=== block 1 ===
$ cat config.mk
export PLATFORM = sky130hd
export DESIGN_NAME = alu_responder_flat
export DESIGN_NICKNAME = d
export VERILOG_FILES = /design/src/rtl/alu_pkg.sv /design/src/rtl/alu_responder_if.sv /design/src/rtl/alu_core.sv /design/src/rtl/alu_responder.sv /design/src/flat_wrapper.sv
export SDC_FILE = /design/constraint.sdc
export NUM_CORES = 1
export LEC_CHECK = 0
export CAP_MARGIN = 20
export CORE_MARGIN = 8
export CORE_UTILIZATION = 49
export DETAILED_ROUTE_END_ITERATION = 6
export HOLD_SLACK_MARGIN = 0.05
export PLACE_DENSITY = 0.78
export SLEW_MARGIN = 30
export SYNTH_ARGS = -nofsm -noshare
export SYNTH_HDL_FRONTEND = slang
export SYNTH_SLANG_ARGS = --single-unit
$ cat constraint.sdc
create_clock -name clk -period 2.36 [get_ports clk]
set_clock_uncertainty 0.2 [all_clocks]
set_input_delay 0.472 -clock clk [delete_from_list [all_inputs] [get_ports clk]]
set_output_delay 0.472 -clock clk [all_outputs]
set_load 0.005 [all_outputs]
$ cat src/rtl/alu_pkg.sv
// Shared definitions for the 4-bit AND/ADD ALU datapath and its responder.
// Holds op encodings, default widths and the packed result layout helper.
// No logic here; imported by the core, the responder and its interface users.
package alu_pkg;

  // Selector encoding
  localparam logic OP_AND = 1'b0;
  localparam logic OP_ADD = 1'b1;

  // Default datapath width; the packed result record is {carry, zero, C}
  localparam int DEF_WIDTH = 4;
  localparam int RES_W     = DEF_WIDTH + 2;

  // Width of a packed result record for an arbitrary operand width
  function automatic int res_width(input int width);
    return width + 2;
  endfunction

endpackage

$ cat src/rtl/alu_responder_if.sv
// Request/response bundle between an ALU requester and the alu_responder.
// Pure wiring, no latency of its own.
// Both channels are valid/ready; master issues requests and consumes results.
interface alu_responder_if #(
  parameter int WIDTH     = 4,
  parameter int CNT_WIDTH = 8
);

  // Request channel
  logic             req_valid;
  logic             req_ready;
  logic [WIDTH-1:0] A;
  logic [WIDTH-1:0] B;
  logic             selector;

  // Response channel
  logic             rsp_valid;
  logic             rsp_ready;
  logic [WIDTH-1:0] C;
  logic             carry;
  logic             zero;

  // Completed-operation counter
  logic [CNT_WIDTH-1:0] op_count;

  // Requester / result consumer side
  modport master (
    output req_valid, A, B, selector, rsp_ready,
    input  req_ready, rsp_valid, C, carry, zero, op_count
  );

  // Responding side (alu_responder)
  modport slave (
    input  req_valid, A, B, selector, rsp_ready,
    output req_ready, rsp_valid, C, carry, zero, op_count
  );

endinterface

$ cat src/rtl/alu_core.sv
// Combinational AND/ADD with carry-out and zero flag.
// Zero latency; purely combinational.
// No handshake; the caller decides when the result is captured.
module alu_core
  import alu_pkg::*;
#(
  parameter int WIDTH = DEF_WIDTH
) (
  input  logic [WIDTH-1:0] a_i,
  input  logic [WIDTH-1:0] b_i,
  input  logic             sel_i,
  output logic [WIDTH-1:0] c_o,
  output logic             carry_o,
  output logic             zero_o
);

  // One extra bit holds the ADD carry-out
  logic [WIDTH:0] sum;
  assign sum = {1'b0, a_i} + {1'b0, b_i};

  // Select AND or ADD; zero is taken on the truncated result
  always_comb begin
    c_o     = a_i & b_i;
    carry_o = 1'b0;
    if (sel_i == OP_ADD) begin
      c_o     = sum[WIDTH-1:0];
      carry_o = sum[WIDTH];
    end
    zero_o = (c_o == '0);
  end

endmodule

$ cat src/rtl/alu_responder.sv
// Handshaked ALU responder: computes AND/ADD on accept, buffers results in a FIFO.
// Result is visible on the response channel the cycle after its accept edge.
// req_ready drops only when the FIFO is full; it never depends on rsp_ready.
module alu_responder
  import alu_pkg::*;
#(
  parameter int WIDTH     = 4,
  parameter int DEPTH     = 2,
  parameter int CNT_WIDTH = 8
) (
  input  logic           clk,
  input  logic           rst,
  alu_responder_if.slave bus
);

  localparam int RW    = res_width(WIDTH);
  localparam int PTR_W = (DEPTH > 1) ? $clog2(DEPTH) : 1;
  localparam int CW    = PTR_W + 1;
  localparam logic [CW-1:0] DEPTH_C = CW'(DEPTH);

  // Combinational core result for the operands currently presented
  logic [WIDTH-1:0] core_c;
  logic             core_carry;
  logic             core_zero;

  alu_core #(
    .WIDTH (WIDTH)
  ) u_core (
    .a_i     (bus.A),
    .b_i     (bus.B),
    .sel_i   (bus.selector),
    .c_o     (core_c),
    .carry_o (core_carry),
    .zero_o  (core_zero)
  );

  // FIFO storage and bookkeeping; records packed as {carry, zero, C}
  logic [RW-1:0]        mem_q [DEPTH];
  logic [PTR_W-1:0]     wr_ptr_q, wr_ptr_d;
  logic [PTR_W-1:0]     rd_ptr_q, rd_ptr_d;
  logic [CW-1:0]        cnt_q, cnt_d;
  logic [CNT_WIDTH-1:0] op_cnt_q, op_cnt_d;

  logic          req_ready_w;
  logic          rsp_valid_w;
  logic          acc;
  logic          del;
  logic [RW-1:0] head;

  // Flags come from registered count only, so ready has no path from rsp_ready
  assign req_ready_w = (cnt_q < DEPTH_C);
  assign rsp_valid_w = (cnt_q != '0);
  assign acc         = bus.req_valid && req_ready_w;
  assign del         = bus.rsp_ready && rsp_valid_w;

  // Head entry drives the response payload straight from storage
  assign head          = mem_q[rd_ptr_q];
  assign bus.C         = head[WIDTH-1:0];
  assign bus.zero      = head[WIDTH];
  assign bus.carry     = head[WIDTH+1];
  assign bus.req_ready = req_ready_w;
  assign bus.rsp_valid = rsp_valid_w;
  assign bus.op_count  = op_cnt_q;

  // Next-state for pointers, occupancy and delivered-op counter
  always_comb begin
    wr_ptr_d = wr_ptr_q;
    rd_ptr_d = rd_ptr_q;
    cnt_d    = cnt_q;
    op_cnt_d = op_cnt_q;
    if (acc) begin
      wr_ptr_d = wr_ptr_q + PTR_W'(1);
    end
    if (del) begin
      rd_ptr_d = rd_ptr_q + PTR_W'(1);
      op_cnt_d = op_cnt_q + CNT_WIDTH'(1);
    end
    // Simultaneous accept and deliver leaves occupancy unchanged
    case ({acc, del})
      2'b10:   cnt_d = cnt_q + CW'(1);
      2'b01:   cnt_d = cnt_q - CW'(1);
      default: cnt_d = cnt_q;
    endcase
  end

  // Control registers; reset flushes everything buffered
  always_ff @(posedge clk) begin
    if (rst) begin
      wr_ptr_q <= '0;
      rd_ptr_q <= '0;
      cnt_q    <= '0;
      op_cnt_q <= '0;
    end else begin
      wr_ptr_q <= wr_ptr_d;
      rd_ptr_q <= rd_ptr_d;
      cnt_q    <= cnt_d;
      op_cnt_q <= op_cnt_d;
    end
  end

  // Result storage: capture the core output at the accept edge
  always_ff @(posedge clk) begin
    if (rst) begin
      for (int i = 0; i < DEPTH; i++) begin
        mem_q[i] <= '0;
      end
    end else if (acc) begin
      mem_q[wr_ptr_q] <= {core_carry, core_zero, core_c};
    end
  end

endmodule

$ cat src/flat_wrapper.sv
// flat-port wrapper written by rule: the top's interface ports become plain ports
module alu_responder_flat import alu_pkg::*;
#(
  parameter int WIDTH     = 4,
  parameter int DEPTH     = 2,
  parameter int CNT_WIDTH = 8
)
  (clk, rst, bus_req_valid, bus_A, bus_B, bus_selector, bus_rsp_ready, bus_req_ready, bus_rsp_valid, bus_C, bus_carry, bus_zero, bus_op_count);
  alu_responder_if #(.WIDTH(WIDTH), .CNT_WIDTH(CNT_WIDTH)) bus_i ();
  input  logic clk;
  input  logic rst;
  input wire logic [$bits(bus_i.req_valid)-1:0] bus_req_valid;
  input wire logic [$bits(bus_i.A)-1:0] bus_A;
  input wire logic [$bits(bus_i.B)-1:0] bus_B;
  input wire logic [$bits(bus_i.selector)-1:0] bus_selector;
  input wire logic [$bits(bus_i.rsp_ready)-1:0] bus_rsp_ready;
  output wire logic [$bits(bus_i.req_ready)-1:0] bus_req_ready;
  output wire logic [$bits(bus_i.rsp_valid)-1:0] bus_rsp_valid;
  output wire logic [$bits(bus_i.C)-1:0] bus_C;
  output wire logic [$bits(bus_i.carry)-1:0] bus_carry;
  output wire logic [$bits(bus_i.zero)-1:0] bus_zero;
  output wire logic [$bits(bus_i.op_count)-1:0] bus_op_count;
  assign bus_i.req_valid = bus_req_valid;
  assign bus_i.A = bus_A;
  assign bus_i.B = bus_B;
  assign bus_i.selector = bus_selector;
  assign bus_i.rsp_ready = bus_rsp_ready;
  assign bus_req_ready = bus_i.req_ready;
  assign bus_rsp_valid = bus_i.rsp_valid;
  assign bus_C = bus_i.C;
  assign bus_carry = bus_i.carry;
  assign bus_zero = bus_i.zero;
  assign bus_op_count = bus_i.op_count;
  alu_responder #(.WIDTH(WIDTH), .DEPTH(DEPTH), .CNT_WIDTH(CNT_WIDTH)) u_core (.clk(clk), .rst(rst), .bus(bus_i));
endmodule
Figure 1. Sequential cells grouped by signal name (block 1).
Other sequential cells in the stronger grey, the rest of the logic in the fainter grey.
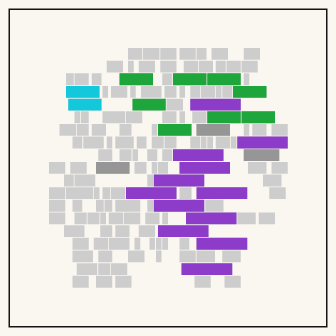
netlist name	colour	flops
u_core.cnt_q	cyan	2
u_core.mem_q	purple	12
u_core.bus.op_count	green	8
not coloured	3

==> run notes <==
Results of the run.

Compared with the post-synthesis result, the final layout area differs by 26.1%. After detailed placement, the total cell area comes to 1640 sq um. Summing over the stages, the warning tally comes to 27.

The register with the most flip-flops in the final layout is u_core.mem_q. At floorplan, the net count of the design was reported as 140. Per report_power, the sequential group accounts for roughly 47% of the total. By startpoint and endpoint, the worst setup path is classified as reg2out.

The number of buffers inserted by post-CTS setup repair is 0. The power in sequential cells is a little under 600 uW. The worst slack after detailed placement is -0.0767 ns. On the worst path, the slowest cell contributes a delay of 0.45 ns. The count of final setup violators is 0. Switching power as a fraction of the total was reported as between 20 and 30%. Global routing used 13.6% of the available met1 tracks.

The dominant non-sequential cell family after synthesis is simple AND/OR/NAND/NOR gates. The worst setup path is launched from a register. The pin closest to its max-slew limit shows a slew of between 0.3 and 0.4 ns. The clock buffers instantiated in the layout total 3. The signal on the critical path passes through mux2_1, clkdlybuf4s50_1. In the Yosys report the total cell count is between 100 and 150. The top metal layer carrying routed signals is met4.

The total detailed-routing wirelength is 2.41 mm. The reported clock group power is approximately 190 uW. The cell-mix breakdown from Yosys lists the adder-cell area share as around 6.6%. The OpenROAD report gives the critical path a required time of 1.69 ns. The worst register-to-register path has a setup slack of slightly below 0.7 ns. Per the post-synthesis stats, the area per cell is 11.0 sq um. Per the OpenROAD floorplan log, the area of the core is 2660 sq um. The most critical hold endpoint after final layout shows a slack of 0.332 ns. The run finished with clean final reports.

=== block 2 ===
Figure 2. Met1 routing (block 2).
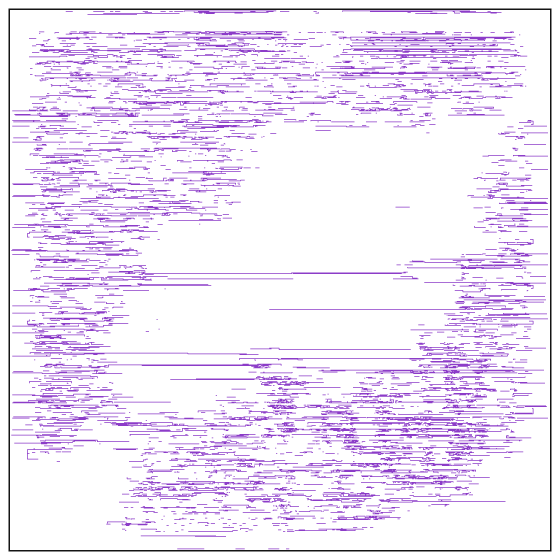
Figure 3. The metal 2 layer (block 2).
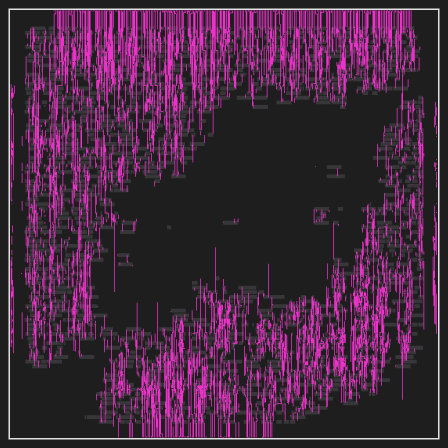
Figure 4. Placement view (block 2).
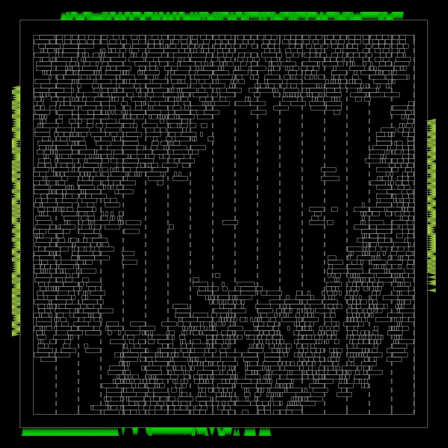
## src/rtl/fi_pkg.sv

```systemverilog
// ============================================================================
// Module  : fi_pkg
// Brief   : Shared state encoding and helpers for the fault-injection campaign.
// Rev     : 1.0
// ============================================================================
`default_nettype none

package fi_pkg;

  localparam int unsigned FI_NUM_STATES = 8;
  localparam int unsigned FI_STATE_W    = 3;

  typedef enum logic [FI_STATE_W-1:0] {
    ST_IDLE    = 3'd0,
    ST_FETCH   = 3'd1,
    ST_RESTORE = 3'd2,
    ST_INJECT  = 3'd3,
    ST_RUN     = 3'd4,
    ST_OBSERVE = 3'd5,
    ST_REPORT  = 3'd6,
    ST_DONE    = 3'd7
  } fi_state_e;

  function automatic logic fi_sel_in_range(input int unsigned sel,
                                           input int unsigned num_sig);
    return sel < num_sig;
  endfunction

endpackage

`default_nettype wire

```

## src/rtl/fi_run_counter.sv

```systemverilog
// ============================================================================
// Module  : fi_run_counter
// Brief   : Run-length counter; flags the last cycle of an enabled run.
// Rev     : 1.0
// ============================================================================
`default_nettype none

module fi_run_counter #(
  parameter int unsigned CNT_W = 32
) (
  input  logic             clk,
  input  logic             n_rst,
  input  logic             load_i,
  input  logic             en_i,
  input  logic [CNT_W-1:0] limit_i,
  output logic             tc_o
);

  logic [CNT_W-1:0] count_q;
  logic [CNT_W-1:0] count_d;

  always_comb begin
    count_d = count_q;
    if (load_i) begin
      count_d = '0;
    end else if (en_i) begin
      count_d = count_q + CNT_W'(1);
    end
  end

  always_ff @(posedge clk or negedge n_rst) begin
    if (!n_rst) begin
      count_q <= '0;
    end else begin
      count_q <= count_d;
    end
  end

  // Terminal count fires on the final cycle so the caller can leave on time.
  assign tc_o = en_i && (count_q == (limit_i - CNT_W'(1)));

endmodule

`default_nettype wire

```

## src/rtl/fi_campaign_ctrl.sv

```systemverilog
// ============================================================================
// Module  : fi_campaign_ctrl
// Brief   : Sequences restore / inject / run / observe for each campaign entry.
// Rev     : 1.0
// ============================================================================
`default_nettype none

module fi_campaign_ctrl
  import fi_pkg::*;
#(
  parameter int unsigned DATA_W  = 64,
  parameter int unsigned SEL_W   = 8,
  parameter int unsigned CNT_W   = 32,
  parameter int unsigned NUM_SIG = 1
) (
  input  logic              clk,
  input  logic              n_rst,
  input  logic              start,
  input  logic              abort,
  input  logic [CNT_W-1:0]  cfg_case_num,
  input  logic              req_valid,
  output logic              req_ready,
  input  logic [SEL_W-1:0]  req_sel,
  input  logic [DATA_W-1:0] req_mask,
  input  logic              req_last,
  input  logic [DATA_W-1:0] golden_state,
  input  logic [DATA_W-1:0] golden_next,
  input  logic [DATA_W-1:0] dut_state,
  output logic              restore_en,
  output logic              inject_en,
  output logic [SEL_W-1:0]  inject_sel,
  output logic [DATA_W-1:0] inject_mask,
  output logic              dut_clk_en,
  output logic              res_valid,
  input  logic              res_ready,
  output logic [SEL_W-1:0]  res_sel,
  output logic [DATA_W-1:0] res_mask,
  output logic [DATA_W-1:0] res_diff,
  output logic              res_bad_sel,
  output logic [CNT_W-1:0]  inj_count,
  output logic              busy,
  output logic              done
);

  fi_state_e         state_q;
  logic [CNT_W-1:0]  case_num_q;
  logic [SEL_W-1:0]  sel_q;
  logic [DATA_W-1:0] mask_q;
  logic              last_q;
  logic              bad_sel_q;
  logic              req_ready_q;
  logic              restore_en_q;
  logic              inject_en_q;
  logic [SEL_W-1:0]  inject_sel_q;
  logic [DATA_W-1:0] inject_mask_q;
  logic              dut_clk_en_q;
  logic              res_valid_q;
  logic [SEL_W-1:0]  res_sel_q;
  logic [DATA_W-1:0] res_mask_q;
  logic [DATA_W-1:0] res_diff_q;
  logic              res_bad_sel_q;
  logic [CNT_W-1:0]  inj_count_q;
  logic              done_q;

  logic              sel_ok;
  logic              run_tc;
  logic              unused_golden;

  // The golden restore value is routed to the target by the harness, not here.
  assign unused_golden = ^golden_state;

  assign sel_ok = fi_sel_in_range(32'(sel_q), NUM_SIG);

  fi_run_counter #(
    .CNT_W (CNT_W)
  ) u_run_counter (
    .clk     (clk),
    .n_rst   (n_rst),
    .load_i  (state_q == ST_INJECT),
    .en_i    (state_q == ST_RUN),
    .limit_i (case_num_q),
    .tc_o    (run_tc)
  );

  always_ff @(posedge clk or negedge n_rst) begin
    if (!n_rst) begin
      state_q       <= ST_IDLE;
      case_num_q    <= '0;
      sel_q         <= '0;
      mask_q        <= '0;
      last_q        <= 1'b0;
      bad_sel_q     <= 1'b0;
      req_ready_q   <= 1'b0;
      restore_en_q  <= 1'b0;
      inject_en_q   <= 1'b0;
      inject_sel_q  <= '0;
      inject_mask_q <= '0;
      dut_clk_en_q  <= 1'b0;
      res_valid_q   <= 1'b0;
      res_sel_q     <= '0;
      res_mask_q    <= '0;
      res_diff_q    <= '0;
      res_bad_sel_q <= 1'b0;
      inj_count_q   <= '0;
      done_q        <= 1'b0;
    end else begin
      // Strobes are single-cycle by default; each state re-arms what it needs.
      restore_en_q  <= 1'b0;
      inject_en_q   <= 1'b0;
      inject_sel_q  <= '0;
      inject_mask_q <= '0;
      dut_clk_en_q  <= 1'b0;
      done_q        <= 1'b0;

      if (abort) begin
        state_q     <= ST_IDLE;
        req_ready_q <= 1'b0;
        res_valid_q <= 1'b0;
      end else begin
        case (state_q)
          ST_IDLE: begin
            if (start) begin
              state_q     <= ST_FETCH;
              inj_count_q <= '0;
              case_num_q  <= cfg_case_num;
              req_ready_q <= 1'b1;
            end
          end

          ST_FETCH: begin
            if (req_valid) begin
              state_q      <= ST_RESTORE;
              sel_q        <= req_sel;
              mask_q       <= req_mask;
              last_q       <= req_last;
              bad_sel_q    <= 1'b0;
              req_ready_q  <= 1'b0;
              restore_en_q <= 1'b1;
            end
          end

          ST_RESTORE: begin
            state_q   <= ST_INJECT;
            bad_sel_q <= !sel_ok;
            if (sel_ok) begin
              inject_en_q   <= 1'b1;
              inject_sel_q  <= sel_q;
              inject_mask_q <= mask_q;
            end
          end

          ST_INJECT: begin
            if (case_num_q != '0) begin
              state_q      <= ST_RUN;
              dut_clk_en_q <= 1'b1;
            end else begin
              state_q <= ST_OBSERVE;
            end
          end

          ST_RUN: begin
            if (run_tc) begin
              state_q <= ST_OBSERVE;
            end else begin
              dut_clk_en_q <= 1'b1;
            end
          end

          ST_OBSERVE: begin
            state_q       <= ST_REPORT;
            res_valid_q   <= 1'b1;
            res_diff_q    <= golden_next ^ dut_state;
            res_sel_q     <= sel_q;
            res_mask_q    <= mask_q;
            res_bad_sel_q <= bad_sel_q;
          end

          ST_REPORT: begin
            if (res_ready) begin
              res_valid_q <= 1'b0;
              inj_count_q <= inj_count_q + CNT_W'(1);
              if (last_q) begin
                state_q <= ST_DONE;
                done_q  <= 1'b1;
              end else begin
                state_q     <= ST_FETCH;
                req_ready_q <= 1'b1;
              end
            end
          end

          ST_DONE: begin
            state_q <= ST_IDLE;
          end

          default: begin
            state_q <= ST_IDLE;
          end
        endcase
      end
    end
  end

  assign req_ready   = req_ready_q;
  assign restore_en  = restore_en_q;
  assign inject_en   = inject_en_q;
  assign inject_sel  = inject_sel_q;
  assign inject_mask = inject_mask_q;
  assign dut_clk_en  = dut_clk_en_q;
  assign res_valid   = res_valid_q;
  assign res_sel     = res_sel_q;
  assign res_mask    = res_mask_q;
  assign res_diff    = res_diff_q;
  assign res_bad_sel = res_bad_sel_q;
  assign inj_count   = inj_count_q;
  assign busy        = (state_q != ST_IDLE);
  assign done        = done_q;

endmodule

`default_nettype wire

```

## config.mk

```make
export PLATFORM = sky130hd
export DESIGN_NAME = fi_campaign_ctrl
export DESIGN_NICKNAME = d
export VERILOG_FILES = /design/src/rtl/fi_pkg.sv /design/src/rtl/fi_run_counter.sv /design/src/rtl/fi_campaign_ctrl.sv
export SDC_FILE = /design/constraint.sdc
export NUM_CORES = 1
export LEC_CHECK = 0
export CORE_MARGIN = 8
export CORE_UTILIZATION = 30
export DETAILED_ROUTE_END_ITERATION = 7
export PLACE_DENSITY = 0.64
export SYNTH_ARGS = -nofsm -noshare
export SYNTH_HDL_FRONTEND = slang
export SYNTH_HIERARCHICAL = 1
export SYNTH_SLANG_ARGS = --single-unit
```

## constraint.sdc

```tcl
create_clock -name clk -period 8.8 [get_ports clk]
set_clock_uncertainty 0.1 [all_clocks]
set_input_delay 1.32 -clock clk [delete_from_list [all_inputs] [get_ports clk]]
set_output_delay 1.32 -clock clk [all_outputs]
set_load 0.005 [all_outputs]
```

==> run notes <==
Results of the run.

The number of max-cap violations is 0. The adder-cell share of the synthesized area is 0.226%. In the finished design, the share of the clock period the worst path needs comes to approximately 44%.

In the synthesized netlist the dominant register cell turns out to be sky130_fd_sc_hd__dfrtp_1. The filler cell count in the final layout is 5182. The chip footprint is approximately 63000 sq um. The area of the core is 55000 sq um. Across all stage logs, warnings added up to 96.

In the final layout, the multi-input gates occupy 6530 sq um. The critical path's top delay family is simple AND/OR/NAND/NOR gates. Hold is met by 0.385 ns. The endpoint of the most critical setup path is u_run_counter/count_q[30]. In this run the tightest slew margin relative to its limit is 11.6%. The script extracted a total leakage power of 10.6 nW. Setup repair after global routing left no endpoint under its margin. The power in sequential cells is 2.50 mW. In this run the clock root is driven by a sky130_fd_sc_hd__clkbuf_16.

The iteration tally of the first detailed-router pass is 5. The clock share of power is 34.2%. The area share of buffers outside the clock network is 20.9%. The layout multi-input combinational cell count is between 1000 and 1500. The top metal layer carrying routed signals is met5. The simple-gate area share of the yosys netlist is between 20 and 25%. The number of antenna diodes in the final layout is 2. The final weighted congestion in routability-driven placement is 0.894. Cell internal power was estimated by the tool at 4.05 mW. Among all stages on the critical path, the largest delay is contributed by sky130_fd_sc_hd__inv_1. In this run the count of I/O pins placed on the die edge is 551. The run finished with clean final reports.

The combined buffer and inverter count along the critical path is 2. The first global-routing pass estimated 80.8 mm of wire. The routed metal-1 wirelength is 21.4 mm.
Notes on Figure 2 above:
longest straight run	99.4 microns
nets with wire on the layer	2095
share of all routed wire	41%
wire length on this layer	21.4 mm
overall routed net length: 52.5 mm
GR Util met1: 19.5%
total via count in the routed design: 13100

Notes on Figure 3 above:
wire length on this layer	25.2 mm
main direction	vertical
share of all routed wire	48%
nets with wire on the layer	1934
longest straight run	77.5 microns
GR Util met2: 26.3%

Notes on Figure 4 above:
count of non-filler cells in the finished layout: 2851
number of core rows: 86


=== block 3 ===
Figure 5. Met1 routing (block 3).
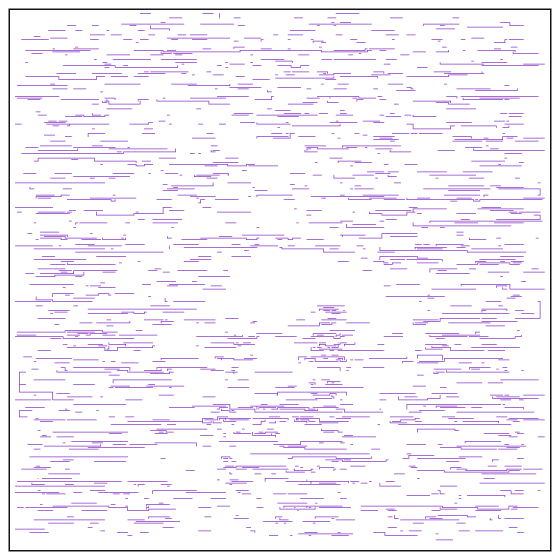
Figure 6. Cell area per tile (block 3).
The die is cut into 12 by 12 equal tiles; white is low, dark blue is high, 0 to 100% covered.
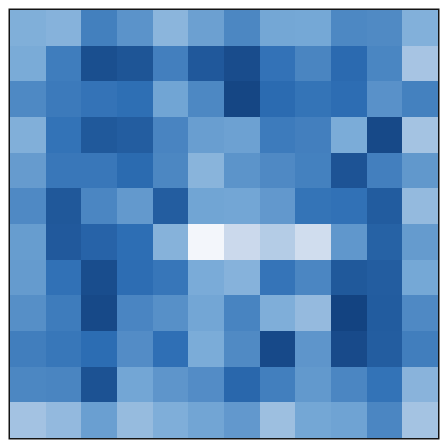
### config.mk
export PLATFORM = sky130hd
export DESIGN_NAME = puf_challenge_sequencer
export DESIGN_NICKNAME = d
export VERILOG_FILES = /design/src/rtl/puf_challenge_sequencer.sv
export SDC_FILE = /design/constraint.sdc
export NUM_CORES = 1
export LEC_CHECK = 0
export CAP_MARGIN = 20
export CORE_MARGIN = 2
export CORE_UTILIZATION = 44
export DETAILED_ROUTE_END_ITERATION = 6
export PLACE_DENSITY_LB_ADDON = 0.08
export SLEW_MARGIN = 20
export SYNTH_ARGS = -nofsm -noshare
export SYNTH_HDL_FRONTEND = slang
export SYNTH_SLANG_ARGS = --single-unit
### constraint.sdc
create_clock -name clk -period 13.9 [get_ports clk]
set_input_delay 2.78 -clock clk [delete_from_list [all_inputs] [get_ports clk]]
set_output_delay 2.78 -clock clk [all_outputs]
set_load 0.05 [all_outputs]
### src/rtl/puf_challenge_sequencer.sv
// Arbiter-PUF challenge sequencer: runs VOTES clear/launch/settle/sample rounds
// per challenge and returns the majority-voted response with a stability flag.
module puf_challenge_sequencer #(
  parameter int N             = 128,
  parameter int SETTLE_CYCLES = 16,
  parameter int VOTES         = 7,
  localparam int CW = $clog2(VOTES + 1),
  localparam int SW = $clog2(SETTLE_CYCLES + 1)
) (
  input  logic          clk,
  input  logic          reset,
  input  logic          req_valid,
  output logic          req_ready,
  input  logic [N-1:0]  req_challenge,
  output logic [N-1:0]  puf_sel,
  output logic          puf_in,
  output logic          puf_reset,
  input  logic          puf_out,
  output logic          rsp_valid,
  input  logic          rsp_ready,
  output logic          rsp_bit,
  output logic [CW-1:0] rsp_ones,
  output logic          rsp_unstable,
  output logic          busy
);

  typedef enum logic [2:0] {IDLE, CLEAR, LAUNCH, SETTLE, SAMPLE, DONE} state_t;

  state_t          state, next_state;
  logic            launch_d, clear_d;
  logic [SW-1:0]   settle_cnt;
  logic [CW-1:0]   vote_cnt;
  logic [CW-1:0]   ones;
  logic [CW-1:0]   ones_next;
  logic            sync_p0, sync_p1;
  logic            last_vote;

  function automatic logic majority(input logic [CW-1:0] cnt);
    return cnt > CW'(VOTES / 2);
  endfunction

  function automatic logic split_vote(input logic [CW-1:0] cnt);
    return (cnt != '0) && (cnt != CW'(VOTES));
  endfunction

  // p0 -> p1: two-flop synchronizer on the asynchronous latch output
  always_ff @(posedge clk) begin
    sync_p0 <= puf_out;
    sync_p1 <= sync_p0;
  end

  assign ones_next = ones + CW'(sync_p1);
  assign last_vote = (vote_cnt == CW'(VOTES - 1));

  always_ff @(posedge clk or posedge reset) begin
    if (reset) begin
      state     <= IDLE;
      puf_in    <= 1'b0;
      puf_reset <= 1'b1;
    end else begin
      state     <= next_state;
      puf_in    <= launch_d;
      puf_reset <= clear_d;
    end
  end

  // Chain drives are registered from next_state so they line up with the state and never glitch.
  always_comb begin
    next_state = state;
    req_ready  = 1'b0;
    rsp_valid  = 1'b0;
    busy       = 1'b1;
    case (state)
      IDLE: begin
        req_ready = 1'b1;
        busy      = 1'b0;
        if (req_valid) next_state = CLEAR;
      end
      CLEAR:  next_state = LAUNCH;
      LAUNCH: next_state = SETTLE;
      SETTLE: if (settle_cnt == SW'(SETTLE_CYCLES - 1)) next_state = SAMPLE;
      SAMPLE: next_state = last_vote ? DONE : CLEAR;
      DONE: begin
        rsp_valid = 1'b1;
        if (rsp_ready) next_state = IDLE;
      end
      default: next_state = IDLE;
    endcase
    launch_d = (next_state == LAUNCH) || (next_state == SETTLE) || (next_state == SAMPLE);
    clear_d  = !launch_d;
  end

  always_ff @(posedge clk or posedge reset) begin
    if (reset) begin
      puf_sel      <= '0;
      settle_cnt   <= '0;
      vote_cnt     <= '0;
      ones         <= '0;
      rsp_bit      <= 1'b0;
      rsp_ones     <= '0;
      rsp_unstable <= 1'b0;
    end else begin
      if (state == IDLE && req_valid) begin
        puf_sel  <= req_challenge;
        vote_cnt <= '0;
        ones     <= '0;
      end
      if (state == LAUNCH) settle_cnt <= '0;
      else if (state == SETTLE) settle_cnt <= settle_cnt + SW'(1);
      // Response registers load once, on the final sample, then hold through DONE and beyond.
      if (state == SAMPLE) begin
        ones     <= ones_next;
        vote_cnt <= vote_cnt + CW'(1);
        if (last_vote) begin
          rsp_bit      <= majority(ones_next);
          rsp_ones     <= ones_next;
          rsp_unstable <= split_vote(ones_next);
        end
      end
    end
  end

endmodule

==> run notes <==
Results of the run.

The run finished with clean final reports. In this run the number of cells on the critical path is 3. The total length of routed met2 wires is between 6 and 7 mm. On met3, the global router reports a usage of 11.2%. Once placement completed, the tool counted placed cells totaling 803. The register with the most flip-flops in the layout has 128 of them. For reference, the mux area share after synthesis is 25.8%.

The launching element type of the critical path is a register. The number of standard cells after synthesis is around 370. In this run the vertical extent of the chip is 119 microns. Setup repair after global routing left no endpoint under its margin. The initial antenna violation count was 1.

The met2 routing resource usage after global routing is 33.1%. The routed metal-1 wirelength is 5.52 mm. The register cell area after layout is 3770 sq um. The clock share of power is approximately two fifths.

The most critical setup path has its endpoint at req_ready. The tally of nets with antenna violations remaining after routing is 0. VDD sags by at most 0.0000766 V. Fill cells in the final layout number around 930.
About Figure 5:
longest straight run	26.2 microns
main direction	horizontal
share of all routed wire	38%
GR Util met1: 24.2%
overall routed net length: 14.6 mm
total via count in the routed design: 4027

About Figure 6:
mean over tiles	63%
tiles over 75% full	23%
fullest tile	92%
emptiest ninth of the die	centre
utilization after layout: 70.4%
Floorplan Core Area: 13100 sq um
floorplan core density: 44.7%


=== block 4 ===
Figure 7. Cell area per tile (block 4).
The die is cut into 9 by 9 equal tiles; white is low, dark blue is high, 0 to 100% covered.
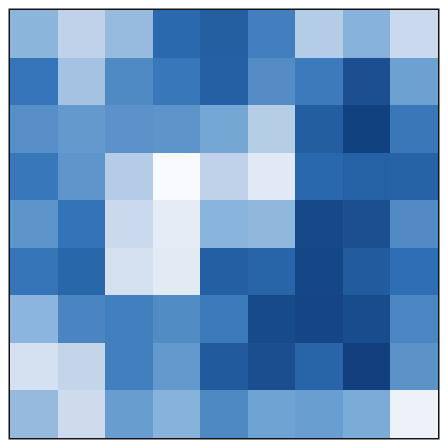
[config.mk]
export PLATFORM = sky130hd
export DESIGN_NAME = shape_cmd_scheduler
export DESIGN_NICKNAME = d
export VERILOG_FILES = /design/src/rtl/shape_cmd_scheduler.sv
export SDC_FILE = /design/constraint.sdc
export NUM_CORES = 1
export LEC_CHECK = 0
export ABC_AREA = 1
export CAP_MARGIN = 20
export CORE_MARGIN = 1
export CORE_UTILIZATION = 32
export CTS_BUF_LIST = sky130_fd_sc_hd__clkbuf_16
export CTS_CLUSTER_SIZE = 20
export DETAILED_ROUTE_END_ITERATION = 8
export GPL_ROUTABILITY_DRIVEN = 0
export GPL_TIMING_DRIVEN = 0
export PLACE_DENSITY = 0.82
export SETUP_SLACK_MARGIN = 0.1
export SLEW_MARGIN = 0
export SYNTH_ARGS = -nofsm -noshare
export SYNTH_HDL_FRONTEND = slang
export SYNTH_SLANG_ARGS = --single-unit
[constraint.sdc]
create_clock -name clk -period 1.3 [get_ports clk]
set_clock_uncertainty 0.2 [all_clocks]
set_input_delay 0.26 -clock clk [delete_from_list [all_inputs] [get_ports clk]]
set_output_delay 0.26 -clock clk [all_outputs]
set_load 0.02 [all_outputs]
[src/rtl/shape_cmd_scheduler.sv]
// shape_cmd_scheduler: round-robin sharing of the shape processor ctrl write/read port.
// Optional feature macro: SHAPE_SCHED_READBACK_EN adds the READ state and ctrl readback into rsp_data.
module shape_cmd_scheduler #(
    parameter int NUM_REQ = 2,
    parameter int ID_W    = $clog2(NUM_REQ)
) (
    input  logic                  clk,
    input  logic                  rst_n,
    input  logic [NUM_REQ-1:0]    req_valid,
    output logic [NUM_REQ-1:0]    req_ready,
    input  logic [NUM_REQ*32-1:0] req_data,
    output logic                  rsp_valid,
    input  logic                  rsp_ready,
    output logic [ID_W-1:0]       rsp_id,
    output logic                  rsp_error,
    output logic [31:0]           rsp_data,
    output logic                  busy,
    output logic                  write,
    output logic [31:0]           write_data,
    output logic                  read,
    input  logic [31:0]           read_data,
    input  logic                  error
);

    typedef enum logic [2:0] {IDLE, WRITE, CHECK, READ, RESP} state_t;

    state_t          state;
    state_t          next_state;
    logic [ID_W-1:0] rr_ptr;
    logic [ID_W-1:0] id_q;
    logic [ID_W-1:0] grant_idx;
    logic            grant_found;
    logic [31:0]     word_q;
    logic            err_q;

    // Index base+offset modulo NUM_REQ; offset is always below NUM_REQ.
    function automatic logic [ID_W-1:0] wrap_idx(input logic [ID_W-1:0] base, input int offset);
        int s;
        s = int'(base) + offset;
        if (s >= NUM_REQ) s = s - NUM_REQ;
        return ID_W'(s);
    endfunction

    always_comb begin
        grant_found = 1'b0;
        grant_idx   = '0;
        for (int k = 0; k < NUM_REQ; k++) begin
            if (!grant_found && req_valid[wrap_idx(rr_ptr, k)]) begin
                grant_found = 1'b1;
                grant_idx   = wrap_idx(rr_ptr, k);
            end
        end
    end

    always_ff @(posedge clk or negedge rst_n) begin
        if (!rst_n) state <= IDLE;
        else        state <= next_state;
    end

    // req_ready is qualified by rst_n so every output is low while reset is held.
    always_comb begin
        next_state = state;
        req_ready  = '0;
        write      = 1'b0;
        read       = 1'b0;
        case (state)
            IDLE: begin
                if (grant_found) begin
                    req_ready[grant_idx] = rst_n;
                    next_state           = WRITE;
                end
            end
            WRITE: begin
                write      = 1'b1;
                next_state = CHECK;
            end
            CHECK: begin
`ifdef SHAPE_SCHED_READBACK_EN
                next_state = READ;
`else
                next_state = RESP;
`endif
            end
            READ: begin
`ifdef SHAPE_SCHED_READBACK_EN
                read       = 1'b1;
                next_state = RESP;
`else
                next_state = IDLE;
`endif
            end
            RESP: begin
                if (rsp_ready) next_state = IDLE;
            end
            default: next_state = IDLE;
        endcase
    end

    always_ff @(posedge clk or negedge rst_n) begin
        if (!rst_n) begin
            rr_ptr <= '0;
            id_q   <= '0;
            word_q <= '0;
            err_q  <= 1'b0;
        end else begin
            if (state == IDLE && grant_found) begin
                id_q   <= grant_idx;
                word_q <= req_data[32*grant_idx +: 32];
            end
            if (state == CHECK) err_q <= error;
            if (state == RESP && rsp_ready) rr_ptr <= wrap_idx(id_q, 1);
        end
    end

`ifdef SHAPE_SCHED_READBACK_EN
    logic [31:0] data_q;

    always_ff @(posedge clk or negedge rst_n) begin
        if (!rst_n)              data_q <= '0;
        else if (state == READ)  data_q <= read_data;
    end

    assign rsp_data = data_q;
`else
    logic unused_read_data;

    assign unused_read_data = ^read_data;
    assign rsp_data         = '0;
`endif

    assign busy       = (state != IDLE);
    assign rsp_valid  = (state == RESP);
    assign rsp_id     = id_q;
    assign rsp_error  = err_q;
    assign write_data = (state == WRITE) ? word_q : '0;

endmodule

==> run notes <==
Results of the run.

In the global route stage, met1 resource usage came out at 22.6%. The flip-flop count of the largest register, all copies and words added is 32. The largest incremental delay on the critical path is roughly 0.40 ns. The most critical setup path has its startpoint at state[2]. In the synthesized netlist the async set-or-reset flop fraction comes to 100%. STA on the placed design reports a worst setup slack of -1.33 ns. The flow ran to the end, but the final reports show violations. The deepest clock path buffer count is 2. Endpoints failing hold in the final report were tallied at 38. For reference, the top cells by count after synthesis are 168 x sky130_fd_sc_hd__nand2_1, 39 x sky130_fd_sc_hd__buf_4, 38 x sky130_fd_sc_hd__dfrtp_1, 38 x sky130_fd_sc_hd__inv_1, 35 x sky130_fd_sc_hd__nand3_1. From left edge to right edge, the die measures 90.8 microns. The count of final setup violators is between 70 and 80. The checks that failed: hold timing, setup timing.

The simple-gate area share of the yosys netlist is 40.7%. Yosys instantiated no cell more often than sky130_fd_sc_hd__nand2_1. The tightest slew margin relative to the limit is between 60% and 70%. Counting the buffers created by CTS gives 5. After synthesis, the largest area contributor takes up a little under two fifths of total cell area.

The tightest hold path in the finished design has a slack of -0.250 ns. The final worst-path setup slack is -0.612 ns. After clock tree synthesis, the repair step resized roughly 300 gates. Entering global routing, the biggest net connects approximately 40 pins. The final standard cell count with taps included and fillers excluded is approximately 660. Dividing the synthesized area by the synthesized cell count gives 6.66 sq um. The synthesized chip area reported by yosys is 2520 sq um. The number of well-tap cells placed is 102. The total via count in the routed design is 2905. The startpoint identified for the worst register-to-register timing path is state[0]. The script extracted a total leakage power of about 2.6 nW. Synthesis instantiated 17 different standard cells from the library. After synthesis the netlist holds a flip-flop and latch count of 38. The routed metal-1 wirelength is between 3 and 4 mm. The cell with the most instances on the worst path is sky130_fd_sc_hd__buf_4.
## Picture notes: Figure 7
tiles over 75% full	28%
densest ninth of the die	middle right
fullest tile	94%
floorplan core density: 32.8%
utilization after layout: 64.4%


=== block 5 ===
==> config.mk <==
export PLATFORM = sky130hd
export DESIGN_NAME = lcd_bus_responder
export DESIGN_NICKNAME = d
export VERILOG_FILES = /design/src/rtl/lcd_pkg.sv /design/src/rtl/lcd_bus_responder_ddram_shadow.sv /design/src/rtl/lcd_bus_responder.sv
export SDC_FILE = /design/constraint.sdc
export NUM_CORES = 1
export LEC_CHECK = 0
export ABC_AREA = 0
export CORE_UTILIZATION = 61
export CTS_CLUSTER_SIZE = 8
export DETAILED_ROUTE_END_ITERATION = 12
export PLACE_DENSITY = 0.89
export SYNTH_ARGS = -nofsm -noshare
export SYNTH_HDL_FRONTEND = slang
export SYNTH_SLANG_ARGS = --single-unit
==> constraint.sdc <==
create_clock -name CLK_50MHZ -period 5.27 [get_ports CLK_50MHZ]
set_input_delay 1.054 -clock CLK_50MHZ [delete_from_list [all_inputs] [get_ports CLK_50MHZ]]
set_output_delay 1.054 -clock CLK_50MHZ [all_outputs]
set_load 0.02 [all_outputs]
==> src/rtl/lcd_pkg.sv <==
// Shared definitions for the HD44780-style LCD initiator and bus responder:
// opcodes, timing defaults, controller state encoding and error flag indices.
package lcd_pkg;

  localparam logic [7:0] CMD_CLEAR      = 8'h01;
  localparam logic [7:0] CMD_ENTRY_INC  = 8'h06;
  localparam logic [7:0] CMD_DISPLAY_ON = 8'h0C;
  localparam logic [7:0] CMD_FUNC_SET   = 8'h38;
  localparam logic [7:0] CMD_SET_DDRAM  = 8'h80;

  localparam int unsigned E_MIN_HIGH_DEF   = 12;
  localparam int unsigned CMD_BUSY_DEF     = 2000;
  localparam int unsigned CLEAR_BUSY_DEF   = 82000;
  localparam int unsigned POWERUP_WAIT_DEF = 750000;

  localparam int unsigned SHADOW_DEPTH = 32;
  localparam logic [7:0]  FILL_CHAR    = 8'h20;

  localparam int unsigned ERR_SHORT_E = 0;
  localparam int unsigned ERR_BUSY    = 1;
  localparam int unsigned ERR_EARLY   = 2;
  localparam int unsigned ERR_ILLEGAL = 3;

  typedef enum logic [2:0] {
    FILL  = 3'd0,
    PWRUP = 3'd1,
    FS1   = 3'd2,
    FS2   = 3'd3,
    FS3   = 3'd4,
    READY = 3'd5,
    CLEAR = 3'd6
  } lcd_state_t;

  // Visible DDRAM positions are 0x00-0x0F (line 0) and 0x40-0x4F (line 1).
  function automatic logic addr_valid(input logic [6:0] a);
    return a[5:4] == 2'b00;
  endfunction

  // Step within a line, wrapping line 0 end <-> line 1 start in both directions.
  function automatic logic [6:0] addr_step(input logic [6:0] a, input logic inc);
    if (inc) begin
      if (a[3:0] == 4'hF) return {~a[6], 6'h00};
      else                return a + 7'd1;
    end else begin
      if (a[3:0] == 4'h0) return {~a[6], 2'b00, 4'hF};
      else                return a - 7'd1;
    end
  endfunction

  function automatic logic [4:0] shadow_index(input logic [6:0] a);
    return {a[6], a[3:0]};
  endfunction

endpackage

==> src/rtl/lcd_bus_responder_ddram_shadow.sv <==
// 32x8 DDRAM shadow: one synchronous write port, one registered read port.
module lcd_ddram_shadow
  import lcd_pkg::*;
(
  input  logic       clk,
  input  logic       rst,
  input  logic       we,
  input  logic [4:0] waddr,
  input  logic [7:0] wdata,
  input  logic [4:0] raddr,
  output logic [7:0] rdata
);

  logic [7:0] mem [SHADOW_DEPTH];

  // Array contents are initialised by the controller's fill sequence, not by reset.
  always_ff @(posedge clk) begin
    if (we) mem[waddr] <= wdata;
  end

  always_ff @(posedge clk or posedge rst) begin
    if (rst) rdata <= '0;
    else     rdata <= mem[raddr];
  end

endmodule

==> src/rtl/lcd_bus_responder.sv <==
// Responder for the 8-bit character-LCD bus: checks protocol and timing,
// decodes commands/data and maintains a 2x16 DDRAM shadow.
module lcd_bus_responder
  import lcd_pkg::*;
#(
  parameter int unsigned E_MIN_HIGH   = E_MIN_HIGH_DEF,
  parameter int unsigned CMD_BUSY     = CMD_BUSY_DEF,
  parameter int unsigned CLEAR_BUSY   = CLEAR_BUSY_DEF,
  parameter int unsigned POWERUP_WAIT = POWERUP_WAIT_DEF
) (
  input  logic       CLK_50MHZ,
  input  logic       BTN_SOUTH,
  input  logic [7:0] LCD_DB,
  input  logic       LCD_E,
  input  logic       LCD_RS,
  input  logic       LCD_RW,
  input  logic [4:0] RD_ADDR,
  output logic [7:0] RD_CHAR,
  output logic [6:0] CUR_ADDR,
  output logic       EVT_VALID,
  output logic       EVT_RS,
  output logic [7:0] EVT_DATA,
  output logic       BUSY,
  output logic       INIT_DONE,
  output logic [3:0] ERR,
  output logic [7:0] LED
);

  localparam int unsigned EW   = $clog2(E_MIN_HIGH + 1);
  localparam int unsigned PW   = $clog2(POWERUP_WAIT + 1);
  localparam int unsigned BMAX = (CLEAR_BUSY > CMD_BUSY) ? CLEAR_BUSY : CMD_BUSY;
  localparam int unsigned BW   = $clog2(BMAX + 1);

  logic           clk, rst;
  logic [10:0]    sync1, sync2;
  logic [7:0]     db_s;
  logic           e_s, rs_s, rw_s, e_prev;
  logic           e_rise, e_fall, wr;
  logic [EW-1:0]  e_cnt;
  logic [PW-1:0]  pwr_cnt;
  logic           pwr_done;
  logic [BW-1:0]  busy_cnt, busy_val;
  logic           busy_load;
  logic [4:0]     fill_idx;
  logic [3:0]     err, err_set;
  logic [6:0]     cur_addr, addr_n;
  logic           id, id_n;
  logic           mem_we;
  logic [4:0]     mem_waddr;
  logic [7:0]     mem_wdata;
  lcd_state_t     state, state_n;
  logic [2:0]     state_bits;

  assign clk = CLK_50MHZ;
  assign rst = BTN_SOUTH;

  assign {db_s, e_s, rs_s, rw_s} = sync2;
  assign e_rise   = e_s & ~e_prev;
  assign e_fall   = ~e_s & e_prev;
  assign wr       = e_fall & ~rw_s;
  assign pwr_done = (pwr_cnt == PW'(POWERUP_WAIT));

  always_ff @(posedge clk or posedge rst) begin
    if (rst) state <= FILL;
    else     state <= state_n;
  end

  always_comb begin
    state_n   = state;
    err_set   = '0;
    addr_n    = cur_addr;
    id_n      = id;
    mem_we    = 1'b0;
    mem_waddr = fill_idx;
    mem_wdata = FILL_CHAR;
    busy_load = 1'b0;
    busy_val  = BW'(CMD_BUSY);

    unique case (state)
      FILL: begin
        mem_we = 1'b1;
        if (fill_idx == 5'(SHADOW_DEPTH - 1)) state_n = PWRUP;
      end
      CLEAR: begin
        mem_we = 1'b1;
        if (fill_idx == 5'(SHADOW_DEPTH - 1)) state_n = READY;
      end
      PWRUP: if (pwr_done) state_n = FS1;
      default: ;
    endcase

    // Bus-level checks apply to every write outside FILL; decode depends on state.
    if (wr && state != FILL) begin
      if (e_cnt < EW'(E_MIN_HIGH)) err_set[ERR_SHORT_E] = 1'b1;
      if (!pwr_done) begin
        err_set[ERR_EARLY] = 1'b1;
      end else begin
        busy_load = 1'b1;
        if (busy_cnt != '0) err_set[ERR_BUSY] = 1'b1;
        if (!rs_s && db_s[7:2] == 6'd0 && db_s[1:0] != 2'd0) busy_val = BW'(CLEAR_BUSY);

        if (rs_s) begin
          if (state == READY) begin
            mem_we    = 1'b1;
            mem_waddr = shadow_index(cur_addr);
            mem_wdata = db_s;
            addr_n    = addr_step(cur_addr, id);
          end else begin
            err_set[ERR_ILLEGAL] = 1'b1;
          end
        end else begin
          unique case (state)
            FS1, FS2, FS3: begin
              if (db_s[7:4] == 4'h3) begin
                if (state == FS1)      state_n = FS2;
                else if (state == FS2) state_n = FS3;
                else                   state_n = READY;
              end else begin
                err_set[ERR_ILLEGAL] = 1'b1;
              end
            end
            READY: begin
              casez (db_s)
                8'b1???????: begin
                  if (addr_valid(db_s[6:0])) addr_n = db_s[6:0];
                  else                       err_set[ERR_ILLEGAL] = 1'b1;
                end
                8'b01??????: ;
                8'b001?????: ;
                8'b0001????: addr_n = addr_step(cur_addr, db_s[2]);
                8'b00001???: ;
                8'b000001??: id_n = db_s[1];
                8'b0000001?: addr_n = '0;
                8'b00000001: begin
                  addr_n  = '0;
                  state_n = CLEAR;
                end
                default: err_set[ERR_ILLEGAL] = 1'b1;
              endcase
            end
            default: ;
          endcase
        end
      end
    end
  end

  always_ff @(posedge clk or posedge rst) begin
    if (rst) begin
      sync1     <= '0;
      sync2     <= '0;
      e_prev    <= 1'b0;
      e_cnt     <= '0;
      pwr_cnt   <= '0;
      busy_cnt  <= '0;
      fill_idx  <= '0;
      err       <= '0;
      cur_addr  <= '0;
      id        <= 1'b1;
      EVT_VALID <= 1'b0;
      EVT_RS    <= 1'b0;
      EVT_DATA  <= '0;
    end else begin
      sync1  <= {LCD_DB, LCD_E, LCD_RS, LCD_RW};
      sync2  <= sync1;
      e_prev <= e_s;
      // Starting at 1 on the rise makes the count equal the number of high clocks.
      if (e_rise)                                 e_cnt <= EW'(1);
      else if (e_s && e_cnt != EW'(E_MIN_HIGH))  e_cnt <= e_cnt + EW'(1);
      if (!pwr_done) pwr_cnt <= pwr_cnt + PW'(1);
      if (busy_load)            busy_cnt <= busy_val;
      else if (busy_cnt != '0)  busy_cnt <= busy_cnt - BW'(1);
      if (state == FILL || state == CLEAR) fill_idx <= fill_idx + 5'd1;
      else                                 fill_idx <= '0;
      err       <= err | err_set;
      cur_addr  <= addr_n;
      id        <= id_n;
      EVT_VALID <= e_fall;
      if (e_fall) begin
        EVT_RS   <= rs_s;
        EVT_DATA <= db_s;
      end
    end
  end

  lcd_ddram_shadow u_shadow (
    .clk   (clk),
    .rst   (rst),
    .we    (mem_we),
    .waddr (mem_waddr),
    .wdata (mem_wdata),
    .raddr (RD_ADDR),
    .rdata (RD_CHAR)
  );

  assign state_bits = state;
  assign CUR_ADDR   = cur_addr;
  assign BUSY       = (busy_cnt != '0);
  assign INIT_DONE  = (state == READY);
  assign ERR        = err;
  assign LED        = {err, INIT_DONE, state_bits};

endmodule
Figure 8. Placement view (block 5).
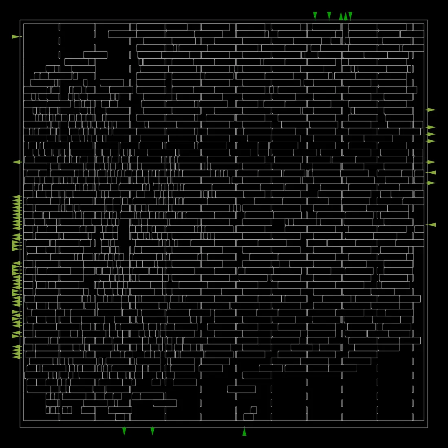
Floorplan Core Area: 24200 sq um
utilization after layout: 71.1%

Figure 9. Sequential cells grouped by signal name (block 5).
Other sequential cells in the stronger grey, the rest of the logic in the fainter grey.
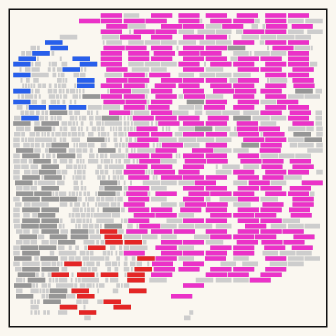
netlist name	colour	flops
u_shadow.mem	magenta	256
pwr_cnt	red	20
busy_cnt	blue	17
Flop+latch power: 3.05 mW
flip-flop and latch area: 10200 sq um
register share of the cell area: 59.4%

Figure 10. Met1 routing (block 5).
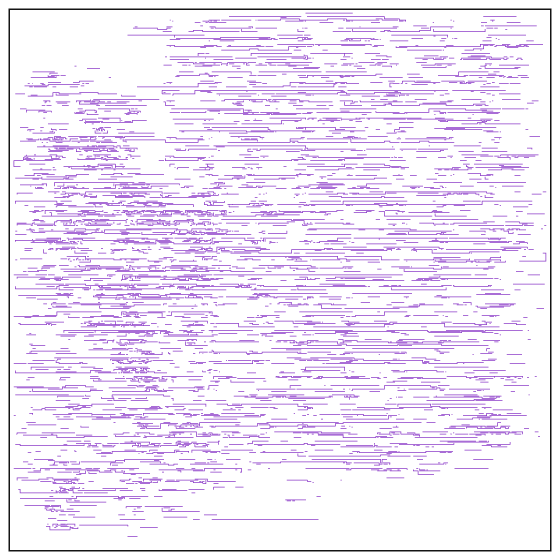
longest straight run	55.7 microns
share of all routed wire	37%

==> run notes <==
Results of the run.

The flow ran to the end, and the final reports show no timing, DRC or antenna violations. Per the CTS log, the maximum H-tree level is 2. The terminus of the critical flop-to-flop path is u_shadow.mem[4][5]. In this run, synthesis produced a sequential element count of roughly 360. Sorting the Yosys area breakdown by cell type puts at the top sky130_fd_sc_hd__edfxtp_1. The deepest clock path buffer count is 3. The non-clock buffer total of the final layout is 62. The script reports the combined buffer and inverter count of the critical path as 3. The portion of total power attributed to sequential cells is 49.5%.

The placement row count is approximately 57. The net count entering floorplan is about 960. For reference, full adder, half adder and majority cells occupy 0.830% of the area reported after synthesis. The cell chosen for the clock root is sky130_fd_sc_hd__clkbuf_16. The tightest slew margin relative to the limit is 13.3%. The share of layout cells above drive strength 1 is 17.3%. In this run, post-CTS hold repair placed 0 buffers.

For this design the ratio of total power to cell area is 358 nW/um^2. The largest single stage delay on the critical path is 0.57 ns.

=== block 6 ===
Figure 11. The metal 2 layer (block 6).
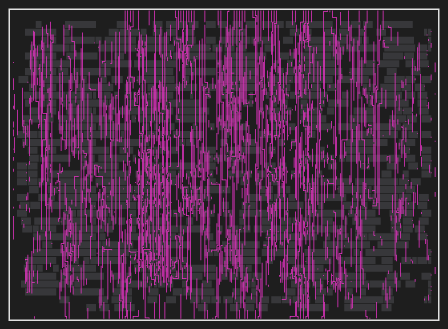
Figure 12. Cell area per tile (block 6).
The die is cut into 15 by 11 equal tiles; white is low, dark blue is high, 0 to 100% covered.
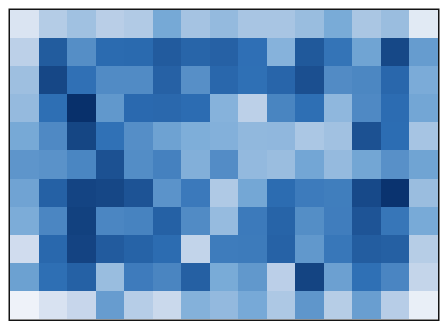
Figure 13. Sequential cells grouped by signal name (block 6).
Other sequential cells in the stronger grey, the rest of the logic in the fainter grey.
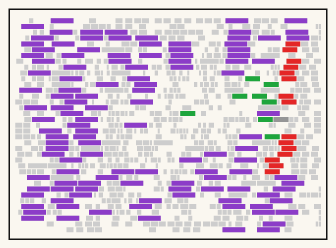
===== config.mk =====
export PLATFORM = sky130hd
export DESIGN_NAME = wb_reg_bank_flat
export DESIGN_NICKNAME = d
export VERILOG_FILES = /design/src/rtl/wb_reg_bank_pkg.sv /design/src/rtl/wb_reg_bank_if.sv /design/src/rtl/wb_ack_pipe.sv /design/src/rtl/wb_reg_bank.sv /design/src/flat_wrapper.sv
export SDC_FILE = /design/constraint.sdc
export NUM_CORES = 1
export LEC_CHECK = 0
export ABC_AREA = 0
export CAP_MARGIN = 20
export CORE_AREA = 2 2 146 105
export DETAILED_ROUTE_END_ITERATION = 8
export DIE_AREA = 0 0 148 107
export PLACE_DENSITY_LB_ADDON = 0.05
export SYNTH_ARGS = -nofsm -noshare
export SYNTH_HDL_FRONTEND = slang
export SYNTH_SLANG_ARGS = --single-unit

===== constraint.sdc =====
create_clock -name clk -period 3.43 [get_ports clk]
set_input_delay 0.686 -clock clk [delete_from_list [all_inputs] [get_ports clk]]
set_output_delay 0.686 -clock clk [all_outputs]
set_load 0.01 [all_outputs]

===== src/rtl/wb_reg_bank_pkg.sv =====
// Shared address-map constants, state types and decode helper for wb_reg_bank.
package wb_reg_bank_pkg;

  localparam int unsigned ID_ADDR       = 0;
  localparam int unsigned STATUS_OFFSET = 0;
  localparam logic        UNMAPPED_BIT  = 1'b0;

  typedef enum logic [1:0] {
    REGION_ID,
    REGION_RW,
    REGION_STATUS,
    REGION_NONE
  } region_e;

  typedef enum logic {
    ST_OPEN,
    ST_HOLD
  } stall_state_e;

  // Status sits directly above the register window.
  function automatic region_e decode_addr(input logic [31:0] addr, input int unsigned num_regs);
    if (addr == ID_ADDR) return REGION_ID;
    if (addr < num_regs) return REGION_RW;
    if (addr == num_regs + STATUS_OFFSET) return REGION_STATUS;
    return REGION_NONE;
  endfunction

endpackage


===== src/rtl/wb_reg_bank_if.sv =====
// Pipelined Wishbone slave bus bundle for wb_reg_bank.
interface wb_reg_bank_if #(
  parameter int unsigned BYTES     = 1,
  parameter int unsigned ADDR_BITS = 8
);

  logic [ADDR_BITS-1:0] addr;
  logic [BYTES*8-1:0]   dat_m2s;
  logic [BYTES*8-1:0]   dat_s2m;
  logic                 we;
  logic [BYTES-1:0]     sel;
  logic                 stb;
  logic                 cyc;
  logic                 ack;
  logic                 stall;

  modport master (
    output addr, dat_m2s, we, sel, stb, cyc,
    input  dat_s2m, ack, stall
  );

  modport slave (
    input  addr, dat_m2s, we, sel, stb, cyc,
    output dat_s2m, ack, stall
  );

endinterface


===== src/rtl/wb_ack_pipe.sv =====
// Fixed-depth valid+data delay line with synchronous flush, used for ack/read data.
module wb_ack_pipe #(
  parameter int unsigned DEPTH = 1,
  parameter int unsigned WIDTH = 8
) (
  input  logic             clk,
  input  logic             sresetn,
  input  logic             flush,
  input  logic             in_valid,
  input  logic [WIDTH-1:0] in_data,
  output logic             out_valid,
  output logic [WIDTH-1:0] out_data
);

  logic [DEPTH-1:0] vld_q;
  logic [WIDTH-1:0] dat_q [DEPTH];

  always_ff @(posedge clk) begin
    if (!sresetn || flush) begin
      vld_q <= '0;
    end else begin
      vld_q[0] <= in_valid;
      for (int unsigned i = 1; i < DEPTH; i++) begin
        vld_q[i] <= vld_q[i-1];
      end
    end
  end

  always_ff @(posedge clk) begin
    dat_q[0] <= in_data;
    for (int unsigned i = 1; i < DEPTH; i++) begin
      dat_q[i] <= dat_q[i-1];
    end
  end

  assign out_valid = vld_q[DEPTH-1];
  assign out_data  = dat_q[DEPTH-1];

endmodule


===== src/rtl/wb_reg_bank.sv =====
// Wishbone-pipelined register bank: RO ID at 0, RW window, RO status above it.
module wb_reg_bank
  import wb_reg_bank_pkg::*;
#(
  parameter int unsigned        BYTES           = 1,
  parameter int unsigned        ADDR_BITS       = 8,
  parameter int unsigned        NUM_REGS        = 16,
  parameter int unsigned        ACK_LATENCY     = 1,
  parameter bit                 STALL_ALTERNATE = 1'b0,
  parameter logic [BYTES*8-1:0] ID_VALUE        = 8'hA5
) (
  input  logic                         clk,
  input  logic                         sresetn,
  wb_reg_bank_if.slave                 s_wb,
  output logic [NUM_REGS*BYTES*8-1:0]  regs_o,
  output logic [NUM_REGS-1:0]          wr_pulse_o,
  input  logic [BYTES*8-1:0]           status_i
);

  localparam int unsigned DW = BYTES * 8;

  logic [ADDR_BITS-1:0] addr;
  logic                 accept;
  region_e              region;
  logic [DW-1:0]        rd_data;
  logic [DW-1:0]        push_data;
  logic [NUM_REGS-1:0]  wr_hit;
  logic [DW-1:0]        regs_q [1:NUM_REGS-1];
  stall_state_e         state_q;
  stall_state_e         state_d;
  logic                 ack_vld;
  logic [DW-1:0]        ack_dat;

  assign addr   = s_wb.addr;
  assign accept = sresetn && s_wb.cyc && s_wb.stb && !s_wb.stall;
  assign region = decode_addr(32'(addr), NUM_REGS);

  always_comb begin
    wr_hit = '0;
    for (int unsigned n = 1; n < NUM_REGS; n++) begin
      wr_hit[n] = accept && s_wb.we && (32'(addr) == n);
    end
  end

  always_ff @(posedge clk) begin
    if (!sresetn) begin
      wr_pulse_o <= '0;
      for (int unsigned n = 1; n < NUM_REGS; n++) begin
        regs_q[n] <= '0;
      end
    end else begin
      wr_pulse_o <= wr_hit;
      for (int unsigned n = 1; n < NUM_REGS; n++) begin
        for (int unsigned b = 0; b < BYTES; b++) begin
          if (wr_hit[n] && s_wb.sel[b]) begin
            regs_q[n][8*b +: 8] <= s_wb.dat_m2s[8*b +: 8];
          end
        end
      end
    end
  end

  always_comb begin
    rd_data = {DW{UNMAPPED_BIT}};
    unique case (region)
      REGION_ID:     rd_data = ID_VALUE;
      REGION_STATUS: rd_data = status_i;
      REGION_RW: begin
        for (int unsigned n = 1; n < NUM_REGS; n++) begin
          if (32'(addr) == n) rd_data = regs_q[n];
        end
      end
      default: ;
    endcase
  end

  always_comb begin
    regs_o        = '0;
    regs_o[DW-1:0] = ID_VALUE;
    for (int unsigned n = 1; n < NUM_REGS; n++) begin
      regs_o[n*DW +: DW] = regs_q[n];
    end
  end

  always_ff @(posedge clk) begin
    if (!sresetn) state_q <= ST_OPEN;
    else          state_q <= state_d;
  end

  always_comb begin
    state_d = ST_OPEN;
    if (STALL_ALTERNATE && accept) state_d = ST_HOLD;
  end

  assign s_wb.stall = sresetn && (state_q == ST_HOLD);

  // Write beats carry zero so the returned data is zero for write acks.
  assign push_data = s_wb.we ? '0 : rd_data;

  wb_ack_pipe #(
    .DEPTH (ACK_LATENCY),
    .WIDTH (DW)
  ) u_ack_pipe (
    .clk       (clk),
    .sresetn   (sresetn),
    .flush     (!s_wb.cyc),
    .in_valid  (accept),
    .in_data   (push_data),
    .out_valid (ack_vld),
    .out_data  (ack_dat)
  );

  // Masking with cyc drops an ack already at the pipe output when cyc falls.
  assign s_wb.ack     = ack_vld && s_wb.cyc && sresetn;
  assign s_wb.dat_s2m = s_wb.ack ? ack_dat : '0;

endmodule


===== src/flat_wrapper.sv =====
// flat-port wrapper written by rule: the top's interface ports become plain ports
module wb_reg_bank_flat import wb_reg_bank_pkg::*;
#(
  parameter int unsigned        BYTES           = 1,
  parameter int unsigned        ADDR_BITS       = 8,
  parameter int unsigned        NUM_REGS        = 16,
  parameter int unsigned        ACK_LATENCY     = 1,
  parameter bit                 STALL_ALTERNATE = 1'b0,
  parameter logic [BYTES*8-1:0] ID_VALUE        = 8'hA5
)
  (clk, sresetn, regs_o, wr_pulse_o, status_i, s_wb_addr, s_wb_dat_m2s, s_wb_we, s_wb_sel, s_wb_stb, s_wb_cyc, s_wb_dat_s2m, s_wb_ack, s_wb_stall);
  wb_reg_bank_if #(.BYTES(BYTES), .ADDR_BITS(ADDR_BITS)) s_wb_i ();
  input  logic clk;
  input  logic sresetn;
  output logic [NUM_REGS*BYTES*8-1:0] regs_o;
  output logic [NUM_REGS-1:0] wr_pulse_o;
  input  logic [BYTES*8-1:0] status_i;
  input wire logic [$bits(s_wb_i.addr)-1:0] s_wb_addr;
  input wire logic [$bits(s_wb_i.dat_m2s)-1:0] s_wb_dat_m2s;
  input wire logic [$bits(s_wb_i.we)-1:0] s_wb_we;
  input wire logic [$bits(s_wb_i.sel)-1:0] s_wb_sel;
  input wire logic [$bits(s_wb_i.stb)-1:0] s_wb_stb;
  input wire logic [$bits(s_wb_i.cyc)-1:0] s_wb_cyc;
  output wire logic [$bits(s_wb_i.dat_s2m)-1:0] s_wb_dat_s2m;
  output wire logic [$bits(s_wb_i.ack)-1:0] s_wb_ack;
  output wire logic [$bits(s_wb_i.stall)-1:0] s_wb_stall;
  assign s_wb_i.addr = s_wb_addr;
  assign s_wb_i.dat_m2s = s_wb_dat_m2s;
  assign s_wb_i.we = s_wb_we;
  assign s_wb_i.sel = s_wb_sel;
  assign s_wb_i.stb = s_wb_stb;
  assign s_wb_i.cyc = s_wb_cyc;
  assign s_wb_dat_s2m = s_wb_i.dat_s2m;
  assign s_wb_ack = s_wb_i.ack;
  assign s_wb_stall = s_wb_i.stall;
  wb_reg_bank #(.BYTES(BYTES), .ADDR_BITS(ADDR_BITS), .NUM_REGS(NUM_REGS), .ACK_LATENCY(ACK_LATENCY), .STALL_ALTERNATE(STALL_ALTERNATE), .ID_VALUE(ID_VALUE)) u_core (.clk(clk), .sresetn(sresetn), .s_wb(s_wb_i), .regs_o(regs_o), .wr_pulse_o(wr_pulse_o), .status_i(status_i));
endmodule

==> run notes <==
Results of the run.

The run finished with clean final reports. The maximum achievable frequency is about 0.32 GHz. Among logic cells in the layout, the one with the most instances is sky130_fd_sc_hd__clkdlybuf4s50_1. Cells with a size suffix above 1 make up 11.3% of the layout. The combinational share of cell area is 27.8%. In this run the cell area of the synthesized design comes to 6990 sq um. The wire length of the first global-routing pass is about 35 mm. Signal routing reaches up to met4. In this run the full chip footprint comes out at 15800 sq um.

No sink is reached through more buffers than the 2 on the longest clock path. Input and output buffers added on the ports amount to 173. The TritonCTS clock tree is yes. The proportion of synthesized chip area in sequential cells is 58.4%. The number of max-cap violations is 0. The worst setup path is launched from an input pin.

The count of inverters other than clock inverters in the layout is 3. The area share of buffers outside the clock network is 20.8%. The filler cell count in the final layout is around 1100.

The area growth from synthesis to layout is 37.2%. The count of warning messages emitted by the tools is 26. For reference, the most critical setup path is categorized as in2out.
Notes on Figure 11 above:
main direction	vertical
share of all routed wire	42%
longest straight run	68.3 microns
wire length on this layer	10100 microns
nets with wire on the layer	715

Notes on Figure 12 above:
mean over tiles	59%
tiles over 75% full	27%
densest ninth of the die	middle left

Notes on Figure 13 above:
netlist name	colour	flops
u_core.wr_pulse_o	red	15
u_core.u_ack_pipe.dat_q	green	8
u_core.regs_q	purple	120
not coloured	1


=== block 7 ===
Figure 14. Met1 routing (block 7).
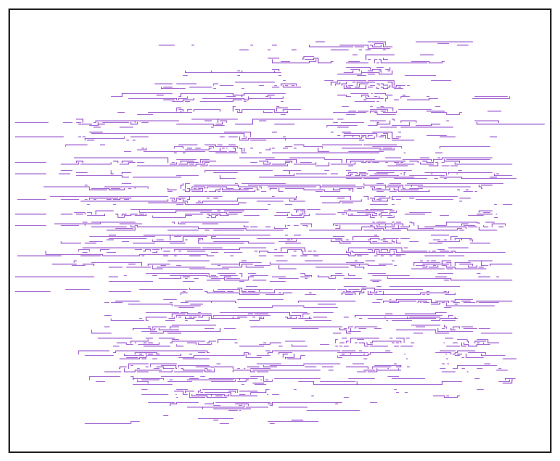
File: src/rtl/seg7_scan_display.sv
// Time-multiplexed 8-digit hex driver for a 7-segment bank. The displayed value is
// snapshotted once per frame so a scan never mixes nibbles from two input values.
module seg7_scan_display #(
  parameter  int SCAN_DIV = 100000,
  localparam int CNT_W    = $clog2(SCAN_DIV)
) (
  input  logic        clk,
  input  logic        rst_n,
  input  logic [31:0] data,
  input  logic        blank_lz,
  input  logic [7:0]  dp_mask,
  output logic [2:0]  which,
  output logic [7:0]  seg,
  output logic        frame_tick
);

  logic [CNT_W-1:0] cnt_q, cnt_d;
  logic [2:0]       which_q, which_d;
  logic [31:0]      snap_q, snap_d;
  logic [7:0]       seg_q, seg_d;
  logic             tick_q, tick_d;
  logic [7:0]       nz_above;
  logic [3:0]       nibble;
  logic             blanked;

  function automatic logic [6:0] hex7(input logic [3:0] v);
    case (v)
      4'h0: hex7 = 7'h40; 4'h1: hex7 = 7'h79; 4'h2: hex7 = 7'h24; 4'h3: hex7 = 7'h30;
      4'h4: hex7 = 7'h19; 4'h5: hex7 = 7'h12; 4'h6: hex7 = 7'h02; 4'h7: hex7 = 7'h78;
      4'h8: hex7 = 7'h00; 4'h9: hex7 = 7'h10; 4'hA: hex7 = 7'h08; 4'hB: hex7 = 7'h03;
      4'hC: hex7 = 7'h46; 4'hD: hex7 = 7'h21; 4'hE: hex7 = 7'h06; default: hex7 = 7'h0E;
    endcase
  endfunction

  always_comb begin
    cnt_d   = cnt_q + CNT_W'(1);
    which_d = which_q;
    snap_d  = snap_q;
    tick_d  = 1'b0;
    if (cnt_q == CNT_W'(SCAN_DIV - 1)) begin
      cnt_d   = '0;
      which_d = which_q + 3'd1;
      if (which_q == 3'd7) begin
        snap_d = data;
        tick_d = 1'b1;
      end
    end
  end

  // nz_above[i]: some nibble at position i or higher is non-zero in the post-edge snapshot
  for (genvar gi = 0; gi < 8; gi++) begin : g_nz
    assign nz_above[gi] = |snap_d[31:4*gi];
  end

  // Segments are computed from the post-edge digit so they never lag which
  always_comb begin
    nibble  = snap_d[{which_d, 2'b00} +: 4];
    blanked = blank_lz && (which_d != 3'd0) && !nz_above[which_d];
    seg_d   = {~dp_mask[which_d], blanked ? 7'h7F : hex7(nibble)};
  end

  always_ff @(posedge clk or negedge rst_n) begin
    if (!rst_n) begin
      cnt_q   <= '0;
      which_q <= 3'd0;
      snap_q  <= 32'h0;
      seg_q   <= 8'hFF;
      tick_q  <= 1'b0;
    end else begin
      cnt_q   <= cnt_d;
      which_q <= which_d;
      snap_q  <= snap_d;
      seg_q   <= seg_d;
      tick_q  <= tick_d;
    end
  end

  assign which      = which_q;
  assign seg        = seg_q;
  assign frame_tick = tick_q;

endmodule

File: config.mk
export PLATFORM = sky130hd
export DESIGN_NAME = seg7_scan_display
export DESIGN_NICKNAME = d
export VERILOG_FILES = /design/src/rtl/seg7_scan_display.sv
export SDC_FILE = /design/constraint.sdc
export NUM_CORES = 1
export LEC_CHECK = 0
export ABC_AREA = 1
export CORE_ASPECT_RATIO = 0.8
export CORE_MARGIN = 5
export CORE_UTILIZATION = 45
export DETAILED_ROUTE_END_ITERATION = 8
export PLACE_DENSITY = 0.7
export REMOVE_ABC_BUFFERS = 1
export SLEW_MARGIN = 20
export SYNTH_ARGS = -nofsm -noshare
export SYNTH_HDL_FRONTEND = slang
export SYNTH_SLANG_ARGS = --single-unit
File: constraint.sdc
create_clock -name clk -period 4.25 [get_ports clk]
set_clock_uncertainty 0.05 [all_clocks]
set_input_delay 1.275 -clock clk [delete_from_list [all_inputs] [get_ports clk]]
set_output_delay 1.275 -clock clk [all_outputs]
set_load 0.01 [all_outputs]
==> run notes <==
Results of the run.

Walking the worst path, the cells encountered are ha_1, nand3_1, inv_1, nand3_4, nand2_1, nand2_2, nor2_1, nand2_1, nand4_1, nand2_1, inv_1, ha_1, nand3_1, nand2_1, nand2_1, nand3_1. The layout report lists the clock-cell share of area as 4.75%. The register with the highest flop count is snap_q.

The largest cell class by area is combinational gates. The peak supply drop is 0.000182 V. The die is roughly 110 microns wide.

Per the final report, the share of cell area in non-clock buffers is 12.0%. The biggest power consumer among the groups is the clock network. The number of DRC violations after detailed routing is 0. Hold analysis shows the worst path with a depth of 1. Per the cell usage report, the commonest logic cells after layout are 207 x sky130_fd_sc_hd__nand2_1, 60 x sky130_fd_sc_hd__inv_1, 53 x sky130_fd_sc_hd__dfrtp_1, 53 x sky130_fd_sc_hd__clkdlybuf4s50_1, 51 x sky130_fd_sc_hd__nand3_1.

The cell area after placement is approximately 4500 sq um. The worst hold path terminates at cnt_q[0]. The count of warning messages emitted by the tools is 29. Endpoints with negative setup slack in the final report add up to 0.

The wire length of the first global-routing pass is 17.1 mm. The start point of the critical path is cnt_q[0]. The area growth from synthesis to layout is 20.9%. Summing the areas of all compound-gate instances in the mapped netlist gives under 10% of the synthesized area. The run finished with clean final reports.

STA puts the critical path data required time at 4.49 ns. In this run the worst path has a maximum fanout of 26. The post-route utilization of the core is recorded as 55.6%.

The cell chosen for the clock root is sky130_fd_sc_hd__clkbuf_8. The final worst-path cycle share is 78.4%. In this run the worst setup path terminates at seg[3].

The combined buffer and inverter count along the critical path is 2. sky130_fd_sc_hd__dfrtp_1 takes more of the synthesized area than any other cell. The top cell type's share of synthesized area is around a third.
## Picture notes: Figure 14
nets with wire on the layer	610
share of all routed wire	48%
GR Util met1: 27.8%
overall routed net length: 10.1 mm
total via count in the routed design: 3758


=== block 8 ===
Figure 15. Sequential cells grouped by signal name (block 8).
Other sequential cells in the stronger grey, the rest of the logic in the fainter grey.
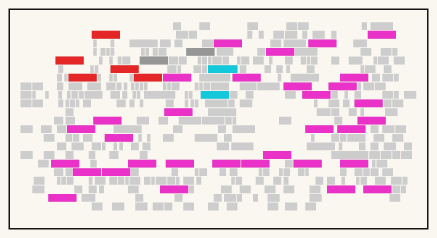
Figure 16. The metal 2 layer (block 8).
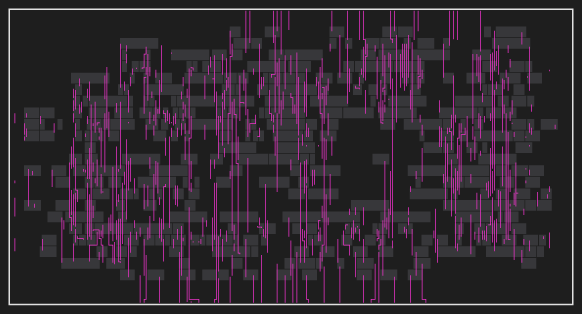
[src/rtl/shift_pkg.sv]
// Shared types and default sizing for the multi-cycle right shifter.
package shift_pkg;

    localparam int unsigned WIDTH = 32;
    localparam int unsigned SHW   = 5;

    typedef enum logic [1:0] {
        StIdle  = 2'd0,
        StShift = 2'd1,
        StDone  = 2'd2
    } state_e;

endpackage

[src/rtl/right_shift_unit.sv]
// Multi-cycle logical/arithmetic right shifter, one bit per clock, start/done handshake.
module right_shift_unit
    import shift_pkg::*;
#(
    parameter int unsigned WIDTH = shift_pkg::WIDTH,
    parameter int unsigned SHW   = shift_pkg::SHW
) (
    input  logic             clk,
    input  logic             rst_n,
    input  logic             i_start,
    input  logic [WIDTH-1:0] i_data_in,
    input  logic [SHW-1:0]   i_shamt,
    input  logic             i_arith,
    output logic             o_ready,
    output logic             o_busy,
    output logic             o_done,
    output logic [WIDTH-1:0] o_result,
    output logic             o_lost
);

    state_e           r_state;
    logic [SHW-1:0]   r_count;
    logic             r_fill;
    logic [WIDTH-1:0] r_result;
    logic             r_lost;

    always_ff @(posedge clk or negedge rst_n) begin
        if (!rst_n) begin
            r_state  <= StIdle;
            r_count  <= '0;
            r_fill   <= 1'b0;
            r_result <= '0;
            r_lost   <= 1'b0;
        end else begin
            unique case (r_state)
                StIdle: begin
                    if (i_start) begin
                        r_result <= i_data_in;
                        r_count  <= i_shamt;
                        r_fill   <= i_arith & i_data_in[WIDTH-1];
                        r_lost   <= 1'b0;
                        r_state  <= (i_shamt != '0) ? StShift : StDone;
                    end
                end
                StShift: begin
                    r_result <= {r_fill, r_result[WIDTH-1:1]};
                    r_lost   <= r_lost | r_result[0];
                    r_count  <= r_count - 1'b1;
                    if (r_count == SHW'(1)) begin
                        r_state <= StDone;
                    end
                end
                StDone: begin
                    r_state <= StIdle;
                end
                default: begin
                    r_state <= StIdle;
                end
            endcase
        end
    end

    // Handshake flags are pure state decodes so inputs never reach them combinationally.
    assign o_ready  = (r_state == StIdle);
    assign o_busy   = (r_state == StShift);
    assign o_done   = (r_state == StDone);
    assign o_result = r_result;
    assign o_lost   = r_lost;

endmodule

[config.mk]
export PLATFORM = sky130hd
export DESIGN_NAME = right_shift_unit
export DESIGN_NICKNAME = d
export VERILOG_FILES = /design/src/rtl/shift_pkg.sv /design/src/rtl/right_shift_unit.sv
export SDC_FILE = /design/constraint.sdc
export NUM_CORES = 1
export LEC_CHECK = 0
export ABC_AREA = 1
export ABC_CLOCK_PERIOD_IN_PS = 1200
export CORE_ASPECT_RATIO = 0.5
export CORE_MARGIN = 3
export CORE_UTILIZATION = 25
export DETAILED_ROUTE_END_ITERATION = 12
export HOLD_SLACK_MARGIN = 0.03
export PLACE_DENSITY_LB_ADDON = 0.08
export SYNTH_ARGS = -nofsm -noshare
export SYNTH_HDL_FRONTEND = slang
export SYNTH_SLANG_ARGS = --single-unit
[constraint.sdc]
create_clock -name clk -period 1.2 [get_ports clk]
set_clock_uncertainty 0.05 [all_clocks]
set_input_delay 0.3 -clock clk [delete_from_list [all_inputs] [get_ports clk]]
set_output_delay 0.3 -clock clk [all_outputs]
set_load 0.02 [all_outputs]
==> run notes <==
Results of the run.

The final layout report lists a non-clock inverter count of 12. The final reports fail on setup timing. The run finished, with violations left.

The synthesized netlist devotes 15.2% of its cell area to compound gates. In this run the mean area of a mapped cell was 8.87 sq um. The layer with the highest usage is met2. The worst slack after detailed placement is -0.376 ns. The terminus of the critical flop-to-flop path is o_result[23]. Setup repair after global routing could not meet its margin everywhere. The count of final setup violators is 44. Once layout is done, the placed cells without fillers occupy 3740 sq um. The adder-cell share of the synthesized area is under 10%. In this run the horizontal extent of the chip is 132 microns. The wire length per cell is 14.0 microns. The final worst-path setup slack is -0.209 ns.
## Picture notes: Figure 15
netlist name	colour	flops
o_result	magenta	32
r_count	red	5
r_state	cyan	2
not coloured	2

## Picture notes: Figure 16
wire length on this layer	2860 microns
share of all routed wire	44%
GR Util met2: 20.5%
total via count in the routed design: 2103


=== block 9 ===
$ cat src/rtl/issue_scheduler.sv
// In-order issue scheduler: register/FU scoreboard, one-cycle issue strobe,
// halt-and-drain sequencing, and a saturating hazard stall counter.
module issue_scheduler #(
  parameter int NUM_FU = 16
) (
  input  logic            clk,
  input  logic            rst,
  input  logic            in_valid,
  output logic            in_ready,
  input  logic [1:0][4:0] in_readregs,
  input  logic [4:0]      in_writereg,
  input  logic [7:0]      in_flags,
  input  logic [3:0]      in_fuid,
  input  logic            in_halt,
  output logic            issue_valid,
  output logic [3:0]      issue_fuid,
  output logic [1:0][4:0] issue_readregs,
  output logic [4:0]      issue_writereg,
  output logic [7:0]      issue_flags,
  input  logic            wb_valid,
  input  logic [3:0]      wb_fuid,
  input  logic [4:0]      wb_reg,
  output logic [31:0]     pending_regs,
  output logic            halted,
  output logic [15:0]     stall_count
);

  localparam logic [1:0] ST_RUN    = 2'd0;
  localparam logic [1:0] ST_DRAIN  = 2'd1;
  localparam logic [1:0] ST_HALTED = 2'd2;

  // Register 0 is hard-wired "no register", so its mask bit is always dropped.
  function automatic logic [31:0] reg_mask(input logic [4:0] r);
    return (32'd1 << r) & ~32'd1;
  endfunction

  function automatic logic [NUM_FU-1:0] fu_mask(input logic [3:0] id);
    logic [NUM_FU-1:0] m;
    for (int i = 0; i < NUM_FU; i++) begin
      m[i] = (int'(id) == i);
    end
    return m;
  endfunction

  logic [1:0]        state_r;
  logic [1:0]        state_nxt_s;
  logic [31:0]       pending_r;
  logic [31:0]       pending_nxt_s;
  logic [31:0]       reg_set_s;
  logic [31:0]       reg_clr_s;
  logic [NUM_FU-1:0] fu_busy_r;
  logic [NUM_FU-1:0] fu_busy_nxt_s;
  logic [NUM_FU-1:0] fu_set_s;
  logic [NUM_FU-1:0] fu_clr_s;
  logic              hazard_free_s;
  logic              in_ready_s;
  logic              issue_fire_s;
  logic              halt_fire_s;
  logic              drained_s;
  logic              stall_inc_s;
  logic              issue_valid_r;
  logic [3:0]        issue_fuid_r;
  logic [1:0][4:0]   issue_readregs_r;
  logic [4:0]        issue_writereg_r;
  logic [7:0]        issue_flags_r;
  logic [15:0]       stall_r;

  // Hazard check looks only at registered scoreboard state; no writeback bypass.
  assign hazard_free_s = ~|(pending_r & (reg_mask(in_readregs[0]) |
                                         reg_mask(in_readregs[1]) |
                                         reg_mask(in_writereg))) &
                         ~|(fu_busy_r & fu_mask(in_fuid));
  assign in_ready_s    = ~rst & (state_r == ST_RUN) & (in_halt | hazard_free_s);
  assign issue_fire_s  = in_valid & in_ready_s & ~in_halt;
  assign halt_fire_s   = in_valid & in_ready_s & in_halt;
  assign drained_s     = (pending_r == 32'd0) && (fu_busy_r == {NUM_FU{1'b0}});
  assign stall_inc_s   = (state_r == ST_RUN) & in_valid & ~in_ready_s;

  // Clear first, then set, so a same-cycle issue beats a writeback.
  assign reg_clr_s     = wb_valid ? reg_mask(wb_reg) : 32'd0;
  assign reg_set_s     = issue_fire_s ? reg_mask(in_writereg) : 32'd0;
  assign fu_clr_s      = wb_valid ? fu_mask(wb_fuid) : {NUM_FU{1'b0}};
  assign fu_set_s      = issue_fire_s ? fu_mask(in_fuid) : {NUM_FU{1'b0}};
  assign pending_nxt_s = (pending_r & ~reg_clr_s) | reg_set_s;
  assign fu_busy_nxt_s = (fu_busy_r & ~fu_clr_s) | fu_set_s;

  // Run/drain/halted sequencing.
  always_comb begin
    state_nxt_s = state_r;
    case (state_r)
      ST_RUN: begin
        if (halt_fire_s) state_nxt_s = ST_DRAIN;
        else             state_nxt_s = ST_RUN;
      end
      ST_DRAIN: begin
        if (drained_s) state_nxt_s = ST_HALTED;
        else           state_nxt_s = ST_DRAIN;
      end
      ST_HALTED: state_nxt_s = ST_HALTED;
      default:   state_nxt_s = ST_RUN;
    endcase
  end

  // State, scoreboard, issue register and stall counter.
  always_ff @(posedge clk) begin
    if (rst) begin
      state_r          <= ST_RUN;
      pending_r        <= 32'd0;
      fu_busy_r        <= {NUM_FU{1'b0}};
      issue_valid_r    <= 1'b0;
      issue_fuid_r     <= 4'd0;
      issue_readregs_r <= 10'd0;
      issue_writereg_r <= 5'd0;
      issue_flags_r    <= 8'd0;
      stall_r          <= 16'd0;
    end else begin
      state_r       <= state_nxt_s;
      pending_r     <= pending_nxt_s & ~32'd1;
      fu_busy_r     <= fu_busy_nxt_s;
      issue_valid_r <= issue_fire_s;
      if (issue_fire_s) begin
        issue_fuid_r     <= in_fuid;
        issue_readregs_r <= in_readregs;
        issue_writereg_r <= in_writereg;
        issue_flags_r    <= in_flags;
      end
      if (stall_inc_s && (stall_r != 16'hFFFF)) begin
        stall_r <= stall_r + 16'd1;
      end
    end
  end

  assign in_ready       = in_ready_s;
  assign issue_valid    = issue_valid_r;
  assign issue_fuid     = issue_fuid_r;
  assign issue_readregs = issue_readregs_r;
  assign issue_writereg = issue_writereg_r;
  assign issue_flags    = issue_flags_r;
  assign pending_regs   = pending_r;
  assign halted         = (state_r == ST_HALTED);
  assign stall_count    = stall_r;

endmodule
$ cat config.mk
export PLATFORM = sky130hd
export DESIGN_NAME = issue_scheduler
export DESIGN_NICKNAME = d
export VERILOG_FILES = /design/src/rtl/issue_scheduler.sv
export SDC_FILE = /design/constraint.sdc
export NUM_CORES = 1
export LEC_CHECK = 0
export CORE_ASPECT_RATIO = 0.6
export CORE_MARGIN = 8
export CORE_UTILIZATION = 31
export CTS_CLUSTER_SIZE = 8
export DETAILED_ROUTE_END_ITERATION = 8
export PLACE_DENSITY = 0.6
export SETUP_SLACK_MARGIN = 0.4
export SYNTH_ARGS = -nofsm -noshare
export SYNTH_HDL_FRONTEND = slang
export SYNTH_SLANG_ARGS = --single-unit
export TNS_END_PERCENT = 1
$ cat constraint.sdc
create_clock -name clk -period 2.6 [get_ports clk]
set_input_delay 0.26 -clock clk [delete_from_list [all_inputs] [get_ports clk]]
set_output_delay 0.26 -clock clk [all_outputs]
set_load 0.005 [all_outputs]
==> run notes <==
Results of the run.

The worst setup path is launched from a register. Per the post-route antenna check, the number of violating nets is 0. The routed metal-1 wirelength is 10.7 mm. STA classifies the critical path endpoint as a register. Hold timing on the final database bottoms out at a slack of 0.367 ns. According to the finish report, the design has a final net count of 881. The design received a total of 209 well taps at floorplan. The signal on the critical path passes through nand2_2, o32ai_2, a222oi_1, nand4_1, nor4_2, buf_4, buf_6, buf_6, buf_6, nand4b_1, buf_6, buf_4, buf_16, o31ai_2. OpenROAD reports that the post-layout worst path occupies 115% of the period. The run finished, with violations left. Global routing used about a fifth of the available tracks. The setup total negative slack is -24.97 ns. The final timing report gives a worst setup slack of -0.391 ns. The final reports fail on setup timing.

The combinational logic power is 694 uW. The area taken by multi-input combinational cells is reported as 3390 sq um. The count of final setup violators is around 76.

Once layout is complete, the cells apart from fillers number 1053.
Figure 17. Sequential cells grouped by signal name (block 9).
Other sequential cells in the stronger grey, the rest of the logic in the fainter grey.
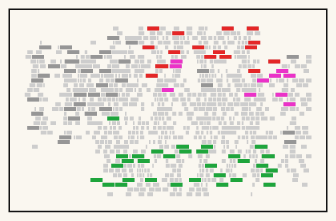
netlist name	colour	flops
issue_readregs	magenta	10
stall_count	red	16
pending_regs	green	31
not coloured	36

Figure 18. Placement view (block 9).
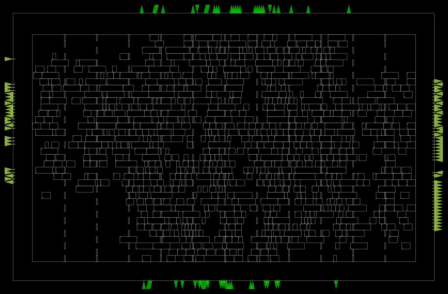
Floorplan Core Area: 16200 sq um
registers: 93

Figure 19. Cell area per tile (block 9).
The die is cut into 18 by 12 equal tiles; white is low, dark blue is high, 0 to 100% covered.
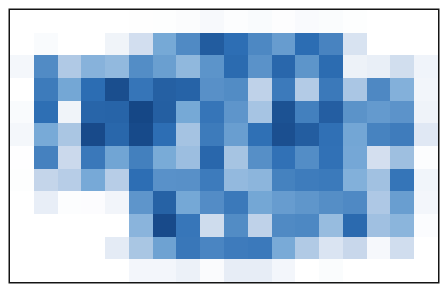
nearly empty tiles	22%
mean over tiles	38%
densest ninth of the die	centre
emptiest ninth of the die	lower left
tiles over 75% full	12%
fullest tile	91%


=== block 10 ===
### config.mk
export PLATFORM = sky130hd
export DESIGN_NAME = soc_bus_arbiter
export DESIGN_NICKNAME = d
export VERILOG_FILES = /design/src/rtl/soc_bus_arbiter.sv
export SDC_FILE = /design/constraint.sdc
export NUM_CORES = 1
export LEC_CHECK = 0
export CAP_MARGIN = 20
export CORE_ASPECT_RATIO = 0.7
export CORE_MARGIN = 2
export CORE_UTILIZATION = 30
export DETAILED_ROUTE_END_ITERATION = 12
export PLACE_DENSITY_LB_ADDON = 0.25
export SYNTH_ARGS = -nofsm -noshare
export SYNTH_HDL_FRONTEND = slang
export SYNTH_SLANG_ARGS = --single-unit
export TNS_END_PERCENT = 1
### constraint.sdc
create_clock -name clk -period 2 [get_ports clk]
set_input_delay 0.6 -clock clk [delete_from_list [all_inputs] [get_ports clk]]
set_output_delay 0.6 -clock clk [all_outputs]
set_load 0.03 [all_outputs]
### src/rtl/soc_bus_arbiter.sv
// soc_bus_arbiter: round-robin arbiter that funnels N CPU-domain requests
// onto the single busctl port, one transaction at a time, and returns the
// read data plus a one-cycle ack to the winning domain.

// Per-domain slice: eligibility masking and grant decode for one domain.
module soc_bus_arbiter_lane #(
    parameter int PTR_W = 1,
    parameter int LANE  = 0
) (
    input  logic             req,
    input  logic             ack,
    input  logic [PTR_W-1:0] sel_idx,
    output logic             elig,
    output logic             hit
);

    // A domain being acked this cycle must not win again in the same cycle.
    assign elig = req & ~ack;
    assign hit  = (sel_idx == PTR_W'(LANE));

endmodule

module soc_bus_arbiter #(
    parameter int N_DOMAINS  = 2,
    parameter int ADDR_WIDTH = 8,
    parameter int DATA_WIDTH = 8,
    parameter int CNT_WIDTH  = 16
) (
    input  logic                             clk,
    input  logic                             reset,
    input  logic [N_DOMAINS-1:0]             req,
    input  logic [N_DOMAINS-1:0]             we,
    input  logic [N_DOMAINS*ADDR_WIDTH-1:0]  addr,
    input  logic [N_DOMAINS*DATA_WIDTH-1:0]  wdata,
    output logic [N_DOMAINS-1:0]             ack,
    output logic [DATA_WIDTH-1:0]            rdata,
    output logic                             busy,
    output logic [CNT_WIDTH-1:0]             xfer_count,
    output logic                             bus_write_en,
    output logic [ADDR_WIDTH-1:0]            bus_addr,
    output logic [DATA_WIDTH-1:0]            bus_wdata,
    input  logic [DATA_WIDTH-1:0]            bus_rdata
);

    // A one-domain build still needs a 1-bit pointer; it simply stays 0.
    localparam int PTR_W = (N_DOMAINS > 1) ? $clog2(N_DOMAINS) : 1;

    typedef enum logic [1:0] {
        IDLE  = 2'd0,
        ISSUE = 2'd1,
        RESP  = 2'd2
    } state_t;

    // Everything captured at the grant edge; the in-flight transaction uses
    // only this copy, so requesters may change or drop their inputs freely.
    typedef struct packed {
        logic [PTR_W-1:0]      idx;
        logic                  we;
        logic [ADDR_WIDTH-1:0] addr;
        logic [DATA_WIDTH-1:0] wdata;
    } xfer_t;

    state_t               state;
    logic [PTR_W-1:0]     ptr;
    xfer_t                cur;

    logic [N_DOMAINS-1:0] elig;
    logic [N_DOMAINS-1:0] hit;
    logic                 found;
    logic [PTR_W-1:0]     win;
    logic [PTR_W-1:0]     nxt_ptr;
    logic                 win_we;
    logic [ADDR_WIDTH-1:0] win_addr;
    logic [DATA_WIDTH-1:0] win_wdata;

    for (genvar i = 0; i < N_DOMAINS; i++) begin : g_lane
        soc_bus_arbiter_lane #(
            .PTR_W (PTR_W),
            .LANE  (i)
        ) u_lane (
            .req     (req[i]),
            .ack     (ack[i]),
            .sel_idx (cur.idx),
            .elig    (elig[i]),
            .hit     (hit[i])
        );
    end

    // Round-robin scan: first eligible domain starting at ptr, wrapping.
    always_comb begin
        int j;
        j     = 0;
        found = 1'b0;
        win   = '0;
        for (int i = 0; i < N_DOMAINS; i++) begin
            j = int'(ptr) + i;
            if (j >= N_DOMAINS) j = j - N_DOMAINS;
            if (!found && elig[j]) begin
                found = 1'b1;
                win   = PTR_W'(j);
            end
        end
    end

    // Winner's request fields and the pointer that follows it.
    always_comb begin
        win_we    = we[win];
        win_addr  = addr[win*ADDR_WIDTH +: ADDR_WIDTH];
        win_wdata = wdata[win*DATA_WIDTH +: DATA_WIDTH];
        nxt_ptr   = (win == PTR_W'(N_DOMAINS - 1)) ? '0 : win + 1'b1;
    end

    // Transaction FSM; all outputs are registered alongside the state.
    always_ff @(posedge clk) begin
        if (reset) begin
            state        <= IDLE;
            ptr          <= '0;
            cur          <= '0;
            ack          <= '0;
            rdata        <= '0;
            busy         <= 1'b0;
            xfer_count   <= '0;
            bus_write_en <= 1'b0;
            bus_addr     <= '0;
            bus_wdata    <= '0;
        end else begin
            ack <= '0;
            case (state)
                IDLE: begin
                    if (found) begin
                        cur.idx      <= win;
                        cur.we       <= win_we;
                        cur.addr     <= win_addr;
                        cur.wdata    <= win_wdata;
                        ptr          <= nxt_ptr;
                        // Bus drive lines are loaded now so they are valid
                        // for the whole ISSUE cycle and hold afterwards.
                        bus_write_en <= win_we;
                        bus_addr     <= win_addr;
                        bus_wdata    <= win_wdata;
                        busy         <= 1'b1;
                        state        <= ISSUE;
                    end
                end
                ISSUE: begin
                    bus_write_en <= 1'b0;
                    state        <= RESP;
                end
                RESP: begin
                    // busctl registers its read port, so data is valid here.
                    if (!cur.we) rdata <= bus_rdata;
                    ack        <= hit;
                    xfer_count <= xfer_count + 1'b1;
                    busy       <= 1'b0;
                    state      <= IDLE;
                end
                default: begin
                    bus_write_en <= 1'b0;
                    busy         <= 1'b0;
                    state        <= IDLE;
                end
            endcase
        end
    end

endmodule

Figure 20. Sequential cells grouped by signal name (block 10).
Other sequential cells in the stronger grey, the rest of the logic in the fainter grey.
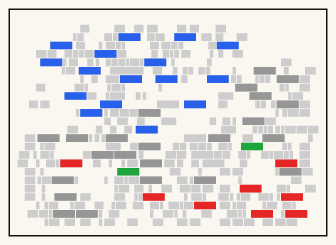
netlist name	colour	flops
cur	green	2
xfer_count	blue	16
bus_wdata	red	8
not coloured	23

==> run notes <==
Results of the run.

Per the OpenROAD power report, leakage power amounts to 1.22 nW. The registers of the reported paths see a clock transition of 0.09 ns. Max-cap violations in this run came to 0. The wire length per cell is 12.6 microns. The met3 layer usage reported by global route is under 10%. The via density per instance is 4.68. The adder-cell share of the synthesized area is 0.619%. The clock share of power is 30.8%.

The max-slew violation count is 0. The worst slack after detailed placement is -0.136 ns. The net switching fraction of the power is 27.8%. The maximum achievable frequency is 0.517 GHz. Yosys attributes the largest share of cell area to sky130_fd_sc_hd__dfxtp_1 49%, sky130_fd_sc_hd__nand2_1 9.1%, sky130_fd_sc_hd__a311oi_1 6.9%. After synthesis, the chip area reported by Yosys is 2020 sq um. On the final layout, the worst clock skew is 0.00688 ns. The total congestion overflow after global routing is 0. The design draws 2.32 mW. The total length of routed met2 wires is 2.31 mm. The layout multi-input combinational cell count is 176. The total via count in the routed design is around 2000. The TritonCTS clock tree is yes. The start point of the critical path is xfer_count[15]. The clock network latency to the later pin of the worst-skew pair is approximately 0.30 ns. The number of cells after detailed placement is 421. The run finished with clean final reports.

The total detailed-routing wirelength is 5.39 mm. The clock buffers instantiated in the layout total 5. The fraction of final cell area spent on clock buffers and inverters in this run is 3.59%. The number of unique standard cell types used by synthesis is 34. The number of well-tap cells placed is 91.

=== block 11 ===
Figure 21. Cell area per tile (block 11).
The die is cut into 6 by 6 equal tiles; white is low, dark blue is high, 0 to 100% covered.
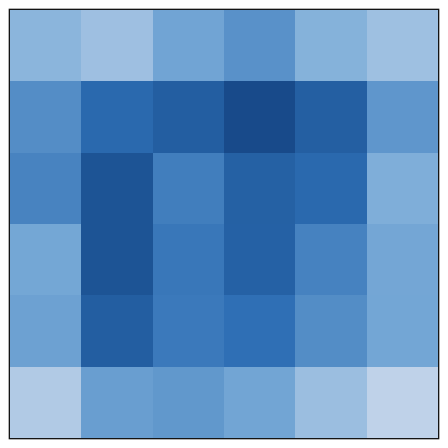
Figure 22. Sequential cells grouped by signal name (block 11).
Other sequential cells in the stronger grey, the rest of the logic in the fainter grey.
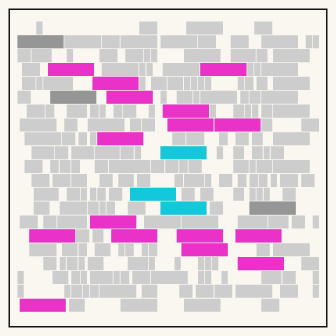
File: src/rtl/bitty_pkg.sv
// Shared types and constants for the BittyPro control sequencer.
package bitty_pkg;

  typedef enum logic [2:0] {
    ST_IDLE   = 3'd0,
    ST_FETCH  = 3'd1,
    ST_LOAD_S = 3'd2,
    ST_EXEC   = 3'd3,
    ST_WB     = 3'd4,
    ST_DONE   = 3'd5
  } state_e;

  // Instruction format codes carried in ir[1:0]
  localparam logic [1:0] FMT_REG = 2'b00;
  localparam logic [1:0] FMT_IMM = 2'b01;

  // Immediate-format operation codes carried in ir[4:2]
  typedef enum logic [2:0] {
    OP_ADD = 3'd0,
    OP_SUB = 3'd1,
    OP_AND = 3'd2,
    OP_OR  = 3'd3,
    OP_XOR = 3'd4,
    OP_MOV = 3'd5,
    OP_ADC = 3'd6,
    OP_CMP = 3'd7
  } op3_e;

  // Bus multiplexer sources beyond R0..R7
  localparam logic [3:0] MUX_IMM = 4'd8;
  localparam logic [3:0] MUX_C   = 4'd9;

  // ALU {mode, select} encodings
  localparam logic [4:0] ALU_ADD = 5'b0_1001;
  localparam logic [4:0] ALU_SUB = 5'b0_0110;
  localparam logic [4:0] ALU_AND = 5'b1_1110;
  localparam logic [4:0] ALU_OR  = 5'b1_1011;
  localparam logic [4:0] ALU_XOR = 5'b1_0110;
  localparam logic [4:0] ALU_MOV = 5'b1_1010;

  // Where the ALU carry_in comes from
  typedef enum logic [1:0] {
    CIN_ZERO = 2'd0,
    CIN_ONE  = 2'd1,
    CIN_FLAG = 2'd2
  } cin_e;

  typedef struct packed {
    logic [2:0]  rx;
    logic [2:0]  ry;
    logic        mode;
    logic [3:0]  select;
    cin_e        cin;
    logic [15:0] imm;
    logic        is_imm;
    logic        is_cmp;
    logic        illegal;
  } dec_t;

endpackage

File: src/rtl/bitty_decode.sv
// Combinational instruction decoder: IR word -> operand/ALU control fields.
module bitty_decode
  import bitty_pkg::*;
(
  input  logic [15:0] ir,
  output dec_t        dec
);

  // Split the word by format; anything unrecognised is flagged illegal
  always_comb begin
    dec         = '0;
    dec.cin     = CIN_ZERO;
    dec.rx      = ir[15:13];
    dec.imm     = {8'h00, ir[12:5]};
    case (ir[1:0])
      FMT_REG: begin
        dec.ry      = ir[12:10];
        dec.select  = ir[9:6];
        dec.mode    = ir[5];
        dec.cin     = ir[4] ? CIN_FLAG : CIN_ZERO;
        dec.illegal = (ir[3:2] != 2'b00);
      end
      FMT_IMM: begin
        dec.is_imm = 1'b1;
        case (op3_e'(ir[4:2]))
          OP_ADD: {dec.mode, dec.select} = ALU_ADD;
          OP_SUB: begin
            {dec.mode, dec.select} = ALU_SUB;
            dec.cin                = CIN_ONE;
          end
          OP_AND: {dec.mode, dec.select} = ALU_AND;
          OP_OR:  {dec.mode, dec.select} = ALU_OR;
          OP_XOR: {dec.mode, dec.select} = ALU_XOR;
          OP_MOV: {dec.mode, dec.select} = ALU_MOV;
          OP_ADC: begin
            {dec.mode, dec.select} = ALU_ADD;
            dec.cin                = CIN_FLAG;
          end
          default: begin
            // cmp: a subtract whose result is never written back
            {dec.mode, dec.select} = ALU_SUB;
            dec.cin                = CIN_ONE;
            dec.is_cmp             = 1'b1;
          end
        endcase
      end
      default: dec.illegal = 1'b1;
    endcase
  end

endmodule

File: src/rtl/bitty_control.sv
// Multi-cycle BittyPro control sequencer: FSM, instruction register and status flags.
module bitty_control
  import bitty_pkg::*;
(
  input  logic        clk,
  input  logic        rst_n,
  input  logic        run,
  input  logic [15:0] instruction,
  input  logic        alu_carry_out,
  input  logic        alu_compare,
  output logic        en_i,
  output logic        en_s,
  output logic        en_c,
  output logic [7:0]  en_reg,
  output logic [3:0]  mux_sel,
  output logic [15:0] imm_out,
  output logic [3:0]  alu_select,
  output logic        alu_mode,
  output logic        alu_carry_in,
  output logic        carry_flag,
  output logic        eq_flag,
  output logic        busy,
  output logic        done,
  output logic        illegal
);

  state_e      state_q, state_d;
  logic [15:0] ir_q, ir_d;
  logic        carry_q, carry_d;
  logic        eq_q, eq_d;
  logic        illegal_q, illegal_d;
  logic [15:0] dec_src;
  dec_t        dec;

  // In FETCH the IR is not loaded yet, so the illegal check looks at the incoming word
  assign dec_src = (state_q == ST_FETCH) ? instruction : ir_q;

  bitty_decode u_decode (
    .ir  (dec_src),
    .dec (dec)
  );

  // State, IR and flag registers
  always_ff @(posedge clk or negedge rst_n) begin
    if (!rst_n) begin
      state_q   <= ST_IDLE;
      ir_q      <= '0;
      carry_q   <= 1'b0;
      eq_q      <= 1'b0;
      illegal_q <= 1'b0;
    end else begin
      state_q   <= state_d;
      ir_q      <= ir_d;
      carry_q   <= carry_d;
      eq_q      <= eq_d;
      illegal_q <= illegal_d;
    end
  end

  // Next-state sequencing
  always_comb begin
    state_d = state_q;
    case (state_q)
      ST_IDLE:   if (run) state_d = ST_FETCH;
      ST_FETCH:  state_d = dec.illegal ? ST_DONE : ST_LOAD_S;
      ST_LOAD_S: state_d = ST_EXEC;
      ST_EXEC:   state_d = dec.is_cmp ? ST_DONE : ST_WB;
      ST_WB:     state_d = ST_DONE;
      ST_DONE:   state_d = run ? ST_FETCH : ST_IDLE;
      default:   state_d = ST_IDLE;
    endcase
  end

  // IR load, flag capture in EXEC, illegal sticky until the next FETCH
  always_comb begin
    ir_d      = ir_q;
    carry_d   = carry_q;
    eq_d      = eq_q;
    illegal_d = illegal_q;
    if (state_q == ST_FETCH) begin
      ir_d = instruction;
      if (dec.illegal) illegal_d = 1'b1;
    end
    if (state_d == ST_FETCH) illegal_d = 1'b0;
    if (state_q == ST_EXEC) begin
      eq_d = alu_compare;
      if (!dec.mode) carry_d = alu_carry_out;
    end
  end

  // Moore outputs decoded from state and IR
  always_comb begin
    en_i         = 1'b0;
    en_s         = 1'b0;
    en_c         = 1'b0;
    en_reg       = 8'h00;
    mux_sel      = 4'd0;
    alu_select   = 4'd0;
    alu_mode     = 1'b0;
    alu_carry_in = 1'b0;
    done         = 1'b0;
    case (state_q)
      ST_FETCH: en_i = 1'b1;
      ST_LOAD_S: begin
        mux_sel = {1'b0, dec.rx};
        en_s    = 1'b1;
      end
      ST_EXEC: begin
        mux_sel    = dec.is_imm ? MUX_IMM : {1'b0, dec.ry};
        alu_select = dec.select;
        alu_mode   = dec.mode;
        case (dec.cin)
          CIN_ONE:  alu_carry_in = 1'b1;
          CIN_FLAG: alu_carry_in = carry_q;
          default:  alu_carry_in = 1'b0;
        endcase
        en_c = 1'b1;
      end
      ST_WB: begin
        mux_sel = MUX_C;
        en_reg  = 8'b0000_0001 << dec.rx;
      end
      ST_DONE: done = 1'b1;
      default: ;
    endcase
  end

  assign busy       = (state_q != ST_IDLE);
  assign imm_out    = dec.imm;
  assign carry_flag = carry_q;
  assign eq_flag    = eq_q;
  assign illegal    = illegal_q;

endmodule

File: config.mk
export PLATFORM = sky130hd
export DESIGN_NAME = bitty_control
export DESIGN_NICKNAME = d
export VERILOG_FILES = /design/src/rtl/bitty_pkg.sv /design/src/rtl/bitty_decode.sv /design/src/rtl/bitty_control.sv
export SDC_FILE = /design/constraint.sdc
export NUM_CORES = 1
export LEC_CHECK = 0
export CAP_MARGIN = 10
export CORE_UTILIZATION = 43
export DETAILED_ROUTE_END_ITERATION = 10
export GPL_ROUTABILITY_DRIVEN = 0
export PLACE_DENSITY_LB_ADDON = 0.05
export SLEW_MARGIN = 10
export SYNTH_ARGS = -nofsm -noshare
export SYNTH_HDL_FRONTEND = slang
export SYNTH_SLANG_ARGS = --single-unit
File: constraint.sdc
create_clock -name clk -period 3.5 [get_ports clk]
set_input_delay 0.875 -clock clk [delete_from_list [all_inputs] [get_ports clk]]
set_output_delay 0.875 -clock clk [all_outputs]
set_load 0.1 [all_outputs]
==> run notes <==
Results of the run.

The run finished with clean final reports. The slowest stage of the critical path is the sky130_fd_sc_hd__clkdlybuf4s50_1 cell. Setup total negative slack on the finished layout was measured at 0 ns. After synthesis, the cell types taking the most area are sky130_fd_sc_hd__dfrtp_1 36%, sky130_fd_sc_hd__buf_4 7.8%, sky130_fd_sc_hd__nand2_1 7.8%. The count of warning messages emitted by the tools is 28. The number of design-rule violations left by the first detailed-router iteration is 59.

The non-clock buffer total of the final layout is 69. Synthesis handed over a netlist of 179 instances. The initial antenna violation count came to 0. The synthesis warning total is 0. The start point of the critical path is instruction[0]. For this floorplan the total number of well-tap instances is roughly 46.

Per the final report, max-transition violations number 0. The combined buffer and inverter count along the critical path is 2. The total via count in the routed design is 1428. The number of global-route vias before repair was 1346. The total congestion overflow after global routing is 0. Yosys reports that the leading cell type by area covers 35.6% of the netlist area. Yosys reports a chip area of 1550 sq um. For the worst reg-to-reg path, the startpoint reported by OpenROAD is state_q[2]. The number of unique standard cell types used by synthesis is 47.
Notes on Figure 21 above:
tiles over 75% full	28%
fullest tile	90%
emptiest ninth of the die	lower right
mean over tiles	62%

Notes on Figure 22 above:
netlist name	colour	flops
state_q	cyan	3
ir_q	magenta	16
not coloured	3


=== block 12 ===
Figure 23. Placement view (block 12).
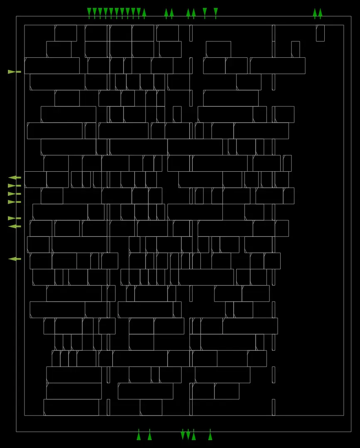
[src/rtl/apb_timer_8bit_if.sv]
// APB slave bus bundle for the 8-bit timer: request signals from the master,
// read data and response from the slave.
interface apb_timer_8bit_if #(
  parameter int ADDR_W = 8,
  parameter int DATA_W = 8
);
  logic              psel;
  logic              penable;
  logic              pwrite;
  logic [ADDR_W-1:0] paddr;
  logic [DATA_W-1:0] pwdata;
  logic [DATA_W-1:0] prdata;
  logic              pready;
  logic              pslverr;

  modport master (
    output psel, penable, pwrite, paddr, pwdata,
    input  prdata, pready, pslverr
  );

  modport slave (
    input  psel, penable, pwrite, paddr, pwdata,
    output prdata, pready, pslverr
  );
endinterface

[src/rtl/apb_timer_8bit.sv]
// 8-bit prescaled up/down timer with APB registers TDR/TCR/TSR/TCNT.
// Define TIMER_SLVERR_EN to flag accesses to unmapped or read-only addresses.
module apb_timer_8bit #(
  parameter int ADDR_W = 8,
  parameter int DATA_W = 8
) (
  input  logic               pclk,
  input  logic               preset,
  apb_timer_8bit_if.slave    apb,
  output logic               ovf_int,
  output logic               udf_int
);

  localparam logic [ADDR_W-1:0] A_TDR  = ADDR_W'(0);
  localparam logic [ADDR_W-1:0] A_TCR  = ADDR_W'(1);
  localparam logic [ADDR_W-1:0] A_TSR  = ADDR_W'(2);
  localparam logic [ADDR_W-1:0] A_TCNT = ADDR_W'(3);

  logic [DATA_W-1:0] tdr_q, tdr_d;
  logic [DATA_W-1:0] tcnt_q, tcnt_d;
  logic              load_q, load_d;
  logic              down_q, down_d;
  logic              en_q, en_d;
  logic [1:0]        cks_q, cks_d;
  logic [1:0]        tsr_q, tsr_d;
  logic [1:0]        tsr_sw;
  logic [3:0]        presc_q, presc_d;
  logic [3:0]        cks_mask;
  logic              wr_en;
  logic              tick;
  logic              ovf_set;
  logic              udf_set;
  logic [DATA_W-1:0] rdata;

  assign wr_en = apb.psel & apb.penable & apb.pwrite;

  always_comb begin
    cks_mask = 4'b0001;
    case (cks_q)
      2'b00: cks_mask = 4'b0001;
      2'b01: cks_mask = 4'b0011;
      2'b10: cks_mask = 4'b0111;
      2'b11: cks_mask = 4'b1111;
      default: cks_mask = 4'b0001;
    endcase
  end

  // Prescaler restarts from zero whenever the timer is stopped or loading,
  // so the first tick after enabling always lands a full period later.
  assign presc_d = (!en_q || load_q) ? 4'd0 : presc_q + 4'd1;
  assign tick    = en_q & ~load_q & ((presc_q & cks_mask) == cks_mask);

  always_comb begin
    tcnt_d  = tcnt_q;
    ovf_set = 1'b0;
    udf_set = 1'b0;
    if (load_q) begin
      tcnt_d = tdr_q;
    end else if (tick) begin
      if (down_q) begin
        udf_set = (tcnt_q == '0);
        tcnt_d  = tcnt_q - DATA_W'(1);
      end else begin
        ovf_set = (tcnt_q == '1);
        tcnt_d  = tcnt_q + DATA_W'(1);
      end
    end
  end

  always_comb begin
    tdr_d  = tdr_q;
    load_d = load_q;
    down_d = down_q;
    en_d   = en_q;
    cks_d  = cks_q;
    tsr_sw = tsr_q;
    if (wr_en) begin
      case (apb.paddr)
        A_TDR: tdr_d = apb.pwdata;
        A_TCR: begin
          load_d = apb.pwdata[7];
          down_d = apb.pwdata[5];
          en_d   = apb.pwdata[4];
          cks_d  = apb.pwdata[1:0];
        end
        A_TSR: tsr_sw = tsr_q & apb.pwdata[1:0];
        default: ;
      endcase
    end
    // A hardware event in the same cycle as a software clear keeps the flag.
    tsr_d = tsr_sw | {udf_set, ovf_set};
  end

  always_ff @(posedge pclk or posedge preset) begin
    if (preset) begin
      tdr_q   <= '0;
      tcnt_q  <= '0;
      load_q  <= 1'b0;
      down_q  <= 1'b0;
      en_q    <= 1'b0;
      cks_q   <= 2'b00;
      tsr_q   <= 2'b00;
      presc_q <= 4'd0;
    end else begin
      tdr_q   <= tdr_d;
      tcnt_q  <= tcnt_d;
      load_q  <= load_d;
      down_q  <= down_d;
      en_q    <= en_d;
      cks_q   <= cks_d;
      tsr_q   <= tsr_d;
      presc_q <= presc_d;
    end
  end

  always_comb begin
    rdata = '0;
    case (apb.paddr)
      A_TDR:  rdata = tdr_q;
      A_TCR:  rdata = DATA_W'({load_q, 1'b0, down_q, en_q, 2'b00, cks_q});
      A_TSR:  rdata = DATA_W'(tsr_q);
      A_TCNT: rdata = tcnt_q;
      default: rdata = '0;
    endcase
  end

  assign apb.prdata = (apb.psel & ~apb.pwrite) ? rdata : '0;
  assign apb.pready = 1'b1;

`ifdef TIMER_SLVERR_EN
  assign apb.pslverr = apb.psel & apb.penable &
                       ((apb.paddr > A_TCNT) | (apb.pwrite & (apb.paddr == A_TCNT)));
`else
  assign apb.pslverr = 1'b0;
`endif

  assign ovf_int = tsr_q[0];
  assign udf_int = tsr_q[1];

endmodule

[src/flat_wrapper.sv]
// flat-port wrapper written by rule: the top's interface ports become plain ports
module apb_timer_8bit_flat 
#(
  parameter int ADDR_W = 8,
  parameter int DATA_W = 8
)
  (pclk, preset, ovf_int, udf_int, apb_psel, apb_penable, apb_pwrite, apb_paddr, apb_pwdata, apb_prdata, apb_pready, apb_pslverr);
  apb_timer_8bit_if #(.ADDR_W(ADDR_W), .DATA_W(DATA_W)) apb_i ();
  input  logic pclk;
  input  logic preset;
  output logic ovf_int;
  output logic udf_int;
  input wire logic [$bits(apb_i.psel)-1:0] apb_psel;
  input wire logic [$bits(apb_i.penable)-1:0] apb_penable;
  input wire logic [$bits(apb_i.pwrite)-1:0] apb_pwrite;
  input wire logic [$bits(apb_i.paddr)-1:0] apb_paddr;
  input wire logic [$bits(apb_i.pwdata)-1:0] apb_pwdata;
  output wire logic [$bits(apb_i.prdata)-1:0] apb_prdata;
  output wire logic [$bits(apb_i.pready)-1:0] apb_pready;
  output wire logic [$bits(apb_i.pslverr)-1:0] apb_pslverr;
  assign apb_i.psel = apb_psel;
  assign apb_i.penable = apb_penable;
  assign apb_i.pwrite = apb_pwrite;
  assign apb_i.paddr = apb_paddr;
  assign apb_i.pwdata = apb_pwdata;
  assign apb_prdata = apb_i.prdata;
  assign apb_pready = apb_i.pready;
  assign apb_pslverr = apb_i.pslverr;
  apb_timer_8bit #(.ADDR_W(ADDR_W), .DATA_W(DATA_W)) u_core (.pclk(pclk), .preset(preset), .apb(apb_i), .ovf_int(ovf_int), .udf_int(udf_int));
endmodule
[config.mk]
export PLATFORM = sky130hd
export DESIGN_NAME = apb_timer_8bit_flat
export DESIGN_NICKNAME = d
export VERILOG_FILES = /design/src/rtl/apb_timer_8bit_if.sv /design/src/rtl/apb_timer_8bit.sv /design/src/flat_wrapper.sv
export SDC_FILE = /design/constraint.sdc
export NUM_CORES = 1
export LEC_CHECK = 0
export CORE_ASPECT_RATIO = 1.25
export CORE_UTILIZATION = 45
export CTS_CLUSTER_SIZE = 40
export DETAILED_ROUTE_END_ITERATION = 12
export PLACE_DENSITY = 0.75
export SYNTH_ARGS = -nofsm -noshare
export SYNTH_HDL_FRONTEND = slang
export SYNTH_SLANG_ARGS = --single-unit
[constraint.sdc]
create_clock -name pclk -period 3.8 [get_ports pclk]
set_input_delay 0.57 -clock pclk [delete_from_list [all_inputs] [get_ports pclk]]
set_output_delay 0.57 -clock pclk [all_outputs]
set_load 0.05 [all_outputs]
==> run notes <==
Results of the run.

The count of inverters other than clock inverters in the layout is 7. The combinational share of cell area is 45.1%. The timing report gives the biggest stage delay along the critical path as roughly 0.84 ns. Setup repair after global routing left no endpoint under its margin. The total number of clock tree sinks is 27. For reference, the critical path cell chain is clkdlybuf4s50_1, nor2_1, nand2_1, a21oi_1, clkdlybuf4s50_1. The layer with the highest usage is met2. The total number of H-tree levels is 1. The power density over the cells is 255 nW/um^2.

The terminus of the critical flop-to-flop path is u_core.tcnt_q[7]. The netlist area before placement is 1640 sq um. In this run the biggest area consumer among cell types represents 41.2% of the synthesized area. Subtracting the final worst setup slack from the clock period gives 3.42 ns. No sink is reached through more buffers than the 2 on the longest clock path. The net count entering floorplan is between 150 and 200. The clock network takes up 2.25% of total cell area after layout. In the final layout, non-clock buffers account for 15.0% of the cell area.

After its last routability iteration, the placer logged a weighted congestion of between 0.8 and 0.9. The vertical die dimension is 69.5 microns. For this run, the detailed router reports a per-instance via density of 6.03. The most frequently used flop master after synthesis is sky130_fd_sc_hd__dfrtp_1. The count of final setup violators is 0.

The flow ran to the end, and the final reports show no timing, DRC or antenna violations. The top metal layer carrying routed signals is met4. The number of top-level pins is 33. The worst register-to-register path begins at u_core.down_q. The wire length of the first global-routing pass is 6.72 mm. The startpoint of the tightest hold check path is u_core.presc_q[0]. The worst slack after detailed placement is 0.416 ns.

In the final report, the number of hold violations comes to 0.
Notes on Figure 23 above:
number of core rows: 24
number of filler cells placed in the layout: 306
Floorplan Core Area: 3480 sq um
utilization after layout: 57.4%


=== block 13 ===
File: config.mk
export PLATFORM = sky130hd
export DESIGN_NAME = dmem_arbiter
export DESIGN_NICKNAME = d
export VERILOG_FILES = /design/src/rtl/risc_pkg.sv /design/src/rtl/dmem_addr_check.sv /design/src/rtl/dmem_arbiter.sv
export SDC_FILE = /design/constraint.sdc
export NUM_CORES = 1
export LEC_CHECK = 0
export CAP_MARGIN = 5
export CELL_PAD_IN_SITES_DETAIL_PLACEMENT = 0
export CELL_PAD_IN_SITES_GLOBAL_PLACEMENT = 1
export CORE_UTILIZATION = 22
export DETAILED_ROUTE_END_ITERATION = 8
export PLACE_DENSITY = 0.93
export SKIP_CTS_REPAIR_TIMING = 1
export SLEW_MARGIN = 20
export SYNTH_ARGS = -nofsm -noshare
export SYNTH_HDL_FRONTEND = slang
export SYNTH_SLANG_ARGS = --single-unit
File: constraint.sdc
create_clock -name clk -period 2.15 [get_ports clk]
set_input_delay 0.215 -clock clk [delete_from_list [all_inputs] [get_ports clk]]
set_output_delay 0.215 -clock clk [all_outputs]
set_load 0.05 [all_outputs]
File: src/rtl/risc_pkg.sv
// Shared types and constants for the data-memory arbiter slice.
package risc_pkg;

    typedef enum logic {
        P0_PRI    = 1'b0,
        P1_FORCED = 1'b1
    } arb_state_t;

    // Byte address to word index shift for 32-bit words.
    localparam int WORD_SHIFT = 2;

endpackage

File: src/rtl/dmem_addr_check.sv
// Combinational legality check for one byte address: word alignment and range.
module dmem_addr_check
    import risc_pkg::*;
#(
    parameter int ADDR_W    = 32,
    parameter int MEM_WORDS = 1000
) (
    input  logic [ADDR_W-1:0] addr,
    output logic              illegal
);

    // One extra bit so the byte limit cannot wrap when the memory fills the address space.
    localparam logic [ADDR_W:0] BYTE_LIMIT = (ADDR_W+1)'(MEM_WORDS) << WORD_SHIFT;

    logic misaligned;
    logic out_of_range;

    assign misaligned   = (addr[WORD_SHIFT-1:0] != '0);
    assign out_of_range = ({1'b0, addr} >= BYTE_LIMIT);
    assign illegal      = misaligned | out_of_range;

endmodule

File: src/rtl/dmem_arbiter.sv
// Two-port arbiter in front of the single-port data memory: fixed priority to the
// pipeline, starvation guard for the secondary master, legality check and sticky error.
module dmem_arbiter
    import risc_pkg::*;
#(
    parameter int DATA_W       = 32,
    parameter int ADDR_W       = 32,
    parameter int MEM_WORDS    = 1000,
    parameter int STARVE_LIMIT = 4
) (
    input  logic              clk,
    input  logic              rst,
    input  logic              p0_req,
    input  logic              p0_we,
    input  logic [ADDR_W-1:0] p0_addr,
    input  logic [DATA_W-1:0] p0_wdata,
    output logic              p0_gnt,
    output logic [DATA_W-1:0] p0_rdata,
    input  logic              p1_req,
    input  logic              p1_we,
    input  logic [ADDR_W-1:0] p1_addr,
    input  logic [DATA_W-1:0] p1_wdata,
    output logic              p1_gnt,
    output logic [DATA_W-1:0] p1_rdata,
    output logic              p1_rvalid,
    output logic [ADDR_W-1:0] mem_A,
    output logic [DATA_W-1:0] mem_WD,
    output logic              mem_WE,
    input  logic [DATA_W-1:0] mem_RD,
    output logic              err,
    output logic [ADDR_W-1:0] err_addr
);

    localparam logic [3:0] STARVE_MAX = 4'(STARVE_LIMIT - 1);

    arb_state_t        state_reg, state_next;
    logic [3:0]        starve_cnt_reg, starve_cnt_next;
    logic [DATA_W-1:0] p1_rdata_reg;
    logic              p1_rvalid_reg;
    logic              err_reg;
    logic [ADDR_W-1:0] err_addr_reg;

    logic [1:0][ADDR_W-1:0] req_addr;
    logic [1:0]             illegal;
    logic                   gnt0, gnt1;
    logic                   grant_illegal;
    logic [ADDR_W-1:0]      grant_addr;
    logic [DATA_W-1:0]      grant_wdata;
    logic                   grant_we;

    assign req_addr[0] = p0_addr;
    assign req_addr[1] = p1_addr;

    generate
        for (genvar gi = 0; gi < 2; gi++) begin : g_chk
            dmem_addr_check #(
                .ADDR_W    (ADDR_W),
                .MEM_WORDS (MEM_WORDS)
            ) u_chk (
                .addr    (req_addr[gi]),
                .illegal (illegal[gi])
            );
        end
    endgenerate

    always_comb begin
        state_next      = state_reg;
        starve_cnt_next = starve_cnt_reg;
        gnt0            = 1'b0;
        gnt1            = 1'b0;
        case (state_reg)
            P0_PRI: begin
                if (p0_req) begin
                    gnt0 = 1'b1;
                end else if (p1_req) begin
                    gnt1 = 1'b1;
                end
                if (p1_req && !gnt1) begin
                    if (starve_cnt_reg == STARVE_MAX) begin
                        state_next      = P1_FORCED;
                        starve_cnt_next = 4'd0;
                    end else begin
                        starve_cnt_next = starve_cnt_reg + 4'd1;
                    end
                end else begin
                    starve_cnt_next = 4'd0;
                end
            end
            P1_FORCED: begin
                // A dropped p1_req here is a protocol violation; nobody gets the slot.
                gnt1            = p1_req;
                state_next      = P0_PRI;
                starve_cnt_next = 4'd0;
            end
            default: begin
                state_next      = P0_PRI;
                starve_cnt_next = 4'd0;
            end
        endcase
    end

    always_comb begin
        grant_addr    = '0;
        grant_wdata   = '0;
        grant_we      = 1'b0;
        grant_illegal = 1'b0;
        if (gnt0) begin
            grant_addr    = p0_addr;
            grant_wdata   = p0_wdata;
            grant_we      = p0_we;
            grant_illegal = illegal[0];
        end else if (gnt1) begin
            grant_addr    = p1_addr;
            grant_wdata   = p1_wdata;
            grant_we      = p1_we;
            grant_illegal = illegal[1];
        end
    end

    assign p0_gnt    = gnt0;
    assign p1_gnt    = gnt1;
    assign mem_A     = grant_addr;
    assign mem_WD    = grant_wdata;
    // Illegal writes and writes overlapping reset never reach the memory.
    assign mem_WE    = grant_we & ~grant_illegal & ~rst;
    assign p0_rdata  = (gnt0 && !illegal[0]) ? mem_RD : '0;
    assign p1_rdata  = p1_rdata_reg;
    assign p1_rvalid = p1_rvalid_reg;
    assign err       = err_reg;
    assign err_addr  = err_addr_reg;

    always_ff @(posedge clk) begin
        if (rst) begin
            state_reg      <= P0_PRI;
            starve_cnt_reg <= 4'd0;
            p1_rdata_reg   <= '0;
            p1_rvalid_reg  <= 1'b0;
            err_reg        <= 1'b0;
            err_addr_reg   <= '0;
        end else begin
            state_reg      <= state_next;
            starve_cnt_reg <= starve_cnt_next;
            p1_rvalid_reg  <= gnt1 & ~p1_we;
            if (gnt1 && !p1_we) begin
                p1_rdata_reg <= illegal[1] ? '0 : mem_RD;
            end
            if (!err_reg && grant_illegal) begin
                err_reg      <= 1'b1;
                err_addr_reg <= grant_addr;
            end
        end
    end

endmodule

==> run notes <==
Results of the run.

The main area contributors are sky130_fd_sc_hd__dfxtp_1 34%, sky130_fd_sc_hd__nand2_1 12%, sky130_fd_sc_hd__a22oi_2 9.0%. The setup check on the worst reg-to-reg path leaves a slack of 0.43 ns. The net count entering floorplan is 731. Excluding fillers, the count of instances in the completed layout stands at 1128. According to the timing report, the data required time at the worst endpoint equals 1.93 ns.

The largest cell class by area is buffers. The power density over the cells is 498 nW/um^2. Among all cell types in the netlist, the one instantiated most often is sky130_fd_sc_hd__nand2_1. Global routing used between 10% and 20% of the available tracks across all layers. The flow ran to the end, and the final reports show no timing, DRC or antenna violations. Counting pins that exceed their max-slew limit in the final report gives 0.

The script logs the ratio of routed vias to standard cells as 4.85. The number of unique standard cell types used by synthesis is 37. In this run the critical path is formed by clkdlybuf4s50_1, o21ai_0, nor2_1, nor3_4, buf_8, buf_8, and3_4, buf_12. The number of port buffers is 330. The area share of buffers outside the clock network is 50.9%. The combinational logic power is 1.93 mW. The total congestion overflow after global routing is 0.

The share of cell area taken by flip-flops and latches is approximately 15%. The number of global-route vias before repair came to approximately 5200. Data arrives at the worst endpoint at 1.89 ns. The floorplan step defined a die boundary enclosing 19400 sq um. Yosys reports the multiplexer fraction of the synthesized area as 0%.

The number of design-rule violations left by the first detailed-router iteration is approximately 210. The clock drives 71 sinks. During I/O placement, the number of pins put on the boundary was about 330. The type of the worst setup path is in2out. The time the final worst path needs with I/O delays and setup is 2.11 ns.

The netlist area before placement is between 4000 and 5000 sq um. The number of DRC violations after detailed routing is 0. The tally of nets with antenna violations remaining after routing is 0.
Figure 24. Met1 routing (block 13).
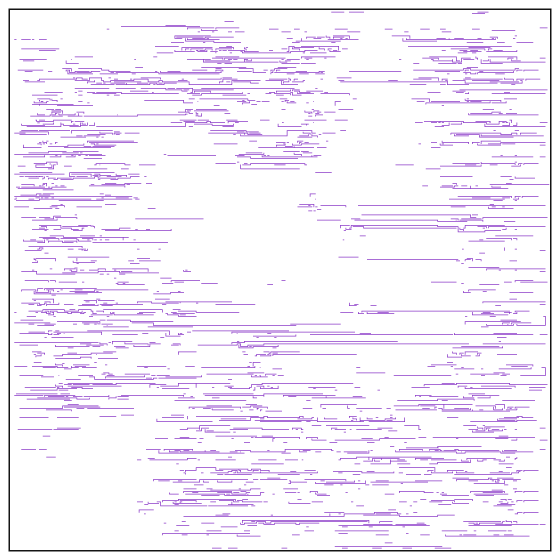
longest straight run	52.9 microns
nets with wire on the layer	885
GR Util met1: 21.8%
overall routed net length: 20.3 mm

Figure 25. The metal 2 layer (block 13).
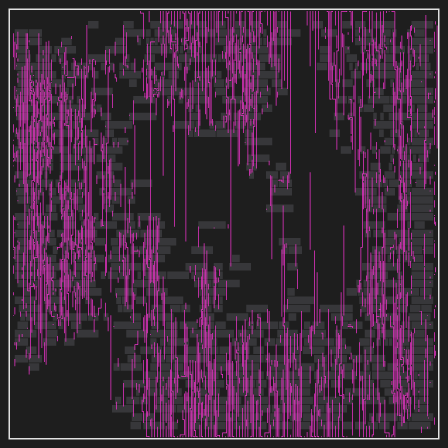
share of all routed wire	51%
main direction	vertical
wire length on this layer	10300 microns
longest straight run	70.4 microns
GR Util met2: 35.1%
total via count in the routed design: 5476



==> screenshots <==
Met1 routing.
Plate I
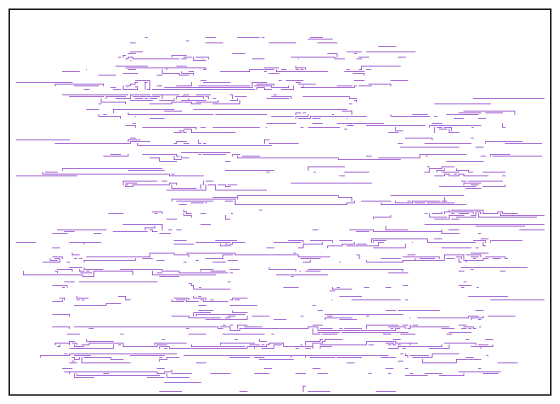
Plate II
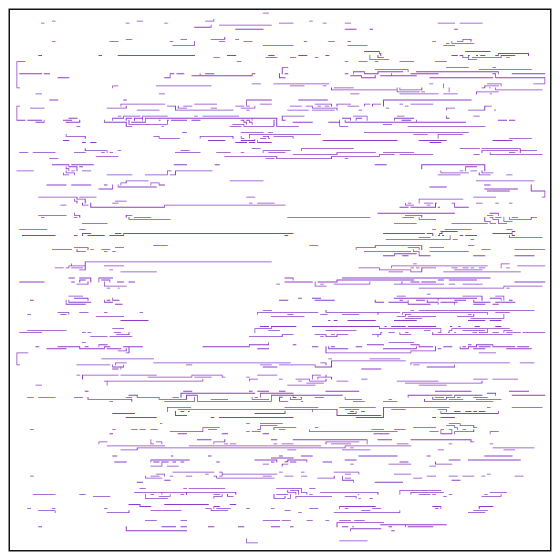
Plate III
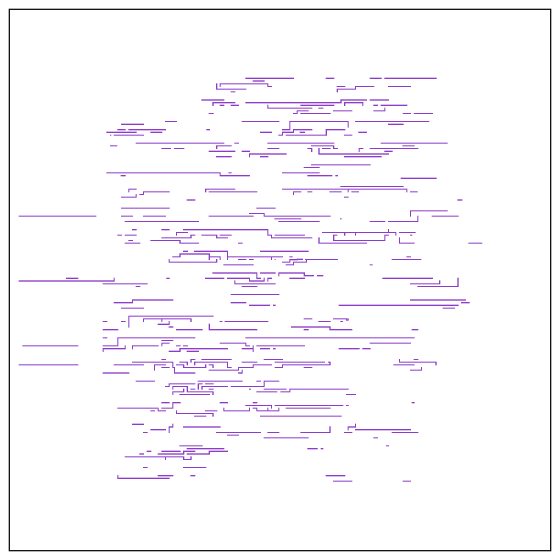
Plate IV
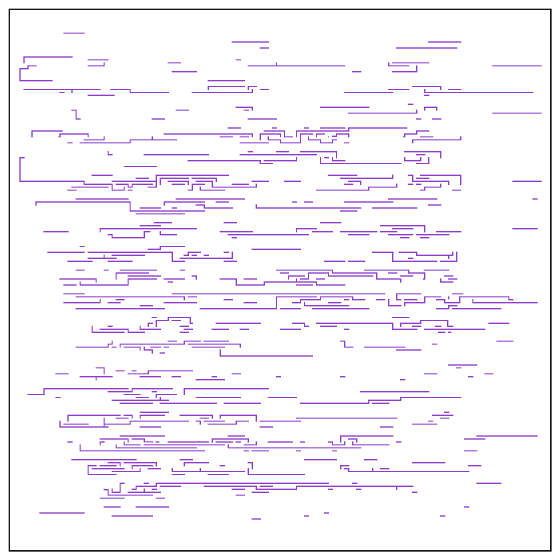
Plate V
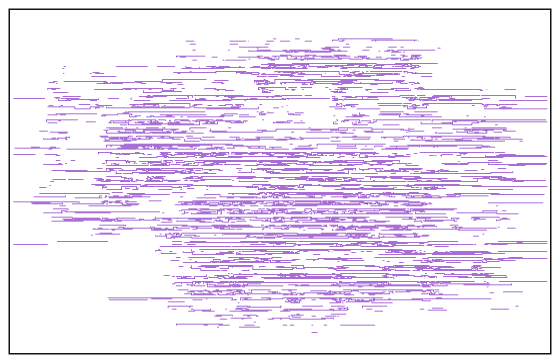
Plate VI
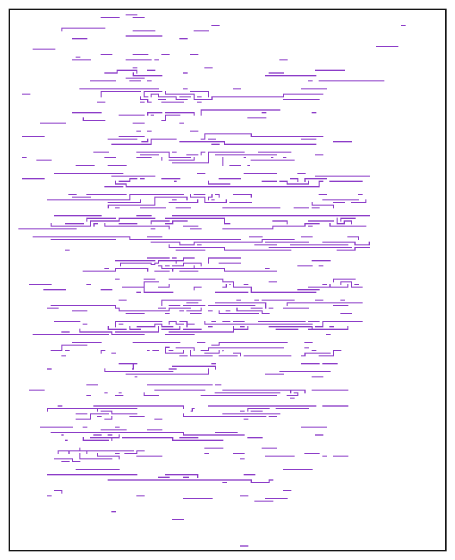
Block 11 is Plate IV.
Block 9 is Plate V.
Block 12 is Plate VI.
Block 1 is Plate III.
Block 10 is Plate I.
Block 4 is Plate II.

Key to Plate II:
longest straight run	35.0 microns
share of all routed wire	35%
wire length on this layer	3100 microns


==> notes/layouts.md <==
Pictures saved along the way, in no particular order.

Sequential cells grouped by signal name.
Other sequential cells in the stronger grey, the rest of the logic in the fainter grey.
shot_01.png
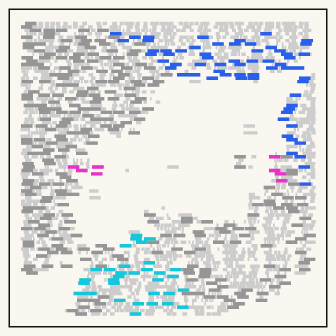
shot_02.png
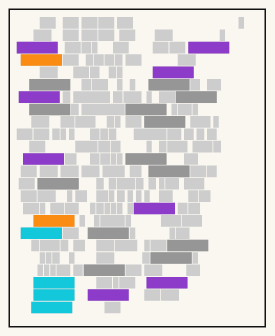
shot_03.png
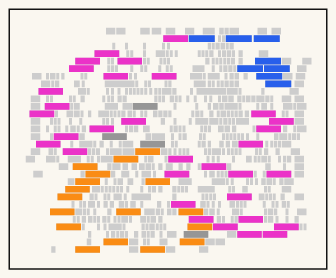
shot_04.png
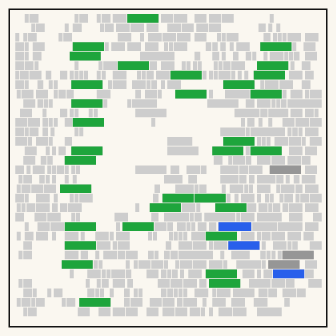
shot_05.png
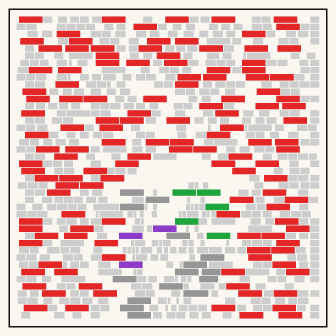
shot_06.png
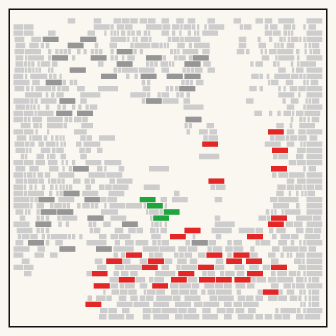
Of these, fewest cells: shot_02.png
Of these, fewest sequential cells: shot_02.png
Block 4 is shot_04.png.
Block 3 is shot_05.png.
Block 12 is shot_02.png.
Block 13 is shot_06.png.
Block 7 is shot_03.png.
Block 2 is shot_01.png.

Key to shot_05.png:
netlist name	colour	flops
settle_cnt	green	5
ones	purple	3
puf_sel	red	128

Power and IR drop assume default switching activity.
